# ---- round_robin_bus_arbiter ----
round_robin_bus_arbiter, gate-type map:
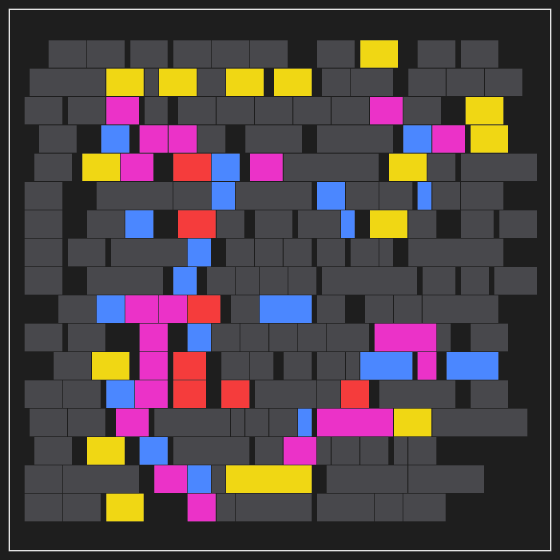

==> src/rtl/round_robin_bus_arbiter.sv <==
// Round-robin N:1 valid/ready arbiter with a one-deep registered output.
// Optional handshake counter enabled by ROUND_ROBIN_BUS_ARBITER_XFER_COUNT_EN.
module round_robin_bus_arbiter #(
   parameter int N     = 4,
   parameter int WIDTH = 8,
   parameter int IDXW  = $clog2(N)
) (
   input  logic                 i_clk,
   input  logic                 i_rst,
   input  logic [N-1:0]         i_valid,
   output logic [N-1:0]         i_ready,
   input  logic [N*WIDTH-1:0]   i_data,
   output logic                 o_valid,
   input  logic                 o_ready,
   output logic [WIDTH-1:0]     o_data,
`ifdef ROUND_ROBIN_BUS_ARBITER_XFER_COUNT_EN
   output logic [15:0]          o_xfer_count,
`endif
   output logic [IDXW-1:0]      o_grant
);

   typedef enum logic {
      EMPTY = 1'b0,
      FULL  = 1'b1
   } state_e;

   localparam logic [IDXW-1:0] LAST = IDXW'(N - 1);

   state_e           state_q, state_d;
   logic [WIDTH-1:0] data_q, data_d;
   logic [IDXW-1:0]  grant_q, grant_d;
   logic [IDXW-1:0]  ptr_q, ptr_d;

   logic             accept;
   logic             in_hs;
   logic             hi_ok, lo_ok;
   logic [IDXW-1:0]  hi_idx, lo_idx;
   logic             win_ok;
   logic [IDXW-1:0]  win_idx;
   logic [IDXW-1:0]  win_nxt;

   // Lowest requester at or above ptr, else lowest one below ptr.
   always_comb begin
      hi_ok  = 1'b0;
      lo_ok  = 1'b0;
      hi_idx = '0;
      lo_idx = '0;
      for (int k = N - 1; k >= 0; k--) begin
         if (i_valid[k]) begin
            if (IDXW'(k) >= ptr_q) begin
               hi_ok  = 1'b1;
               hi_idx = IDXW'(k);
            end else begin
               lo_ok  = 1'b1;
               lo_idx = IDXW'(k);
            end
         end
      end
   end

   always_comb begin
      win_ok  = hi_ok | lo_ok;
      win_idx = hi_ok ? hi_idx : lo_idx;
      win_nxt = (win_idx == LAST) ? '0 : win_idx + 1'b1;
   end

   always_comb begin
      state_d = state_q;
      data_d  = data_q;
      grant_d = grant_q;
      ptr_d   = ptr_q;
      i_ready = '0;
      accept  = (state_q == EMPTY) | o_ready;
      in_hs   = accept & win_ok & ~i_rst;

      if (in_hs) begin
         i_ready[win_idx] = 1'b1;
         data_d  = i_data[win_idx*WIDTH +: WIDTH];
         grant_d = win_idx;
         ptr_d   = win_nxt;
      end

      unique case (state_q)
         EMPTY: begin
            if (in_hs) begin
               state_d = FULL;
            end
         end
         FULL: begin
            if (o_ready && !in_hs) begin
               state_d = EMPTY;
            end
         end
         default: state_d = EMPTY;
      endcase
   end

   always_ff @(posedge i_clk) begin
      if (i_rst) begin
         state_q <= EMPTY;
         data_q  <= '0;
         grant_q <= '0;
         ptr_q   <= '0;
      end else begin
         state_q <= state_d;
         data_q  <= data_d;
         grant_q <= grant_d;
         ptr_q   <= ptr_d;
      end
   end

   assign o_valid = (state_q == FULL);
   assign o_data  = data_q;
   assign o_grant = grant_q;

`ifdef ROUND_ROBIN_BUS_ARBITER_XFER_COUNT_EN
   logic [15:0] xfer_count_q, xfer_count_d;

   always_comb begin
      xfer_count_d = xfer_count_q;
      if (o_valid && o_ready) begin
         xfer_count_d = xfer_count_q + 16'd1;
      end
   end

   always_ff @(posedge i_clk) begin
      if (i_rst) begin
         xfer_count_q <= '0;
      end else begin
         xfer_count_q <= xfer_count_d;
      end
   end

   assign o_xfer_count = xfer_count_q;
`endif

endmodule

==> config.mk <==
export PLATFORM = sky130hd
export DESIGN_NAME = round_robin_bus_arbiter
export DESIGN_NICKNAME = d
export VERILOG_FILES = /design/src/rtl/round_robin_bus_arbiter.sv
export SDC_FILE = /design/constraint.sdc
export NUM_CORES = 1
export LEC_CHECK = 0
export ABC_AREA = 0
export CAP_MARGIN = 15
export CORE_UTILIZATION = 38
export CTS_CLUSTER_DIAMETER = 60
export DETAILED_ROUTE_END_ITERATION = 6
export PLACE_DENSITY = 0.79
export REMOVE_ABC_BUFFERS = 1
export SLEW_MARGIN = 20
export SYNTH_ARGS = -nofsm -noshare
export SYNTH_HDL_FRONTEND = slang
export SYNTH_SLANG_ARGS = --single-unit
==> constraint.sdc <==
create_clock -name i_clk -period 3 [get_ports i_clk]
set_clock_uncertainty 0.1 [all_clocks]
set_input_delay 0.9 -clock i_clk [delete_from_list [all_inputs] [get_ports i_clk]]
set_output_delay 0.9 -clock i_clk [all_outputs]
set_load 0.02 [all_outputs]
# ---- mmio_uart ----
===== src/rtl/mmio_uart_pkg.sv =====
// Shared register map, STATUS bit positions and FSM encodings for mmio_uart.
// Holds no logic apart from the divisor clamp helper.
package mmio_uart_pkg;

  localparam logic [1:0] REG_TXDATA  = 2'd0;
  localparam logic [1:0] REG_RXDATA  = 2'd1;
  localparam logic [1:0] REG_STATUS  = 2'd2;
  localparam logic [1:0] REG_BAUDDIV = 2'd3;

  localparam int ST_TX_FULL  = 0;
  localparam int ST_TX_EMPTY = 1;
  localparam int ST_RX_VALID = 2;
  localparam int ST_RX_FULL  = 3;
  localparam int ST_TX_BUSY  = 4;
  localparam int ST_RX_OVR   = 5;
  localparam int ST_FRAME    = 6;
  localparam int ST_TX_OVF   = 7;

  localparam logic [15:0] MIN_DIV = 16'd4;

  typedef enum logic [1:0] {TX_IDLE, TX_START, TX_DATA, TX_STOP} tx_state_t;
  typedef enum logic [1:0] {RX_IDLE, RX_START, RX_DATA, RX_STOP} rx_state_t;

  // RX needs div/2 >= 2 for its start-bit midpoint check.
  function automatic logic [15:0] clamp_div(input logic [15:0] v);
    return (v < MIN_DIV) ? MIN_DIV : v;
  endfunction

endpackage


===== src/rtl/uart_fifo.sv =====
// Synchronous FIFO, head visible combinationally; push/pop take effect on the clock edge.
// Full+push is dropped unless a pop occurs the same cycle; pop on empty is ignored.
module uart_fifo #(
  parameter int WIDTH = 8,
  parameter int DEPTH = 16
) (
  input  logic             i_clk,
  input  logic             i_rst_n,
  input  logic             i_push,
  input  logic             i_pop,
  input  logic [WIDTH-1:0] i_dat,
  output logic [WIDTH-1:0] o_head,
  output logic             o_full,
  output logic             o_empty
);

  localparam int AW = $clog2(DEPTH);
  localparam logic [AW:0] FULL_CNT = DEPTH[AW:0];

  logic [WIDTH-1:0] r_mem [DEPTH];
  logic [AW-1:0]    r_wr_ptr;
  logic [AW-1:0]    r_rd_ptr;
  logic [AW:0]      r_count;
  logic             w_do_push;
  logic             w_do_pop;

  assign o_empty   = (r_count == '0);
  assign o_full    = (r_count == FULL_CNT);
  assign w_do_pop  = i_pop && !o_empty;
  assign w_do_push = i_push && (!o_full || w_do_pop);
  assign o_head    = r_mem[r_rd_ptr];

  always_ff @(posedge i_clk) begin
    if (w_do_push) r_mem[r_wr_ptr] <= i_dat;
  end

  always_ff @(posedge i_clk or negedge i_rst_n) begin
    if (!i_rst_n) begin
      r_wr_ptr <= '0;
      r_rd_ptr <= '0;
      r_count  <= '0;
    end else begin
      if (w_do_push) r_wr_ptr <= r_wr_ptr + AW'(1);
      if (w_do_pop)  r_rd_ptr <= r_rd_ptr + AW'(1);
      case ({w_do_push, w_do_pop})
        2'b10:   r_count <= r_count + (AW+1)'(1);
        2'b01:   r_count <= r_count - (AW+1)'(1);
        default: r_count <= r_count;
      endcase
    end
  end

endmodule


===== src/rtl/mmio_uart.sv =====
// MMIO 8N1 UART: TXDATA/RXDATA/STATUS/BAUDDIV, 1-cycle registered reads, drops on full FIFOs.
// RX path (synchronizer, RX FSM, RX FIFO) is built only when MMIO_UART_RX_EN is defined.
module mmio_uart
  import mmio_uart_pkg::*;
#(
  parameter int FIFO_DEPTH  = 16,
  parameter int DEFAULT_DIV = 868
) (
  input  logic        clk,
  input  logic        reset_n,
  input  logic [31:0] in_address,
  input  logic        in_write_en,
  input  logic [31:0] in_write_data,
  output logic [31:0] out_read_data,
  output logic        out_txd,
  input  logic        in_rxd
);

  logic [1:0]  w_reg;
  logic        w_wr_tx;
  logic        w_wr_st;
  logic        w_wr_baud;
  logic        w_unused;

  logic [15:0] r_baud;
  logic        r_tx_ovf;
  logic [31:0] r_rdata;
  logic [7:0]  w_status;

  logic        w_tx_full;
  logic        w_tx_empty;
  logic [7:0]  w_tx_head;
  logic        w_tx_pop;
  logic        w_tx_bit_end;
  logic        w_tx_ovf_set;

  tx_state_t   r_tx_state;
  logic [15:0] r_tx_cnt;
  logic [15:0] r_tx_div;
  logic [7:0]  r_tx_shreg;
  logic [2:0]  r_tx_bit;
  logic        r_txd;
  logic        r_tx_busy;

  logic        w_rx_valid;
  logic        w_rx_full;
  logic        w_rx_ovr;
  logic        w_frame_err;
  logic [7:0]  w_rx_head;

  assign w_reg     = in_address[3:2];
  assign w_wr_tx   = in_write_en && (w_reg == REG_TXDATA);
  assign w_wr_st   = in_write_en && (w_reg == REG_STATUS);
  assign w_wr_baud = in_write_en && (w_reg == REG_BAUDDIV);
  assign w_unused  = ^{in_address[31:4], in_address[1:0], in_write_data[31:16]};

  uart_fifo #(.WIDTH(8), .DEPTH(FIFO_DEPTH)) u_tx_fifo (
    .i_clk   (clk),
    .i_rst_n (reset_n),
    .i_push  (w_wr_tx),
    .i_pop   (w_tx_pop),
    .i_dat   (in_write_data[7:0]),
    .o_head  (w_tx_head),
    .o_full  (w_tx_full),
    .o_empty (w_tx_empty)
  );

  assign w_tx_bit_end = (r_tx_cnt == r_tx_div - 16'd1);
  // Popping on the last STOP cycle chains the next frame with no idle gap.
  assign w_tx_pop     = !w_tx_empty &&
                        ((r_tx_state == TX_IDLE) || ((r_tx_state == TX_STOP) && w_tx_bit_end));
  assign w_tx_ovf_set = w_wr_tx && w_tx_full && !w_tx_pop;

  // Line and busy are registered from the current state, so both trail the state by one cycle.
  always_ff @(posedge clk or negedge reset_n) begin
    if (!reset_n) begin
      r_tx_state <= TX_IDLE;
      r_tx_cnt   <= '0;
      r_tx_div   <= MIN_DIV;
      r_tx_shreg <= '0;
      r_tx_bit   <= '0;
      r_txd      <= 1'b1;
      r_tx_busy  <= 1'b0;
    end else begin
      r_tx_busy <= (r_tx_state != TX_IDLE);
      case (r_tx_state)
        TX_IDLE: begin
          r_txd <= 1'b1;
          if (w_tx_pop) begin
            r_tx_shreg <= w_tx_head;
            r_tx_div   <= r_baud;
            r_tx_cnt   <= '0;
            r_tx_state <= TX_START;
          end
        end
        TX_START: begin
          r_txd <= 1'b0;
          if (w_tx_bit_end) begin
            r_tx_cnt   <= '0;
            r_tx_bit   <= '0;
            r_tx_state <= TX_DATA;
          end else begin
            r_tx_cnt <= r_tx_cnt + 16'd1;
          end
        end
        TX_DATA: begin
          r_txd <= r_tx_shreg[0];
          if (w_tx_bit_end) begin
            r_tx_cnt   <= '0;
            r_tx_shreg <= {1'b0, r_tx_shreg[7:1]};
            r_tx_bit   <= r_tx_bit + 3'd1;
            if (r_tx_bit == 3'd7) r_tx_state <= TX_STOP;
          end else begin
            r_tx_cnt <= r_tx_cnt + 16'd1;
          end
        end
        TX_STOP: begin
          r_txd <= 1'b1;
          if (w_tx_bit_end) begin
            r_tx_cnt <= '0;
            if (w_tx_pop) begin
              r_tx_shreg <= w_tx_head;
              r_tx_div   <= r_baud;
              r_tx_state <= TX_START;
            end else begin
              r_tx_state <= TX_IDLE;
            end
          end else begin
            r_tx_cnt <= r_tx_cnt + 16'd1;
          end
        end
        default: r_tx_state <= TX_IDLE;
      endcase
    end
  end

  assign out_txd = r_txd;

`ifdef MMIO_UART_RX_EN
  logic        r_rxd_s1;
  logic        r_rxd_s2;
  rx_state_t   r_rx_state;
  logic [15:0] r_rx_cnt;
  logic [15:0] r_rx_div;
  logic [7:0]  r_rx_shreg;
  logic [2:0]  r_rx_bit;
  logic        r_rx_ovr;
  logic        r_frame_err;
  logic        w_rx_empty;
  logic        w_rx_pop;
  logic        w_rx_push;
  logic        w_rx_ferr_set;
  logic        w_rx_ovr_set;
  logic        w_rx_half_end;
  logic        w_rx_bit_end;
  logic        w_rx_stop_smp;

  always_ff @(posedge clk or negedge reset_n) begin
    if (!reset_n) begin
      r_rxd_s1 <= 1'b1;
      r_rxd_s2 <= 1'b1;
    end else begin
      r_rxd_s1 <= in_rxd;
      r_rxd_s2 <= r_rxd_s1;
    end
  end

  assign w_rx_half_end = (r_rx_cnt == (r_rx_div >> 1) - 16'd1);
  assign w_rx_bit_end  = (r_rx_cnt == r_rx_div - 16'd1);
  assign w_rx_stop_smp = (r_rx_state == RX_STOP) && w_rx_bit_end;
  assign w_rx_push     = w_rx_stop_smp && r_rxd_s2;
  assign w_rx_ferr_set = w_rx_stop_smp && !r_rxd_s2;
  assign w_rx_pop      = w_wr_st && in_write_data[0];
  assign w_rx_ovr_set  = w_rx_push && w_rx_full && !w_rx_pop;

  // The falling edge is taken as the cycle the synchronized line first reads low.
  always_ff @(posedge clk or negedge reset_n) begin
    if (!reset_n) begin
      r_rx_state <= RX_IDLE;
      r_rx_cnt   <= '0;
      r_rx_div   <= MIN_DIV;
      r_rx_shreg <= '0;
      r_rx_bit   <= '0;
    end else begin
      case (r_rx_state)
        RX_IDLE: begin
          if (r_rxd_s2 && !r_rxd_s1) begin
            r_rx_div   <= r_baud;
            r_rx_cnt   <= '0;
            r_rx_state <= RX_START;
          end
        end
        RX_START: begin
          if (w_rx_half_end) begin
            r_rx_cnt   <= '0;
            r_rx_bit   <= '0;
            r_rx_state <= r_rxd_s2 ? RX_IDLE : RX_DATA;
          end else begin
            r_rx_cnt <= r_rx_cnt + 16'd1;
          end
        end
        RX_DATA: begin
          if (w_rx_bit_end) begin
            r_rx_cnt   <= '0;
            r_rx_shreg <= {r_rxd_s2, r_rx_shreg[7:1]};
            r_rx_bit   <= r_rx_bit + 3'd1;
            if (r_rx_bit == 3'd7) r_rx_state <= RX_STOP;
          end else begin
            r_rx_cnt <= r_rx_cnt + 16'd1;
          end
        end
        RX_STOP: begin
          if (w_rx_bit_end) begin
            r_rx_cnt   <= '0;
            r_rx_state <= RX_IDLE;
          end else begin
            r_rx_cnt <= r_rx_cnt + 16'd1;
          end
        end
        default: r_rx_state <= RX_IDLE;
      endcase
    end
  end

  uart_fifo #(.WIDTH(8), .DEPTH(FIFO_DEPTH)) u_rx_fifo (
    .i_clk   (clk),
    .i_rst_n (reset_n),
    .i_push  (w_rx_push),
    .i_pop   (w_rx_pop),
    .i_dat   (r_rx_shreg),
    .o_head  (w_rx_head),
    .o_full  (w_rx_full),
    .o_empty (w_rx_empty)
  );

  always_ff @(posedge clk or negedge reset_n) begin
    if (!reset_n) begin
      r_rx_ovr    <= 1'b0;
      r_frame_err <= 1'b0;
    end else begin
      if (w_rx_ovr_set)                                r_rx_ovr <= 1'b1;
      else if (w_wr_st && in_write_data[ST_RX_OVR])    r_rx_ovr <= 1'b0;
      if (w_rx_ferr_set)                               r_frame_err <= 1'b1;
      else if (w_wr_st && in_write_data[ST_FRAME])     r_frame_err <= 1'b0;
    end
  end

  assign w_rx_valid  = !w_rx_empty;
  assign w_rx_ovr    = r_rx_ovr;
  assign w_frame_err = r_frame_err;
`else
  logic w_unused_rx;

  assign w_unused_rx = in_rxd;
  assign w_rx_valid  = 1'b0;
  assign w_rx_full   = 1'b0;
  assign w_rx_ovr    = 1'b0;
  assign w_frame_err = 1'b0;
  assign w_rx_head   = 8'h00;
`endif

  // Sticky flags: a set on the same cycle as a clear wins.
  always_ff @(posedge clk or negedge reset_n) begin
    if (!reset_n) begin
      r_baud   <= 16'(DEFAULT_DIV);
      r_tx_ovf <= 1'b0;
    end else begin
      if (w_wr_baud) r_baud <= clamp_div(in_write_data[15:0]);
      if (w_tx_ovf_set)                              r_tx_ovf <= 1'b1;
      else if (w_wr_st && in_write_data[ST_TX_OVF])  r_tx_ovf <= 1'b0;
    end
  end

  always_comb begin
    w_status              = '0;
    w_status[ST_TX_FULL]  = w_tx_full;
    w_status[ST_TX_EMPTY] = w_tx_empty;
    w_status[ST_RX_VALID] = w_rx_valid;
    w_status[ST_RX_FULL]  = w_rx_full;
    w_status[ST_TX_BUSY]  = r_tx_busy;
    w_status[ST_RX_OVR]   = w_rx_ovr;
    w_status[ST_FRAME]    = w_frame_err;
    w_status[ST_TX_OVF]   = r_tx_ovf;
  end

  always_ff @(posedge clk or negedge reset_n) begin
    if (!reset_n) begin
      r_rdata <= '0;
    end else begin
      case (w_reg)
        REG_TXDATA:  r_rdata <= '0;
        REG_RXDATA:  r_rdata <= {23'b0, w_rx_valid, w_rx_head};
        REG_STATUS:  r_rdata <= {24'b0, w_status};
        REG_BAUDDIV: r_rdata <= {16'b0, r_baud};
        default:     r_rdata <= '0;
      endcase
    end
  end

  assign out_read_data = r_rdata;

endmodule


===== config.mk =====
export PLATFORM = sky130hd
export DESIGN_NAME = mmio_uart
export DESIGN_NICKNAME = d
export VERILOG_FILES = /design/src/rtl/mmio_uart_pkg.sv /design/src/rtl/uart_fifo.sv /design/src/rtl/mmio_uart.sv
export SDC_FILE = /design/constraint.sdc
export NUM_CORES = 1
export LEC_CHECK = 0
export ABC_CLOCK_PERIOD_IN_PS = 4970
export CAP_MARGIN = 20
export CORE_UTILIZATION = 57
export CTS_CLUSTER_SIZE = 25
export DETAILED_ROUTE_END_ITERATION = 7
export GPL_TIMING_DRIVEN = 0
export PLACE_DENSITY = 0.83
export SYNTH_ARGS = -nofsm -noshare
export SYNTH_HDL_FRONTEND = slang
export SYNTH_SLANG_ARGS = --single-unit

===== constraint.sdc =====
create_clock -name clk -period 4.97 [get_ports clk]
set_input_delay 0.994 -clock clk [delete_from_list [all_inputs] [get_ports clk]]
set_output_delay 0.994 -clock clk [all_outputs]
set_load 0.01 [all_outputs]

# ---- knap_search_multi ----
<file path="config.mk">
export PLATFORM = sky130hd
export DESIGN_NAME = knap_search_multi
export DESIGN_NICKNAME = d
export VERILOG_FILES = /design/src/rtl/knap_search_multi.sv
export SDC_FILE = /design/constraint.sdc
export NUM_CORES = 1
export LEC_CHECK = 0
export CAP_MARGIN = 20
export CORE_MARGIN = 2
export CORE_UTILIZATION = 55
export CTS_CLUSTER_DIAMETER = 120
export DETAILED_ROUTE_END_ITERATION = 16
export DONT_BUFFER_PORTS = 1
export PLACE_DENSITY = 0.7
export RECOVER_POWER = 25
export SYNTH_ARGS = -nofsm -noshare
export SYNTH_HDL_FRONTEND = slang
export SYNTH_SLANG_ARGS = --single-unit
</file>
<file path="constraint.sdc">
create_clock -name clk -period 5.25 [get_ports clk]
set_input_delay 1.05 -clock clk [delete_from_list [all_inputs] [get_ports clk]]
set_output_delay 1.05 -clock clk [all_outputs]
set_load 0.05 [all_outputs]
</file>
<file path="src/rtl/knap_search_multi.sv">
// Exhaustive multi-constraint 0/1 knapsack searcher: walks all 2^N selections in
// Gray-code order, keeps running totals, and streams qualifying selections out.
module knap_search_multi #(
  parameter int N  = 17,
  parameter int W  = 5,
  parameter int TW = 10
) (
  input  logic                           clk,
  input  logic                           rst,
  input  logic                           ld_en,
  input  logic [((N > 1) ? $clog2(N) : 1)-1:0] ld_idx,
  input  logic [W-1:0]                   ld_value,
  input  logic [W-1:0]                   ld_weight,
  input  logic [W-1:0]                   ld_volume,
  input  logic [TW-1:0]                  min_value,
  input  logic [TW-1:0]                  max_weight,
  input  logic [TW-1:0]                  max_volume,
  input  logic                           start,
  output logic                           busy,
  output logic                           done,
  output logic                           sol_valid,
  input  logic                           sol_ready,
  output logic [N-1:0]                   sol_sel,
  output logic [N:0]                     sol_count
);

  typedef enum logic [1:0] {IDLE, RUN, DONE} state_t;

  state_t state, state_next;

  logic [W-1:0]  tab_value  [N];
  logic [W-1:0]  tab_weight [N];
  logic [W-1:0]  tab_volume [N];

  logic [TW-1:0] thr_min_value, thr_max_weight, thr_max_volume;
  logic [TW-1:0] tot_value, tot_weight, tot_volume;
  logic [N-1:0]  sel, step, step_inc, mask;

  logic          hit, slot_free, stall, last;
  logic [W-1:0]  d_value, d_weight, d_volume;
  logic          d_set;

  assign hit       = (tot_value >= thr_min_value) && (tot_weight <= thr_max_weight) &&
                     (tot_volume <= thr_max_volume);
  assign slot_free = !sol_valid || sol_ready;
  assign stall     = hit && !slot_free;
  assign last      = &step;

  // The bit that becomes set when incrementing step is the Gray-code bit to flip.
  assign step_inc  = step + N'(1);
  assign mask      = step_inc & ~step;

  always_comb begin
    d_value  = '0;
    d_weight = '0;
    d_volume = '0;
    d_set    = 1'b0;
    for (int unsigned i = 0; i < N; i++) begin
      if (mask[i]) begin
        d_value  = tab_value[i];
        d_weight = tab_weight[i];
        d_volume = tab_volume[i];
        d_set    = !sel[i];
      end
    end
  end

  assign busy = (state == RUN);
  assign done = (state == DONE);

  always_ff @(posedge clk) begin
    if (rst) state <= IDLE;
    else     state <= state_next;
  end

  always_comb begin
    state_next = state;
    case (state)
      IDLE:    if (start) state_next = RUN;
      RUN:     if (!stall && last) state_next = DONE;
      DONE:    if (start) state_next = RUN;
      default: state_next = IDLE;
    endcase
  end

  always_ff @(posedge clk) begin
    if (rst) begin
      for (int unsigned i = 0; i < N; i++) begin
        tab_value[i]  <= '0;
        tab_weight[i] <= '0;
        tab_volume[i] <= '0;
      end
      thr_min_value  <= '0;
      thr_max_weight <= '0;
      thr_max_volume <= '0;
      tot_value      <= '0;
      tot_weight     <= '0;
      tot_volume     <= '0;
      sel            <= '0;
      step           <= '0;
      sol_valid      <= 1'b0;
      sol_sel        <= '0;
      sol_count      <= '0;
    end else if (state != RUN) begin
      if (ld_en && (int'(ld_idx) < N)) begin
        tab_value[ld_idx]  <= ld_value;
        tab_weight[ld_idx] <= ld_weight;
        tab_volume[ld_idx] <= ld_volume;
      end
      if (sol_valid && sol_ready) sol_valid <= 1'b0;
      if (start) begin
        thr_min_value  <= min_value;
        thr_max_weight <= max_weight;
        thr_max_volume <= max_volume;
        tot_value      <= '0;
        tot_weight     <= '0;
        tot_volume     <= '0;
        sel            <= '0;
        step           <= '0;
        sol_count      <= '0;
        sol_valid      <= 1'b0;
      end
    end else begin
      if (hit && slot_free) begin
        sol_sel   <= sel;
        sol_valid <= 1'b1;
        sol_count <= sol_count + (N+1)'(1);
      end else if (sol_valid && sol_ready) begin
        sol_valid <= 1'b0;
      end
      if (!stall && !last) begin
        step <= step_inc;
        sel  <= sel ^ mask;
        if (d_set) begin
          tot_value  <= tot_value  + TW'(d_value);
          tot_weight <= tot_weight + TW'(d_weight);
          tot_volume <= tot_volume + TW'(d_volume);
        end else begin
          tot_value  <= tot_value  - TW'(d_value);
          tot_weight <= tot_weight - TW'(d_weight);
          tot_volume <= tot_volume - TW'(d_volume);
        end
      end
    end
  end

endmodule

</file>
round_robin_bus_arbiter, sequential cells grouped by signal name:
Other sequential cells in the stronger gray, the rest of the logic in the fainter gray.
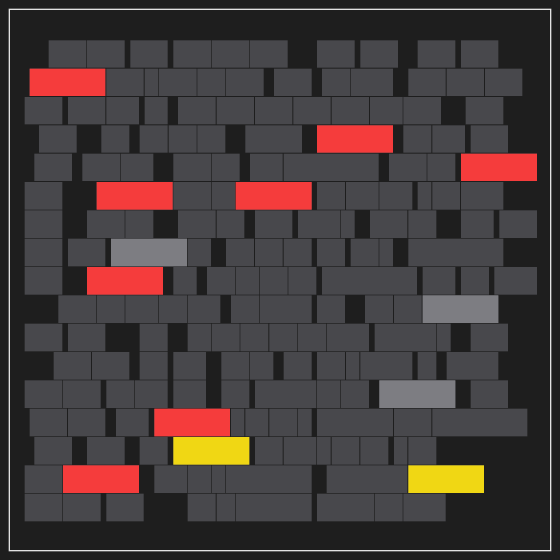
Key: ptr_q = yellow [placed flops 2]; o_data = red [placed flops 8]
Another 3 sequential cells are not colored.

## Picture notes: 'gate-type map' of round_robin_bus_arbiter
Key: NAND gates = blue [cells 19]; multiplexers = yellow [cells 15, where spread over the die]; AND-OR and OR-AND gates = red [cells 7]; inverting AOI/OAI gates = magenta [cells 19]

==> results_dict.tcl, round_robin_bus_arbiter <==
# flow metrics
set metrics [dict create \
    nonClkBufAreaFrac_pct 41.2 \
    setup-violations-final 1 \
    insertion_delay_at_the_late_pin_of_the_worst_skew_pair_ns 0.27 \
    cpMaxStageDelayCell "sky130_fd_sc_hd__clkdlybuf4s50_1" \
    yosys_cells 102 \
    clkSlewWorstSetupHoldPaths_ns 0.09 \
    setup_slack_ns -0.000225 \
    openroad.warnings 31 \
    fmax_mhz 333 \
    drt-pass1-iter-count 4 \
    detail_route.wl_per_cell_um 16.3 \
    grt_remaining_overflow 0 \
    top_cell_area_share_pct 27.6 \
    comb_power_mw 0.414 \
    crit_path_start_kind "input pin" \
    nNonClkInverters 3 \
    topCellsByArea "sky130_fd_sc_hd__dfxtp_1 28%, sky130_fd_sc_hd__mux2i_1 16%, sky130_fd_sc_hd__o221ai_1 7.4%" \
    ioPinCount 54 \
    cts.htree.levels 1 \
    cellInternalPower_mw 0.480 \
    failing_checks "negative setup slack" \
    place_ws_ns -0.928 \
    timing.critical_path.slowest_cell_delay_ns 0.46 \
    postRouteAntennaNets 0 \
    io_buffers 53 \
    syn-mean-instance-area_sq_um 9.25 \
    nClkBuffers 4 \
    path_delay_family "buffers and inverters" \
    numSynthFlops 13 \
    netSwitchingFraction_pct 35.9 \
    grt_use_total_pct 27.8 \
    outcome "finished with violations" \
    die_y_um 51.8 \
    tns_ns -0.000225 \
    power.sequential.total_mw 0.220 \
    critical_path.max_fanout 6 \
]
## round_robin_bus_arbiter: kinds of logic after synthesis
kind of cell,share of synthesized area [%]
and+or+nand+nor,23.3
AOI/OAI and AO/OA,22.9
muxes,15.9
DFF,27.6
buffers and inverters,4.91
adders and majority gates,5.31
## round_robin_bus_arbiter: per-layer routing
metal	wire (um)	vias up	GRT usage (%)	share of wire [%]
met5	0	-	0	0
met4	19	0	7.66	0.55
met3	156	2	4.97	4.5
met2	1740	53	45.9	50
met1	1540	575	36.5	44
li1	-	558	-	-
## round_robin_bus_arbiter: how the worst max path moves through the flow
stage                       endpoint  cells past startpoint        from
after global placement    i_ready[1]                      8  i_valid[0]
after detailed placement  i_ready[1]                      8  i_valid[0]
final                     i_ready[0]                      6     o_ready
after global routing      i_ready[1]                      9  i_valid[2]
after floorplan           i_ready[0]                      4  i_valid[2]
after CTS                 i_ready[0]                      9  i_valid[2]
## round_robin_bus_arbiter: sequential cells by signal, summed over array words and instances, names as in the netlist
register and flops:
o_data 8, o_grant 2, o_valid 1, ptr_q 2
mmio_uart, sequential cells grouped by signal name:
Other sequential cells in the stronger gray, the rest of the logic in the fainter gray.
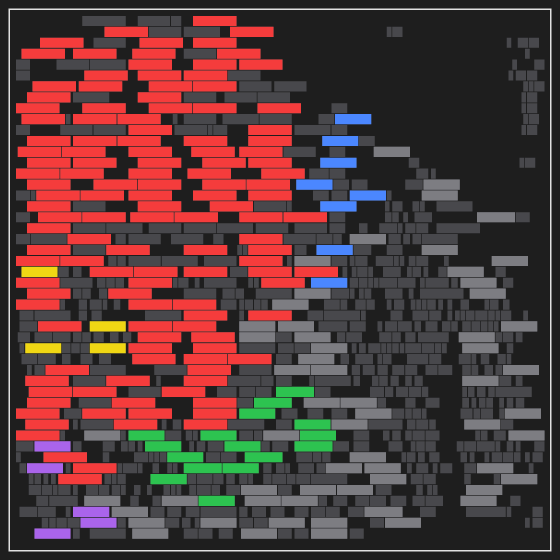
Key: r_tx_shreg = blue [placed flops 8]; u_tx_fifo.r_mem = red [placed flops 128]; u_tx_fifo.r_wr_ptr = yellow [placed flops 4, where west]; u_tx_fifo.r_count = purple [placed flops 5, where south-west]; r_baud = green [placed flops 16, where south]

==> results_dict.tcl, mmio_uart <==
# flow metrics
set metrics [dict create \
    cellInternalPower_mw 4.29 \
    place_area_sq_mm 0.0108 \
    finalClockSkew_ns 0.0202 \
    postRouteAntennaNets 0 \
    die_y_um 135 \
    finalWirelength_um 21700 \
    dominantRegCellSynth "sky130_fd_sc_hd__edfxtp_1" \
    classification_of_the_worst_slack_hold_path "in2async" \
    core_area_sq_mm 0.0172 \
    final_nets 850 \
    die_w_um 135 \
    ioPinCount 101 \
    globalRouteMet1Util_pct 32.5 \
    power_density_over_cell_area_mw_per_mm2 551 \
    post-route-drc-count 0 \
    cts-root-buf "sky130_fd_sc_hd__clkbuf_16" \
    yosysChipArea_sq_mm 0.0100 \
    maximum_resistive_drop_on_vdd_mv 0.381 \
    timing.critical_path.slowest_cell_delay_ns 0.73 \
    power.share.combinational_pct 33.8 \
    outcome "finished clean" \
    power.share.sequential_pct 38.5 \
]
## mmio_uart: metrics by stage
step                      setup TNS, ns  std cells
after floorplan                       0        698
after global placement           -26.53        960
after detailed placement              0        962
after CTS                             0       1004
after global routing                  0       1004
final                                 0       1004
## mmio_uart: final cells by class
cell class	count	area, sq um	share of cell area [%]
buffer	45	243	2.10
timing repair buffer	39	403	3.48
multi-input combinational	408	3580	31.0
tap	225	282	2.43
sequential	221	6180	53.4
clock inverter	12	164	1.42
inverter	24	90.1	0.779
clock buffer	30	622	5.38
## mmio_uart: worst max-delay path by stage
| stage | cells after the start | endpoint | start | slack [ns] |
|---|---|---|---|---|
| after floorplan | 19 | u_tx_fifo.r_count[4] | r_tx_div[0] | 1.27 |
| after global placement | 1 | u_tx_fifo.r_wr_ptr[1] | reset_n | -0.32 |
| after detailed placement | 19 | u_tx_fifo.r_count[4] | r_tx_div[0] | 0.25 |
| after CTS | 19 | u_tx_fifo.r_count[4] | r_tx_div[0] | 0.23 |
| after global routing | 19 | u_tx_fifo.r_count[4] | r_tx_div[0] | 0.26 |
| final | 19 | u_tx_fifo.r_count[4] | r_tx_div[0] | 0.51 |
knap_search_multi, clock wires, drivers and flops:
The bar under the picture is 50 um long.
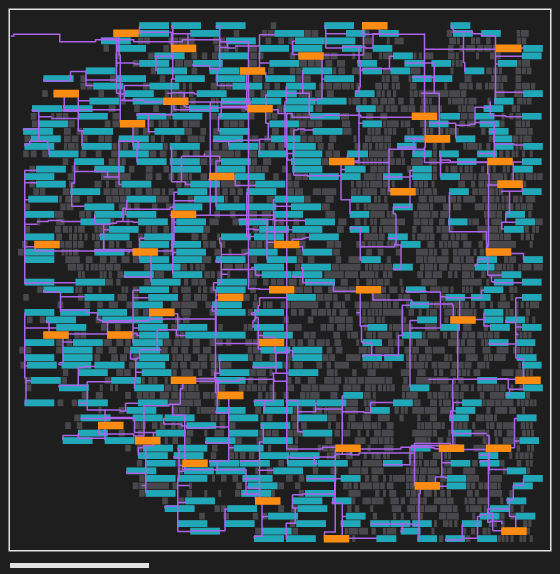
Key: cells driving clock nets = orange [count 43]; flip-flops = cyan [count 387]; clock wires = purple [length 4970 um]
Position of the flops: spread over the die. There are 44 routed clock nets.

==> results_dict.tcl, knap_search_multi <==
# flow metrics
set metrics [dict create \
    outcome "finished clean" \
    die_y_um 195 \
    diodes 0 \
    path_depth 23 \
    crit_buf_inv 2 \
    cap_violations 0 \
    tns_ns 0 \
    worst_hold_slack_ns 0.452 \
    synth.yosys.warnings 0 \
    fp_util_pct 56.1 \
    place_area_sq_mm 0.0209 \
    dominantRegCellSynth "sky130_fd_sc_hd__edfxtp_1" \
    finish.instance_area_sq_mm 0.0227 \
    finalWorstPathRequiredPeriod_ns 5.01 \
    first_global_vias 14500 \
    synth_nets 2121 \
    dr.first_iter.drc_count 1355 \
    grt_use_total_pct 28.1 \
    insertion_delay_at_the_late_pin_of_the_worst_skew_pair_ns 0.58 \
    busiest_layer "met2" \
    yosys_cells 1977 \
    post_synth_num_cell_types 79 \
    maximum_resistive_drop_on_vdd_mv 0.255 \
    worstReg2RegEnd "tot_value[9]" \
    die_w_um 195 \
    via_per_inst 6.04 \
    routabilityCongestion 0.974 \
    kind_of_critical_path "reg2reg" \
    critPathMostFrequentCell "sky130_fd_sc_hd__a21oi_1" \
    globalRouteMet1Util_pct 36.5 \
    synth_adder_area_share_pct 5.68 \
]
-- knap_search_multi: power breakdown --
part	switching [mW]	internal (mW)	leakage, nW	total [mW]
Sequential	0.0688	3.35	3.70	3.42
Clock	1.24	1.80	0.681	3.04
Combinational	0.425	0.289	4.28	0.714
-- knap_search_multi: repair_timing --
action	4_1_cts	5_1_grt
cloned	0	0
endpoints found under the setup margin	5	11
buffers inserted	1	15
resized	4	67
pin swaps	1	16
-- knap_search_multi: sequential cells by signal, summed over array words and instances, names as in the netlist, 17 cells and up --
register,flops
sel,17
sol_count,18
sol_sel,17
step,17
tab_value,85
tab_volume,85
tab_weight,85
-- knap_search_multi: final cells by class --
| cell class | instances | area [sq um] |
|---|---|---|
| clock inverter | 22 | 243 |
| inverter | 92 | 353 |
| timing repair buffer | 124 | 983 |
| clock buffer | 56 | 1160 |
| fill | 2784 | 12900 |
| sequential | 387 | 10300 |
| tap | 461 | 577 |
| multi-input combinational | 1368 | 9110 |
-- knap_search_multi: layer usage --
metal / vias up / wire [um]
met5: - / 0
li1: 7151 / -
met3: 108 / 4250
met4: 0 / 1760
met2: 578 / 26000
met1: 7311 / 22300

# ---- barrel_rot_arbiter ----
<file path="config.mk">
export PLATFORM = sky130hd
export DESIGN_NAME = barrel_rot_arbiter
export DESIGN_NICKNAME = d
export VERILOG_FILES = /design/src/rtl/barrel_pkg.sv /design/src/rtl/barrel_rot_arbiter_rr_grant.sv /design/src/rtl/barrel_shift_left.sv /design/src/rtl/barrel_rot_arbiter.sv
export SDC_FILE = /design/constraint.sdc
export NUM_CORES = 1
export LEC_CHECK = 0
export CAP_MARGIN = 20
export CORE_MARGIN = 10
export CORE_UTILIZATION = 30
export CTS_CLUSTER_DIAMETER = 40
export CTS_CLUSTER_SIZE = 28
export DETAILED_ROUTE_END_ITERATION = 6
export SLEW_MARGIN = 20
export SYNTH_ARGS = -nofsm -noshare
export SYNTH_HDL_FRONTEND = slang
export SYNTH_SLANG_ARGS = --single-unit
export TNS_END_PERCENT = 10
</file>
<file path="constraint.sdc">
create_clock -name clk -period 7.7 [get_ports clk]
set_input_delay 1.54 -clock clk [delete_from_list [all_inputs] [get_ports clk]]
set_output_delay 1.54 -clock clk [all_outputs]
set_load 0.01 [all_outputs]
</file>
<file path="src/rtl/barrel_pkg.sv">
// Shared constants and types for the round-robin rotator arbiter.
// Modules take WIDTH/NREQ as parameters; these are the defaults they start from.
package barrel_pkg;

  localparam int DEF_WIDTH = 8;
  localparam int DEF_NREQ  = 4;
  localparam int SHW       = $clog2(DEF_WIDTH);
  localparam int IDW       = $clog2(DEF_NREQ);

  typedef enum logic {
    ROT_L = 1'b0,
    ROT_R = 1'b1
  } dir_e;

endpackage

</file>
<file path="src/rtl/barrel_rot_arbiter_rr_grant.sv">
// Round-robin priority encoder: first asserted request at or after ptr, wrapping.
module rr_grant #(
  parameter int NREQ = 4,
  localparam int ID_W = $clog2(NREQ)
) (
  input  logic [NREQ-1:0] req,
  input  logic [ID_W-1:0] ptr,
  output logic [NREQ-1:0] gnt,
  output logic [ID_W-1:0] gnt_idx
);

  always_comb begin
    logic found;
    int   idx;
    // NOTE: every output gets a default before the search so no path leaves it unassigned (no latch).
    gnt     = '0;
    gnt_idx = '0;
    found   = 1'b0;
    for (int i = 0; i < NREQ; i++) begin
      idx = int'(ptr) + i;
      if (idx >= NREQ) idx = idx - NREQ;
      if (!found && req[idx]) begin
        found      = 1'b1;
        gnt[idx]   = 1'b1;
        gnt_idx    = ID_W'(idx);
      end
    end
  end

endmodule

</file>
<file path="src/rtl/barrel_shift_left.sv">
// Combinational left rotator built as log2(WIDTH) conditional power-of-two stages.
module barrel_shift_left #(
  parameter int WIDTH = 8,
  localparam int AMT_W = $clog2(WIDTH)
) (
  input  logic [WIDTH-1:0] data,
  input  logic [AMT_W-1:0] amt,
  output logic [WIDTH-1:0] rot
);

  logic [WIDTH-1:0] stage [AMT_W+1];

  assign stage[0] = data;

  for (genvar s = 0; s < AMT_W; s++) begin : g_stage
    localparam int K = 1 << s;
    assign stage[s+1] = amt[s] ? {stage[s][WIDTH-1-K:0], stage[s][WIDTH-1 -: K]}
                               : stage[s];
  end

  assign rot = stage[AMT_W];

endmodule

</file>
<file path="src/rtl/barrel_rot_arbiter.sv">
// Shares one barrel rotator among NREQ requesters with round-robin arbitration
// and a single tagged output register (valid/ready on both sides).
module barrel_rot_arbiter
  import barrel_pkg::*;
#(
  parameter int WIDTH = DEF_WIDTH,
  parameter int NREQ  = DEF_NREQ,
  localparam int AMT_W = $clog2(WIDTH),
  localparam int ID_W  = $clog2(NREQ)
) (
  input  logic                  clk,
  input  logic                  rst_n,
  input  logic [NREQ-1:0]       req_valid,
  output logic [NREQ-1:0]       req_ready,
  input  logic [NREQ*WIDTH-1:0] req_data,
  input  logic [NREQ*AMT_W-1:0] req_amt,
  input  logic [NREQ-1:0]       req_dir,
  output logic                  out_valid,
  input  logic                  out_ready,
  output logic [WIDTH-1:0]      out_data,
  output logic [ID_W-1:0]       out_id
);

  logic [ID_W-1:0]  rr_ptr;
  logic             free;
  logic [NREQ-1:0]  cand;
  logic [NREQ-1:0]  gnt;
  logic [ID_W-1:0]  gnt_idx;
  logic             accept;
  logic [WIDTH-1:0] sel_data;
  logic [AMT_W-1:0] sel_amt;
  dir_e             sel_dir;
  logic [AMT_W-1:0] sh_amt;
  logic [WIDTH-1:0] rot_data;

  assign free = !out_valid || out_ready;
  // Grants are suppressed in reset so nothing is handed out while the register is held clear.
  assign cand      = (free && rst_n) ? req_valid : '0;
  assign req_ready = gnt;
  assign accept    = |gnt;

  rr_grant #(.NREQ(NREQ)) u_rr_grant (
    .req     (cand),
    .ptr     (rr_ptr),
    .gnt     (gnt),
    .gnt_idx (gnt_idx)
  );

  // One-hot AND-OR mux over the granted requester's payload.
  always_comb begin
    logic dir_bit;
    sel_data = '0;
    sel_amt  = '0;
    dir_bit  = 1'b0;
    for (int i = 0; i < NREQ; i++) begin
      sel_data = sel_data | ({WIDTH{gnt[i]}} & req_data[i*WIDTH +: WIDTH]);
      sel_amt  = sel_amt  | ({AMT_W{gnt[i]}} & req_amt[i*AMT_W +: AMT_W]);
      dir_bit  = dir_bit  | (gnt[i] & req_dir[i]);
    end
    sel_dir = dir_e'(dir_bit);
  end

  // Right rotate by n is left rotate by (WIDTH - n) mod WIDTH; truncation makes n=0 map to 0.
  assign sh_amt = (sel_dir == ROT_R) ? AMT_W'(WIDTH - int'(sel_amt)) : sel_amt;

  barrel_shift_left #(.WIDTH(WIDTH)) u_shift (
    .data (sel_data),
    .amt  (sh_amt),
    .rot  (rot_data)
  );

  // NOTE: sequential state uses non-blocking assignments so every register samples pre-edge values.
  always_ff @(posedge clk or negedge rst_n) begin
    if (!rst_n) begin
      out_valid <= 1'b0;
      out_data  <= '0;
      out_id    <= '0;
      rr_ptr    <= '0;
    end else if (accept) begin
      out_valid <= 1'b1;
      out_data  <= rot_data;
      out_id    <= gnt_idx;
      rr_ptr    <= (gnt_idx == ID_W'(NREQ - 1)) ? '0 : gnt_idx + 1'b1;
    end else if (out_valid && out_ready) begin
      out_valid <= 1'b0;
    end
  end

endmodule

</file>
# ---- keypad_scan_fifo ----
[src/rtl/keypad_pkg.sv]
// Shared types for the keypad scanner: debounce states, the NONE frame
// code and the key-code width helper.
package keypad_pkg;

   typedef enum logic [1:0] {
      IDLE,
      CANDIDATE,
      HELD
   } deb_state_t;

   // Frame codes carry one spare bit so NONE never aliases a real key.
   localparam int CODE_W = 7;
   localparam logic [CODE_W-1:0] NONE_CODE = '1;

   function automatic int code_width(input int keys);
      return (keys <= 2) ? 1 : $clog2(keys);
   endfunction

endpackage

[src/rtl/key_event_fifo.sv]
// Small circular queue for debounced key events.
// Head reads zero while empty.
module key_event_fifo #(
   parameter int DEPTH = 4,
   parameter int WIDTH = 4
) (
   input  logic             clk,
   input  logic             rst,
   input  logic             push,
   input  logic             pop,
   input  logic [WIDTH-1:0] din,
   output logic [WIDTH-1:0] dout,
   output logic             full,
   output logic             empty
);

   localparam int AW = $clog2(DEPTH);

   logic [WIDTH-1:0] mem [DEPTH];
   logic [AW-1:0]    wr_ptr;
   logic [AW-1:0]    rd_ptr;
   logic [AW:0]      count;
   logic             do_push;
   logic             do_pop;

   assign empty   = (count == '0);
   assign full    = (count == (AW+1)'(DEPTH));
   assign do_pop  = pop & ~empty;
   // A pop in the same cycle frees the slot a full queue needs.
   assign do_push = push & (~full | do_pop);
   assign dout    = empty ? '0 : mem[rd_ptr];

   always_ff @(posedge clk) begin
      if (do_push)
         mem[wr_ptr] <= din;
   end

   always_ff @(posedge clk) begin
      if (rst) begin
         wr_ptr <= '0;
         rd_ptr <= '0;
         count  <= '0;
      end else begin
         if (do_push)
            wr_ptr <= wr_ptr + 1'b1;
         if (do_pop)
            rd_ptr <= rd_ptr + 1'b1;
         unique case ({do_push, do_pop})
            2'b10:   count <= count + 1'b1;
            2'b01:   count <= count - 1'b1;
            default: count <= count;
         endcase
      end
   end

endmodule

[src/rtl/keypad_scan_fifo.sv]
// Column-scanning keypad reader with frame debounce and an event queue.
// Codes are col*NUM_ROWS + row; lowest active code wins a frame.
module keypad_scan_fifo
   import keypad_pkg::*;
#(
   parameter int NUM_COLS       = 3,
   parameter int NUM_ROWS       = 4,
   parameter int SCAN_DIV       = 250000,
   parameter int DEBOUNCE_SCANS = 3,
   parameter int FIFO_DEPTH     = 4,
   parameter int CW             = code_width(NUM_COLS * NUM_ROWS)
) (
   input  logic                clk,
   input  logic                rst,
   output logic [NUM_COLS-1:0] column_sel,
   input  logic [NUM_ROWS-1:0] scan_data,
   output logic [CW-1:0]       key_code,
   output logic                key_valid,
   input  logic                key_ready,
   output logic                key_held,
   output logic                overflow
);

   localparam int DW  = $clog2(SCAN_DIV);
   localparam int CIW = $clog2(NUM_COLS);
   localparam int CNW = $clog2(DEBOUNCE_SCANS + 1);

   logic [NUM_ROWS-1:0] sync1;
   logic [NUM_ROWS-1:0] sync2;
   logic [DW-1:0]       dwell;
   logic [CIW-1:0]      col_idx;
   logic                wrap;
   logic                last_col;
   logic [CODE_W-1:0]   col_code;
   logic [CODE_W-1:0]   frame_acc;
   logic [CODE_W-1:0]   acc_next;
   logic [CODE_W-1:0]   frame_code;
   logic                frame_done;

   deb_state_t          state;
   logic [CODE_W-1:0]   cand;
   logic [CNW-1:0]      cnt;
   logic [CNW-1:0]      rel_cnt;
   logic                push;
   logic                full;
   logic                empty;

   assign wrap     = (dwell == DW'(SCAN_DIV - 1));
   assign last_col = (col_idx == CIW'(NUM_COLS - 1));

   always_comb begin
      col_code = NONE_CODE;
      for (int r = NUM_ROWS - 1; r >= 0; r--)
         if (sync2[r])
            col_code = CODE_W'(int'(col_idx) * NUM_ROWS + r);
   end

   // Columns are visited in ascending order, so the first hit is lowest.
   assign acc_next = (frame_acc == NONE_CODE) ? col_code : frame_acc;

   always_ff @(posedge clk) begin
      if (rst) begin
         sync1      <= '0;
         sync2      <= '0;
         dwell      <= '0;
         col_idx    <= '0;
         column_sel <= NUM_COLS'(1);
         frame_acc  <= NONE_CODE;
         frame_code <= NONE_CODE;
         frame_done <= 1'b0;
      end else begin
         sync1      <= scan_data;
         sync2      <= sync1;
         frame_done <= 1'b0;
         if (wrap) begin
            dwell      <= '0;
            column_sel <= {column_sel[NUM_COLS-2:0],
                           column_sel[NUM_COLS-1]};
            if (last_col) begin
               col_idx    <= '0;
               frame_code <= acc_next;
               frame_done <= 1'b1;
               frame_acc  <= NONE_CODE;
            end else begin
               col_idx   <= col_idx + 1'b1;
               frame_acc <= acc_next;
            end
         end else begin
            dwell <= dwell + 1'b1;
         end
      end
   end

   assign push = frame_done
              && (state == CANDIDATE)
              && (frame_code == cand)
              && (cnt == CNW'(DEBOUNCE_SCANS - 1));

   always_ff @(posedge clk) begin
      if (rst) begin
         state   <= IDLE;
         cand    <= NONE_CODE;
         cnt     <= '0;
         rel_cnt <= '0;
      end else if (frame_done) begin
         unique case (state)
            IDLE: begin
               if (frame_code != NONE_CODE) begin
                  state <= CANDIDATE;
                  cand  <= frame_code;
                  cnt   <= CNW'(1);
               end
            end
            CANDIDATE: begin
               if (frame_code == NONE_CODE) begin
                  state <= IDLE;
                  cnt   <= '0;
               end else if (frame_code != cand) begin
                  cand <= frame_code;
                  cnt  <= CNW'(1);
               end else if (push) begin
                  state   <= HELD;
                  cnt     <= '0;
                  rel_cnt <= '0;
               end else begin
                  cnt <= cnt + 1'b1;
               end
            end
            HELD: begin
               if (frame_code != NONE_CODE) begin
                  rel_cnt <= '0;
               end else if (rel_cnt == CNW'(DEBOUNCE_SCANS - 1)) begin
                  state   <= IDLE;
                  rel_cnt <= '0;
               end else begin
                  rel_cnt <= rel_cnt + 1'b1;
               end
            end
            default: state <= IDLE;
         endcase
      end
   end

   assign key_held  = (state == HELD);
   assign key_valid = ~empty;

   // A full queue only has room when the consumer pops the same cycle.
   always_ff @(posedge clk) begin
      if (rst)
         overflow <= 1'b0;
      else if (push && full && !key_ready)
         overflow <= 1'b1;
   end

   key_event_fifo #(
      .DEPTH (FIFO_DEPTH),
      .WIDTH (CW)
   ) fifo (
      .clk   (clk),
      .rst   (rst),
      .push  (push),
      .pop   (key_ready),
      .din   (cand[CW-1:0]),
      .dout  (key_code),
      .full  (full),
      .empty (empty)
   );

endmodule

[config.mk]
export PLATFORM = sky130hd
export DESIGN_NAME = keypad_scan_fifo
export DESIGN_NICKNAME = d
export VERILOG_FILES = /design/src/rtl/keypad_pkg.sv /design/src/rtl/key_event_fifo.sv /design/src/rtl/keypad_scan_fifo.sv
export SDC_FILE = /design/constraint.sdc
export NUM_CORES = 1
export LEC_CHECK = 0
export CAP_MARGIN = 20
export CORE_UTILIZATION = 42
export DETAILED_ROUTE_END_ITERATION = 8
export GPL_TIMING_DRIVEN = 0
export SETUP_SLACK_MARGIN = 0.4
export SYNTH_ARGS = -nofsm -noshare
export SYNTH_HDL_FRONTEND = slang
export SYNTH_HIERARCHICAL = 1
export SYNTH_SLANG_ARGS = --single-unit
[constraint.sdc]
create_clock -name clk -period 2.55 [get_ports clk]
set_input_delay 0.51 -clock clk [delete_from_list [all_inputs] [get_ports clk]]
set_output_delay 0.51 -clock clk [all_outputs]
set_load 0.05 [all_outputs]
# ---- ham_stream_decoder ----
## config.mk

```make
export PLATFORM = sky130hd
export DESIGN_NAME = ham_stream_decoder
export DESIGN_NICKNAME = d
export VERILOG_FILES = /design/src/rtl/ham_pkg.sv /design/src/rtl/ham_lane_dec.sv /design/src/rtl/ham_stream_decoder.sv
export SDC_FILE = /design/constraint.sdc
export NUM_CORES = 1
export LEC_CHECK = 0
export ABC_AREA = 1
export CAP_MARGIN = 20
export CORE_MARGIN = 1.5
export CORE_UTILIZATION = 30
export DETAILED_ROUTE_END_ITERATION = 12
export GPL_ROUTABILITY_DRIVEN = 0
export PLACE_DENSITY = 0.59
export SLEW_MARGIN = 20
export SYNTH_ARGS = -nofsm -noshare
export SYNTH_HDL_FRONTEND = slang
export SYNTH_SLANG_ARGS = --single-unit
```

## constraint.sdc

```tcl
create_clock -name clk -period 2.9 [get_ports clk]
set_clock_uncertainty 0.15 [all_clocks]
set_input_delay 0.435 -clock clk [delete_from_list [all_inputs] [get_ports clk]]
set_output_delay 0.435 -clock clk [all_outputs]
set_load 0.05 [all_outputs]
```

## src/rtl/ham_pkg.sv

```systemverilog
// Shared constants and helpers for the streaming Hamming(7,4) decoder.
package ham_pkg;

    localparam logic [2:0] SYN_D3 = 3'b111;
    localparam logic [2:0] SYN_D2 = 3'b110;
    localparam logic [2:0] SYN_D1 = 3'b101;
    localparam logic [2:0] SYN_D0 = 3'b011;

    localparam int unsigned ACC_W  = 32;
    localparam int unsigned ACC_W1 = ACC_W + 1;
    localparam int unsigned POP_W  = 6;

    function automatic logic [POP_W-1:0] popcount(input logic [ACC_W-1:0] v);
        logic [POP_W-1:0] n;
        n = '0;
        for (int i = 0; i < ACC_W; i++) begin
            n = n + POP_W'(v[i]);
        end
        return n;
    endfunction

    // Adds inc to a and clamps at the all-ones value of a w-bit counter.
    function automatic logic [ACC_W-1:0] sat_add(input logic [ACC_W-1:0] a,
                                                 input logic [ACC_W-1:0] inc,
                                                 input int unsigned      w);
        logic [ACC_W:0] sum;
        logic [ACC_W:0] lim;
        sum = {1'b0, a} + {1'b0, inc};
        lim = (ACC_W1'(1) << w) - ACC_W1'(1);
        return (sum > lim) ? lim[ACC_W-1:0] : sum[ACC_W-1:0];
    endfunction

endpackage

```

## src/rtl/ham_lane_dec.sv

```systemverilog
// Combinational single-lane corrector: applies the syndrome to the data nibble.
module ham_lane_dec
    import ham_pkg::*;
(
    input  logic [3:0] data,
    input  logic [2:0] syn,
    input  logic       q,
    output logic [3:0] nibble_c,
    output logic       corr_c,
    output logic       uncorr_c
);

    // q=1 marks a correctable (odd-weight) error; nonzero syndrome with q=0 is a double error.
    always_comb begin
        nibble_c = data;
        corr_c   = q;
        uncorr_c = (syn != 3'b000) && !q;
        if (q) begin
            case (syn)
                SYN_D3:  nibble_c[3] = ~data[3];
                SYN_D2:  nibble_c[2] = ~data[2];
                SYN_D1:  nibble_c[1] = ~data[1];
                SYN_D0:  nibble_c[0] = ~data[0];
                default: nibble_c = data;
            endcase
        end
    end

endmodule

```

## src/rtl/ham_stream_decoder.sv

```systemverilog
// Two-stage valid/ready Hamming(7,4) stream decoder with optional SEC-DED and
// saturating corrected/uncorrectable lane counters.
module ham_stream_decoder
    import ham_pkg::*;
#(
    parameter  int unsigned NUM_LANES = 2,
    parameter  int unsigned SECDED    = 0,
    parameter  int unsigned CNT_W     = 16,
    localparam int unsigned CW        = 7 + SECDED,
    localparam int unsigned IN_W      = NUM_LANES * CW,
    localparam int unsigned OUT_W     = 4 * NUM_LANES
) (
    input  logic                 clk,
    input  logic                 rst_n,
    input  logic                 in_valid,
    output logic                 in_ready,
    input  logic [IN_W-1:0]      in_code,
    output logic                 out_valid,
    input  logic                 out_ready,
    output logic [OUT_W-1:0]     out_data,
    output logic [NUM_LANES-1:0] out_corr,
    output logic [NUM_LANES-1:0] out_uncorr,
    input  logic                 stat_clr,
    output logic [CNT_W-1:0]     corr_cnt,
    output logic [CNT_W-1:0]     uncorr_cnt
);

    logic                        v1;
    logic [NUM_LANES-1:0][3:0]   data1;
    logic [NUM_LANES-1:0][2:0]   syn1;
    logic [NUM_LANES-1:0]        q1;

    logic [NUM_LANES-1:0][3:0]   data_c;
    logic [NUM_LANES-1:0][2:0]   syn_c;
    logic [NUM_LANES-1:0]        q_c;
    logic [NUM_LANES-1:0][3:0]   nib_c;
    logic [NUM_LANES-1:0]        corr_c;
    logic [NUM_LANES-1:0]        uncorr_c;

    logic                        adv2_c;
    logic                        out_hs_c;

    assign adv2_c   = !out_valid || out_ready;
    assign in_ready = !v1 || adv2_c;
    assign out_hs_c = out_valid && out_ready;

    // Without SEC-DED any nonzero syndrome is treated as a single error, so q = |syn.
    always_comb begin
        data_c = '0;
        syn_c  = '0;
        q_c    = '0;
        for (int k = 0; k < NUM_LANES; k++) begin : g_syn
            logic [6:0] c;
            c         = in_code[k*CW +: 7];
            data_c[k] = c[6:3];
            syn_c[k]  = {c[6] ^ c[5] ^ c[4] ^ c[2],
                         c[6] ^ c[5] ^ c[3] ^ c[1],
                         c[6] ^ c[4] ^ c[3] ^ c[0]};
            q_c[k]    = (SECDED != 0) ? ^in_code[k*CW +: CW] : |syn_c[k];
        end
    end

    always_ff @(posedge clk or negedge rst_n) begin
        if (!rst_n) begin
            v1    <= 1'b0;
            data1 <= '0;
            syn1  <= '0;
            q1    <= '0;
        end else if (in_ready) begin
            v1 <= in_valid;
            if (in_valid) begin
                data1 <= data_c;
                syn1  <= syn_c;
                q1    <= q_c;
            end
        end
    end

    for (genvar k = 0; k < NUM_LANES; k++) begin : g_lane
        ham_lane_dec u_dec (
            .data     (data1[k]),
            .syn      (syn1[k]),
            .q        (q1[k]),
            .nibble_c (nib_c[k]),
            .corr_c   (corr_c[k]),
            .uncorr_c (uncorr_c[k])
        );
    end

    always_ff @(posedge clk or negedge rst_n) begin
        if (!rst_n) begin
            out_valid  <= 1'b0;
            out_data   <= '0;
            out_corr   <= '0;
            out_uncorr <= '0;
        end else if (adv2_c) begin
            out_valid <= v1;
            if (v1) begin
                out_data   <= nib_c;
                out_corr   <= corr_c;
                out_uncorr <= uncorr_c;
            end
        end
    end

    // Counters advance only on an output handshake; clear wins over increment.
    always_ff @(posedge clk or negedge rst_n) begin
        if (!rst_n) begin
            corr_cnt   <= '0;
            uncorr_cnt <= '0;
        end else if (stat_clr) begin
            corr_cnt   <= '0;
            uncorr_cnt <= '0;
        end else if (out_hs_c) begin
            corr_cnt   <= CNT_W'(sat_add(ACC_W'(corr_cnt),
                                         ACC_W'(popcount(ACC_W'(out_corr))), CNT_W));
            uncorr_cnt <= CNT_W'(sat_add(ACC_W'(uncorr_cnt),
                                         ACC_W'(popcount(ACC_W'(out_uncorr))), CNT_W));
        end
    end

endmodule

```

# ---- regfile_mp ----
[src/rtl/regfile_pkg.sv]
// Shared register-file types, defaults and the address-width helper.
package regfile_pkg;

  localparam int XLEN_DEF  = 32;
  localparam int NREGS_DEF = 32;

  function automatic int addr_w(input int nregs);
    return (nregs > 1) ? $clog2(nregs) : 1;
  endfunction

  typedef logic [addr_w(NREGS_DEF)-1:0] reg_addr_t;
  typedef logic [XLEN_DEF-1:0]          reg_data_t;

endpackage

[src/rtl/regfile_scoreboard.sv]
// Per-register busy bits for load-use hazards; issue sets, port-1 write clears.
module regfile_scoreboard
  import regfile_pkg::*;
#(
  parameter int NREGS  = NREGS_DEF,
  parameter int NUM_RD = 2,
  parameter int AW     = addr_w(NREGS)
) (
  input  logic                clk,
  input  logic                reset_n,
  input  logic                run,
  input  logic                issue_valid,
  input  logic [AW-1:0]       issue_rd,
  input  logic                we1,
  input  logic [AW-1:0]       waddr1,
  input  logic [NUM_RD*AW-1:0] raddr,
  output logic [NUM_RD-1:0]   rbusy,
  output logic                busy_any
);

  logic [NREGS-1:0] busy_q;
  logic [NREGS-1:0] busy_d;

  // Set is applied after clear so a new producer replaces the old one.
  always_comb begin
    busy_d = busy_q;
    if (run) begin
      if (we1 && waddr1 != '0)
        busy_d[waddr1] = 1'b0;
      if (issue_valid && issue_rd != '0)
        busy_d[issue_rd] = 1'b1;
    end
    busy_d[0] = 1'b0;
  end

  always_ff @(posedge clk or negedge reset_n) begin
    if (!reset_n)
      busy_q <= '0;
    else
      busy_q <= busy_d;
  end

  for (genvar i = 0; i < NUM_RD; i++) begin : g_rb
    assign rbusy[i] = busy_q[raddr[i*AW +: AW]];
  end

  assign busy_any = |busy_q[NREGS-1:1];

endmodule

[src/rtl/regfile_mp.sv]
// Multi-port register file: NUM_RD reads, two writes, busy scoreboard.
// Optional same-cycle write-to-read forwarding under REGFILE_BYPASS_EN.
module regfile_mp
  import regfile_pkg::*;
#(
  parameter  int XLEN   = XLEN_DEF,
  parameter  int NREGS  = NREGS_DEF,
  parameter  int NUM_RD = 2,
  localparam int AW     = addr_w(NREGS)
) (
  input  logic                   clk,
  input  logic                   reset_n,
  input  logic                   run,
  input  logic [NUM_RD*AW-1:0]   raddr,
  output logic [NUM_RD*XLEN-1:0] rdata,
  output logic [NUM_RD-1:0]      rbusy,
  input  logic                   we0,
  input  logic [AW-1:0]          waddr0,
  input  logic [XLEN-1:0]        wdata0,
  input  logic                   we1,
  input  logic [AW-1:0]          waddr1,
  input  logic [XLEN-1:0]        wdata1,
  input  logic                   issue_valid,
  input  logic [AW-1:0]          issue_rd,
  output logic                   busy_any
);

  logic [XLEN-1:0]   regs_q [NREGS];
  logic [XLEN-1:0]   regs_d [NREGS];
  logic [NUM_RD-1:0] sb_rbusy;

  regfile_scoreboard #(
    .NREGS  (NREGS),
    .NUM_RD (NUM_RD),
    .AW     (AW)
  ) u_sb (
    .clk         (clk),
    .reset_n     (reset_n),
    .run         (run),
    .issue_valid (issue_valid),
    .issue_rd    (issue_rd),
    .we1         (we1),
    .waddr1      (waddr1),
    .raddr       (raddr),
    .rbusy       (sb_rbusy),
    .busy_any    (busy_any)
  );

  // Port 1 is applied last so it wins a same-address collision.
  always_comb begin
    regs_d = regs_q;
    if (run) begin
      if (we0 && waddr0 != '0)
        regs_d[waddr0] = wdata0;
      if (we1 && waddr1 != '0)
        regs_d[waddr1] = wdata1;
    end
    regs_d[0] = '0;
  end

  always_ff @(posedge clk or negedge reset_n) begin
    if (!reset_n) begin
      for (int k = 0; k < NREGS; k++)
        regs_q[k] <= '0;
    end else begin
      regs_q <= regs_d;
    end
  end

  for (genvar i = 0; i < NUM_RD; i++) begin : g_rd
    logic [AW-1:0]   a;
    logic [XLEN-1:0] d;
    logic            b;

    assign a = raddr[i*AW +: AW];

    always_comb begin
      d = regs_q[a];
      b = sb_rbusy[i];
`ifdef REGFILE_BYPASS_EN
      if (run && a != '0) begin
        if (we1 && waddr1 == a) begin
          d = wdata1;
          b = issue_valid && issue_rd == a;
        end else if (we0 && waddr0 == a) begin
          d = wdata0;
        end
      end
`endif
    end

    assign rdata[i*XLEN +: XLEN] = d;
    assign rbusy[i]              = b;
  end

endmodule

[config.mk]
export PLATFORM = sky130hd
export DESIGN_NAME = regfile_mp
export DESIGN_NICKNAME = d
export VERILOG_FILES = /design/src/rtl/regfile_pkg.sv /design/src/rtl/regfile_scoreboard.sv /design/src/rtl/regfile_mp.sv
export SDC_FILE = /design/constraint.sdc
export NUM_CORES = 2
export LEC_CHECK = 0
export CORE_ASPECT_RATIO = 1.1
export CORE_MARGIN = 2
export CORE_UTILIZATION = 35
export CTS_BUF_LIST = sky130_fd_sc_hd__clkbuf_16
export CTS_CLUSTER_SIZE = 8
export DETAILED_ROUTE_END_ITERATION = 7
export PLACE_DENSITY_LB_ADDON = 0.12
export SETUP_SLACK_MARGIN = 0.15
export SLEW_MARGIN = 5
export SYNTH_ARGS = -nofsm -noshare
export SYNTH_HDL_FRONTEND = slang
export SYNTH_SLANG_ARGS = --single-unit
[constraint.sdc]
create_clock -name clk -period 5.98 [get_ports clk]
set_clock_uncertainty 0.05 [all_clocks]
set_input_delay 0.897 -clock clk [delete_from_list [all_inputs] [get_ports clk]]
set_output_delay 0.897 -clock clk [all_outputs]
set_load 0.02 [all_outputs]
keypad_scan_fifo, the clock network:
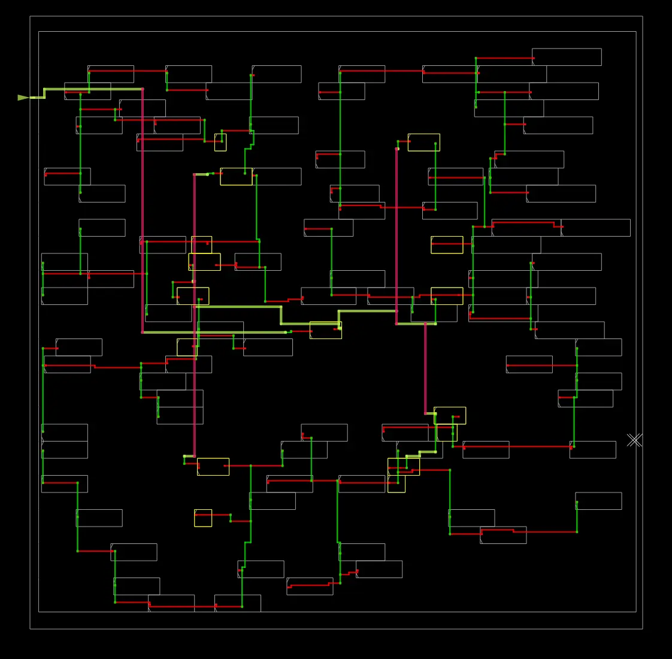
clock tree buffer count of the final layout: 10
flip-flop and latch count: 85
final setup skew: 0.0143 ns
clock distribution power: 0.892 mW
CTS Sinks: 85

==> results_dict.tcl, keypad_scan_fifo <==
# flow metrics
set metrics [dict create \
    die_y_um 97.6 \
    postCtsSetupRepairBufs 9 \
    clkCellAreaFrac_pct 4.09 \
    openroad.warnings 32 \
    insertion_delay_at_the_late_pin_of_the_worst_skew_pair_ns 0.36 \
    dp_hpwl_um 5370 \
    design.die.area_sq_mm 0.00953 \
    post-route-drc-count 2 \
    synthDominantAreaCellType "sky130_fd_sc_hd__dfxtp_1" \
    power.share.clock_pct 38.1 \
    place_area_sq_mm 0.00416 \
    finalHoldViolCount 0 \
    setup-violations-final 0 \
    cellLeakagePower_nw 1.54 \
    grt_use_total_pct 17.6 \
    unrepaired_setup_endpoints_after_global_routing "true" \
    power_density_over_cell_area_mw_per_mm2 520 \
    place_ws_ns -0.0347 \
    failing_checks "design-rule violations" \
    clockBufferDepth 2 \
    core_area_sq_mm 0.00881 \
    path_delay_family "simple AND/OR/NAND/NOR gates" \
    routabilityCongestion 0.844 \
    yosys_cells 381 \
    fraction_of_layout_instances_using_a_drive_strength_above_1_pct 18.8 \
    outcome "finished with violations" \
    power.switching_mw 0.560 \
    reg2reg_setup_slack_ns 0.32 \
]
==> keypad_scan_fifo: per-stage QoR <==
stage | cells | total power, mW | hold slack, ns
final | 534 | 2.34 | 0.445
after floorplan | 381 | 1.46 | 0.414
after detailed placement | 505 | 1.49 | 0.424
after global placement | 505 | 1.49 | 0.418
after global routing | 534 | 2.43 | 0.464
after CTS | 530 | 2.37 | 0.445
==> keypad_scan_fifo: cells in the mapped netlist (all sizes together), types with 6 or more instances <==
| master | instances |
|---|---|
| mux2i | 8 |
| nor2 | 40 |
| o211ai | 9 |
| xor2 | 9 |
| nand2b | 6 |
| nor2b | 16 |
| edfxtp | 16 |
| ha | 6 |
| clkbuf | 10 |
| o21ai | 21 |
| nor4 | 10 |
| inv | 12 |
| xnor2 | 12 |
| nand2 | 13 |
| a21oi | 20 |
| dfxtp | 69 |
| and3 | 6 |
| nand3 | 19 |
| o31ai | 8 |
| nand4 | 12 |
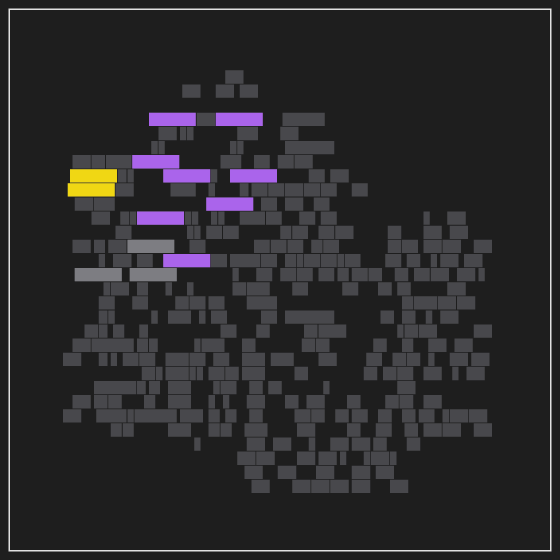
barrel_rot_arbiter: sequential cells grouped by signal name
Other sequential cells in the stronger gray, the rest of the logic in the fainter gray.
Key: out_id = yellow [placed flops 2]; out_data = purple [placed flops 8]
Another 3 sequential cells are not colored.

==> results_dict.tcl, barrel_rot_arbiter <==
# flow metrics
set metrics [dict create \
    design.die.area_sq_mm 0.0108 \
    min_delay_path_depth 2 \
    ioPinCount 70 \
    maximum_resistive_drop_on_vdd_mv 0.182 \
    post-route-drc-count 0 \
    cap_violations 0 \
    fp_util_pct 31.0 \
    crit_buf_inv 3 \
    synth.area.mux_share_pct 8.86 \
    syn-instance-count 246 \
    power.sequential.total_mw 0.139 \
    synthTopLogicFamily "AND-OR/OR-AND gates" \
    timing.critical_path.from "req_valid[0]" \
    timing_worst_slew_pin_value_ns 0.900 \
    netSwitchingFraction_pct 50.9 \
    syn_area_sq_mm 0.00212 \
    cts-root-buf "sky130_fd_sc_hd__clkbuf_8" \
    outcome "finished clean" \
    yosys.cell_count.top_type "sky130_fd_sc_hd__o31ai_1" \
    detailed_route_wire_length_on_metal_1_um 3340 \
    slew_headroom_pct 39.5 \
    enable_flop_cells 0 \
    post_synth_num_cell_types 49 \
    power.share.sequential_pct 13.4 \
    worstReg2RegEnd "out_data[1]" \
    wire_length_of_the_first_global_routing_pass_um 11900 \
    hp-start "out_data[1]" \
    crit_path_end_kind "output pin" \
    critPathRequiredTime_ns 6.16 \
    yosys_cells 246 \
    die_w_um 104 \
]
barrel_rot_arbiter: worst reg2reg max path, stage by stage, from the launching register on:
cell                        delay, ns
sky130_fd_sc_hd__dfrtp_1         0.60
sky130_fd_sc_hd__inv_1           0.25
sky130_fd_sc_hd__ha_1            0.46
sky130_fd_sc_hd__mux4_2          0.59
sky130_fd_sc_hd__or3b_1          0.20
sky130_fd_sc_hd__a21oi_2         0.08
sky130_fd_sc_hd__nor3_2          0.66
sky130_fd_sc_hd__o2111ai_2       0.38
sky130_fd_sc_hd__inv_2           0.35
sky130_fd_sc_hd__ha_1            0.20
sky130_fd_sc_hd__a41oi_1         0.07
sky130_fd_sc_hd__xnor2_1         0.78
sky130_fd_sc_hd__mux4_1          0.69
sky130_fd_sc_hd__nand2_1         0.09
barrel_rot_arbiter: final cells by class:
cell class | instances | area, sq um
timing repair buffer | 72 | 713
clock buffer | 3 | 41.3
tap | 96 | 120
inverter | 25 | 93.8
sequential | 13 | 325
multi-input combinational | 184 | 1550
clock inverter | 1 | 5.00
fill | 742 | 3980
barrel_rot_arbiter: sequential cells by signal (all words and copies together) (netlist names), named ones only:
name       cells
out_data       8
out_id         2
out_valid      1
rr_ptr         1
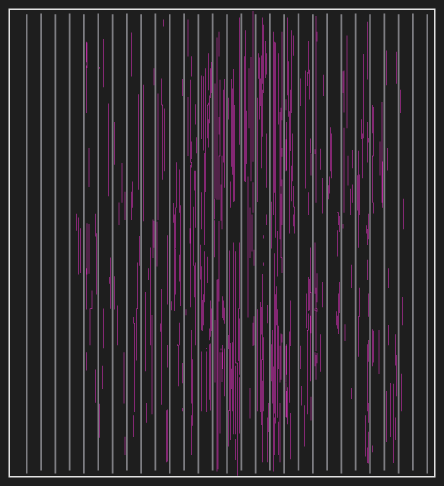
regfile_mp: the metal 4 layer
Supply wires on this layer in gray.
The wires run mostly vertical. The longest straight run is 185 um.

regfile_mp, sequential cells grouped by signal name:
Other cells in gray.
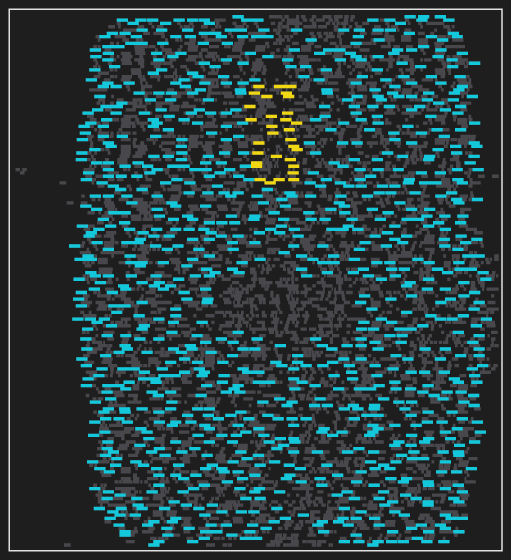
Key: u_sb.busy_q = yellow [placed flops 31, where north]; regs_q = cyan [placed flops 992, where spread over the die]

==> results_dict.tcl, regfile_mp <==
# flow metrics
set metrics [dict create \
    wire_length_of_the_first_global_routing_pass_um 437000 \
    detail_route.wl_per_cell_um 41.8 \
    grt_use_total_pct 33.9 \
    dr.first_iter.drc_count 7591 \
    power.share.sequential_pct 42.0 \
    timing_worst_slew_pin_value_ns 1.50 \
    nClkBuffers 152 \
    tns_ns 0 \
    top_register "regs_q" \
    globalRouteMet2Util_pct 49.7 \
    synth_nets 5421 \
    crit_end "rdata[58]" \
    failing_checks "max-capacitance violations, max-slew violations" \
    dominantRegCellSynth "sky130_fd_sc_hd__dfrtp_1" \
    diodes 4 \
    clockBufferDepth 3 \
    netSwitchingFraction_pct 32.0 \
    critical_path.max_fanout 42 \
    setup-violations-final 0 \
    maxSlewViolCount 2 \
    storage_cell_area_sq_mm 0.0256 \
    timing.critical_path.from "raddr[5]" \
    outcome "finished with violations" \
    detailed_route_wire_length_on_metal_1_um 122000 \
    comb_power_mw 6.83 \
    n_multi_input_combinational_cell 3462 \
    cap_violations 1 \
    clkCellAreaFrac_pct 5.71 \
    slew_headroom_pct -1.05 \
    top_signal_layer_used "met5" \
    final_nets 5210 \
    cellInternalPower_mw 17.2 \
    routabilityCongestion 0.916 \
    timing.critical_path.arrival_ns 4.55 \
    nNonClkInverters 7 \
    fmax_mhz 182 \
]
==> regfile_mp: critical path, cell delays in order <==
cell and delay [ns]:
sky130_fd_sc_hd__buf_8 0.49, sky130_fd_sc_hd__buf_4 0.36, sky130_fd_sc_hd__mux4_2 0.52, sky130_fd_sc_hd__a22o_1 0.25, sky130_fd_sc_hd__o21ai_0 0.72, sky130_fd_sc_hd__o31ai_1 0.38
sky130_fd_sc_hd__buf_4 0.26, sky130_fd_sc_hd__clkdlybuf4s50_1 0.54
==> regfile_mp: per-stage QoR <==
step                hold slack, ns  area (sq um)  setup slack, ns  utilization [%]  std cells
global route                 0.107         69500            0.511             40.2       7409
global placement             0.485         65500            0.623             37.9       7233
finish                      0.0730         69500            0.479             40.2       7411
CTS                         0.0779         69500            0.590             40.2       7407
detailed placement           0.493         65600            0.614             37.9       7234
floorplan                    0.450         61100             2.37                -       5326
==> regfile_mp: cell families (layout without fill, tap and decap cells) <==
logic type	Yosys count	after routing	share of synthesized area [%]
compound gates	2562	2562	31.2
buf+inv	841	654	5.51
flops	1023	1023	41.9
mux	660	660	19.1
other cells	0	4	0
simple gates	240	240	2.26
ham_stream_decoder, cell sizes after repair:
The bar under the picture is 20 um long.
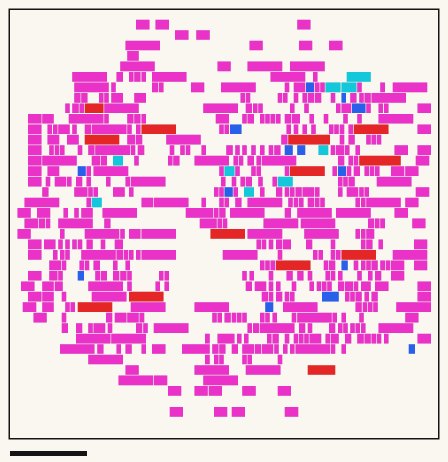
Key: drive 1 or less = magenta [cells 514, share 93%]; drive 6 and up = red [cells 13, share 2.4%]; drive 3 to 4 = cyan [cells 9, share 1.6%]; drive 2 = blue [cells 14, share 2.5%]

==> results_dict.tcl, ham_stream_decoder <==
# flow metrics
set metrics [dict create \
    outcome "finished with violations" \
    failing_checks "negative hold slack" \
    clkCellAreaFrac_pct 6.82 \
    path_depth 1 \
    gr_met3_demand_resource_pct 4.05 \
    detail_route.wl_per_cell_um 12.3 \
    place_area_sq_mm 0.00433 \
    final_nets 568 \
    fraction_of_layout_instances_using_a_drive_strength_above_1_pct 6.55 \
    dp_cells 677 \
    setup_slack_ns 0.616 \
    logic_area_sq_mm 0.00174 \
    io_buffers 64 \
    storage_cell_area_sq_mm 0.00155 \
    globalRouteMet1Util_pct 18.0 \
    nNonClkInverters 47 \
    finish.instance_area_sq_mm 0.00464 \
    critPathRequiredTime_ns 2.32 \
    timing.critical_path.arrival_ns 1.70 \
    worst_hold_slack_ns -0.00348 \
    dp_hpwl_um 6300 \
    path_delay_family "buffers and inverters" \
    placement_rows 39 \
    diodes 0 \
    crit_end "uncorr_cnt[12]" \
    cap_violations 0 \
    finalHoldViolCount 2 \
    fmax_mhz 438 \
    worstPathCellList "clkdlybuf4s50_1" \
    via_per_inst 4.63 \
    cts_tree "yes" \
    cts_sinks 62 \
    setup-violations-final 0 \
    grt_use_total_pct 14.8 \
    rr_startpoint "out_uncorr[0]" \
    synth.yosys.warnings 0 \
    crit_buf_inv 1 \
    detailed_route_wire_length_on_metal_1_um 3870 \
]
==> ham_stream_decoder: Yosys cell counts, drive strengths merged <==
cell      n
nand2   177
dfrtp    62
nor2     49
inv      47
o21ai    47
nand3    26
xor2     15
xnor2    11
nand4     9
nor3      6
buf       5
clkbuf    5
a21oi     4
a22o      2
fa        2
ha        2
nand2b    2
or2       2
nand3b    1
o21bai    1
==> ham_stream_decoder: state kept, by name (all words and copies together), names as in the netlist <==
signal      count
corr_cnt       16
uncorr_cnt     16
data1           8
out_data        8
syn1            6
out_corr        2
out_uncorr      2
q1              2
out_valid       1
v1              1
==> ham_stream_decoder: stage by stage <==
stage,power (mW),hold WS (ns)
floorplan,1.56,-0.0106
global placement,1.83,0.323
detailed placement,1.84,0.328
CTS,3.02,0.0331
global route,3.12,0.0680
finish,2.97,-0.00348
==> ham_stream_decoder: where the power goes <==
group          internal, mW  switching (mW)
sequential            0.978          0.0873
combinational         0.256           0.498
clock                 0.773           0.381
total                  2.01           0.966
==> ham_stream_decoder: logic make-up after synthesis <==
family                   synth area share, %
XOR/XNOR                                6.48
buffers and inverters                   6.45
flip-flops                              44.2
AND-OR/OR-AND                           8.08
AND/OR/NAND/NOR                         33.0
adder cells (fa/ha/maj)                 1.85

==> layout pictures side by side <==
Clock wires, drivers and flops.
image #1
The bar under the picture is 20 um long.
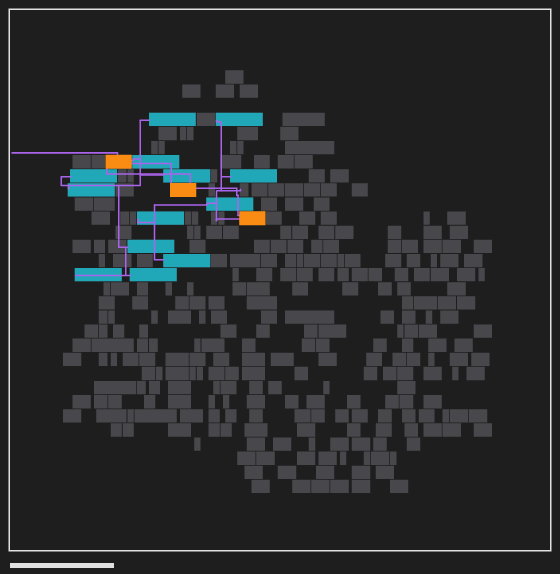
image #2
The bar under the picture is 20 um long.
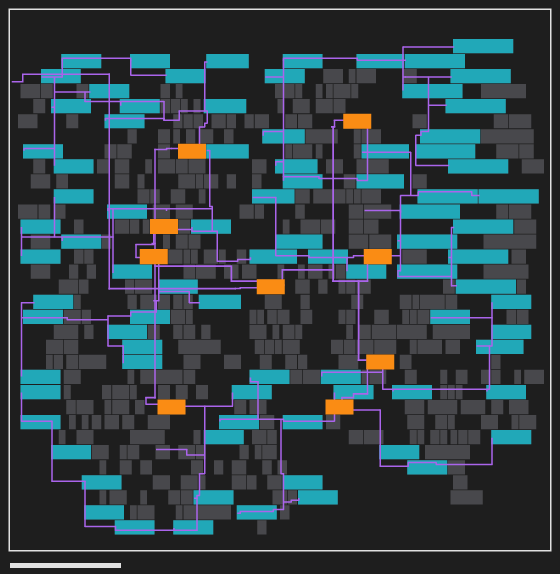
image #3
The bar under the picture is 20 um long.
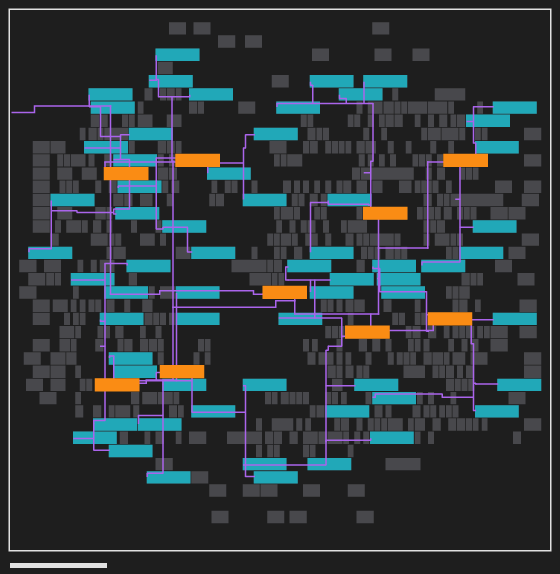
image #4
The bar under the picture is 100 um long.
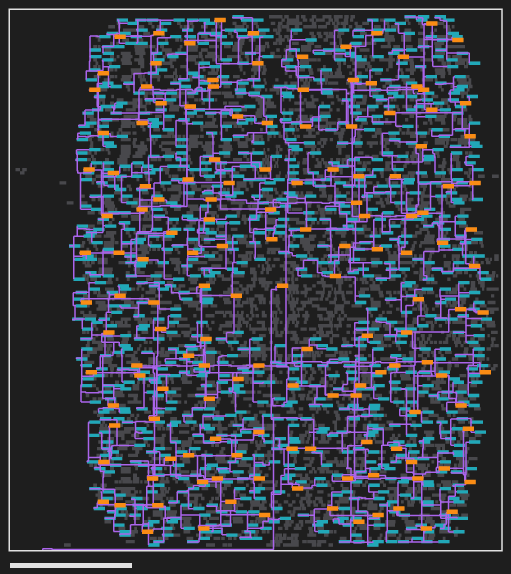
Of these, most sequential cells: image #4
keypad_scan_fifo is image #2.
barrel_rot_arbiter is image #1.
ham_stream_decoder is image #3.
regfile_mp is image #4.



==> layout pictures side by side <==
The clock network.
panel A
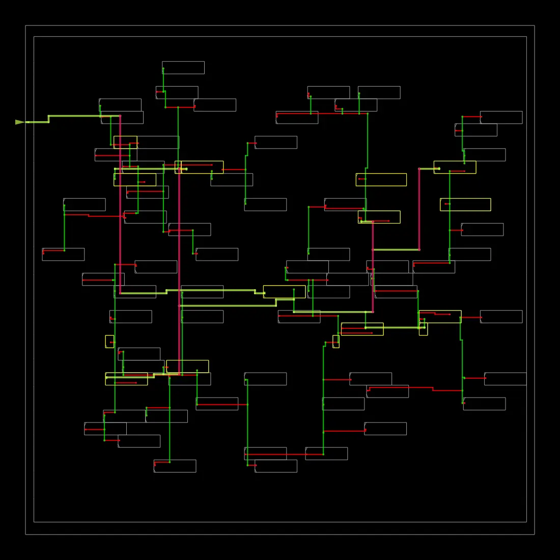
panel B
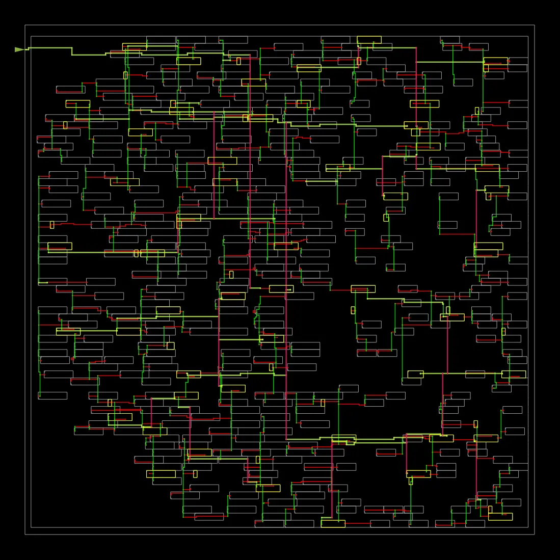
panel C
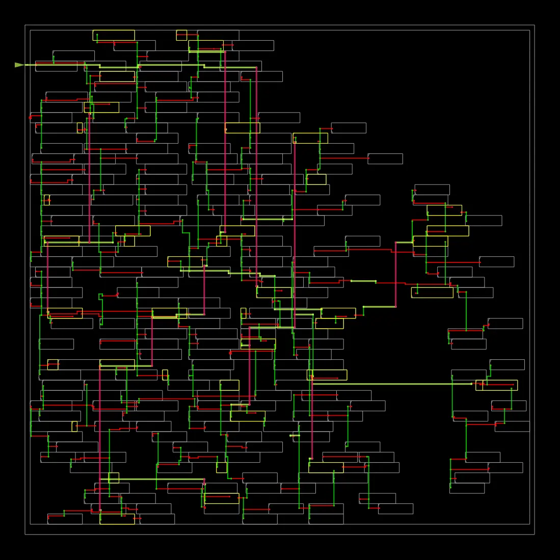
panel D
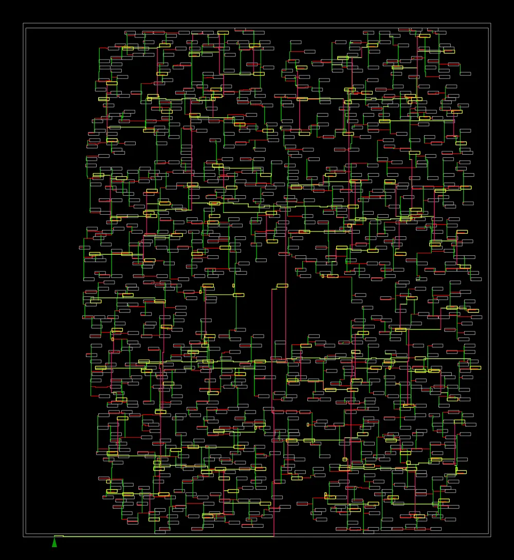
panel E
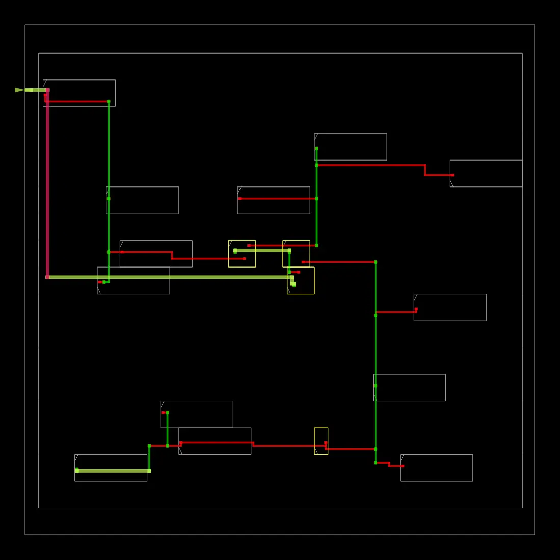
panel F
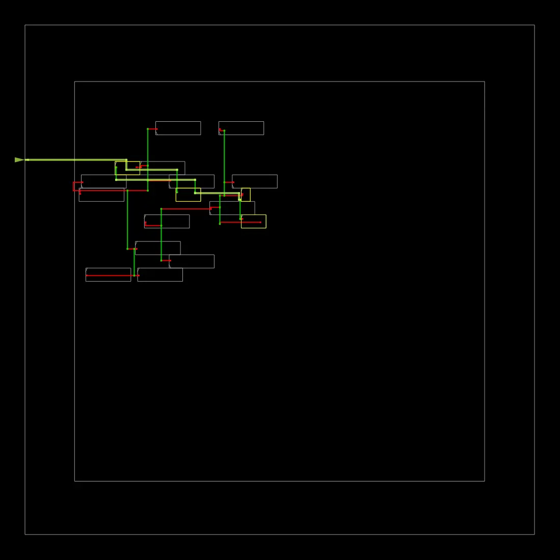
panel B: knap_search_multi
panel A: ham_stream_decoder
panel D: regfile_mp
panel C: mmio_uart
panel E: round_robin_bus_arbiter
panel F: barrel_rot_arbiter
- most sequential cells: panel D
- most clock buffers: panel D


==> gallery <==
Sequential cells grouped by signal name.
Other sequential cells in the stronger gray, the rest of the logic in the fainter gray.
shot_01.png
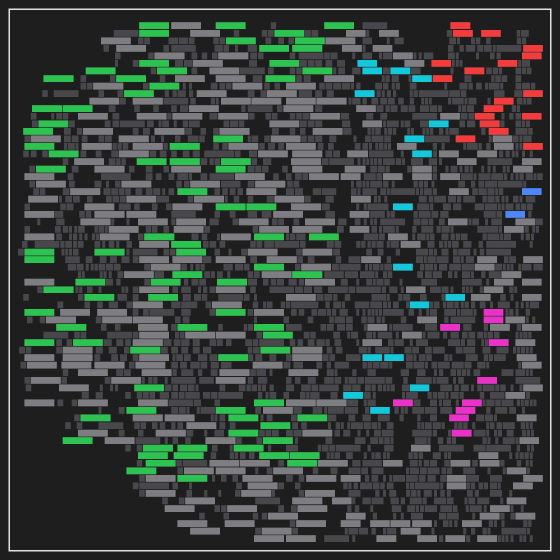
shot_02.png
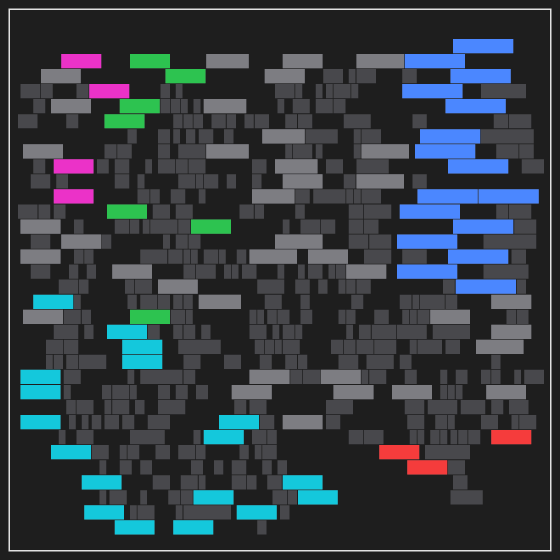
shot_03.png
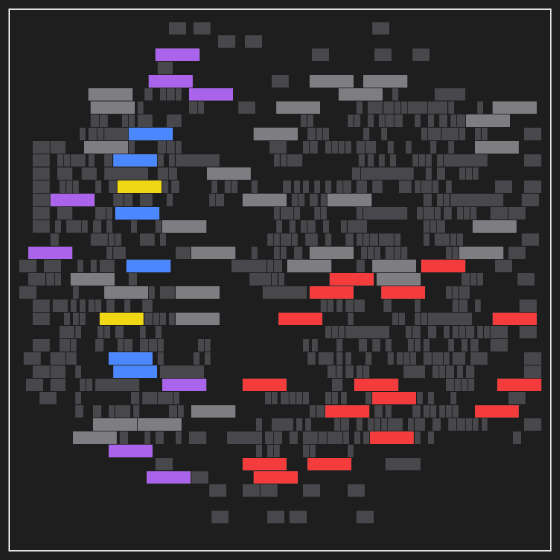
shot_03.png -> ham_stream_decoder
shot_02.png -> keypad_scan_fifo
shot_01.png -> knap_search_multi
Of these, most cells: shot_01.png
Of these, most sequential cells: shot_01.png

Key to shot_03.png:
Key: q1 = yellow [placed flops 2]; out_data = purple [placed flops 8]; syn1 = blue [placed flops 6]; corr_cnt = red [placed flops 16]

Power is estimated from default activity; no workload was simulated.
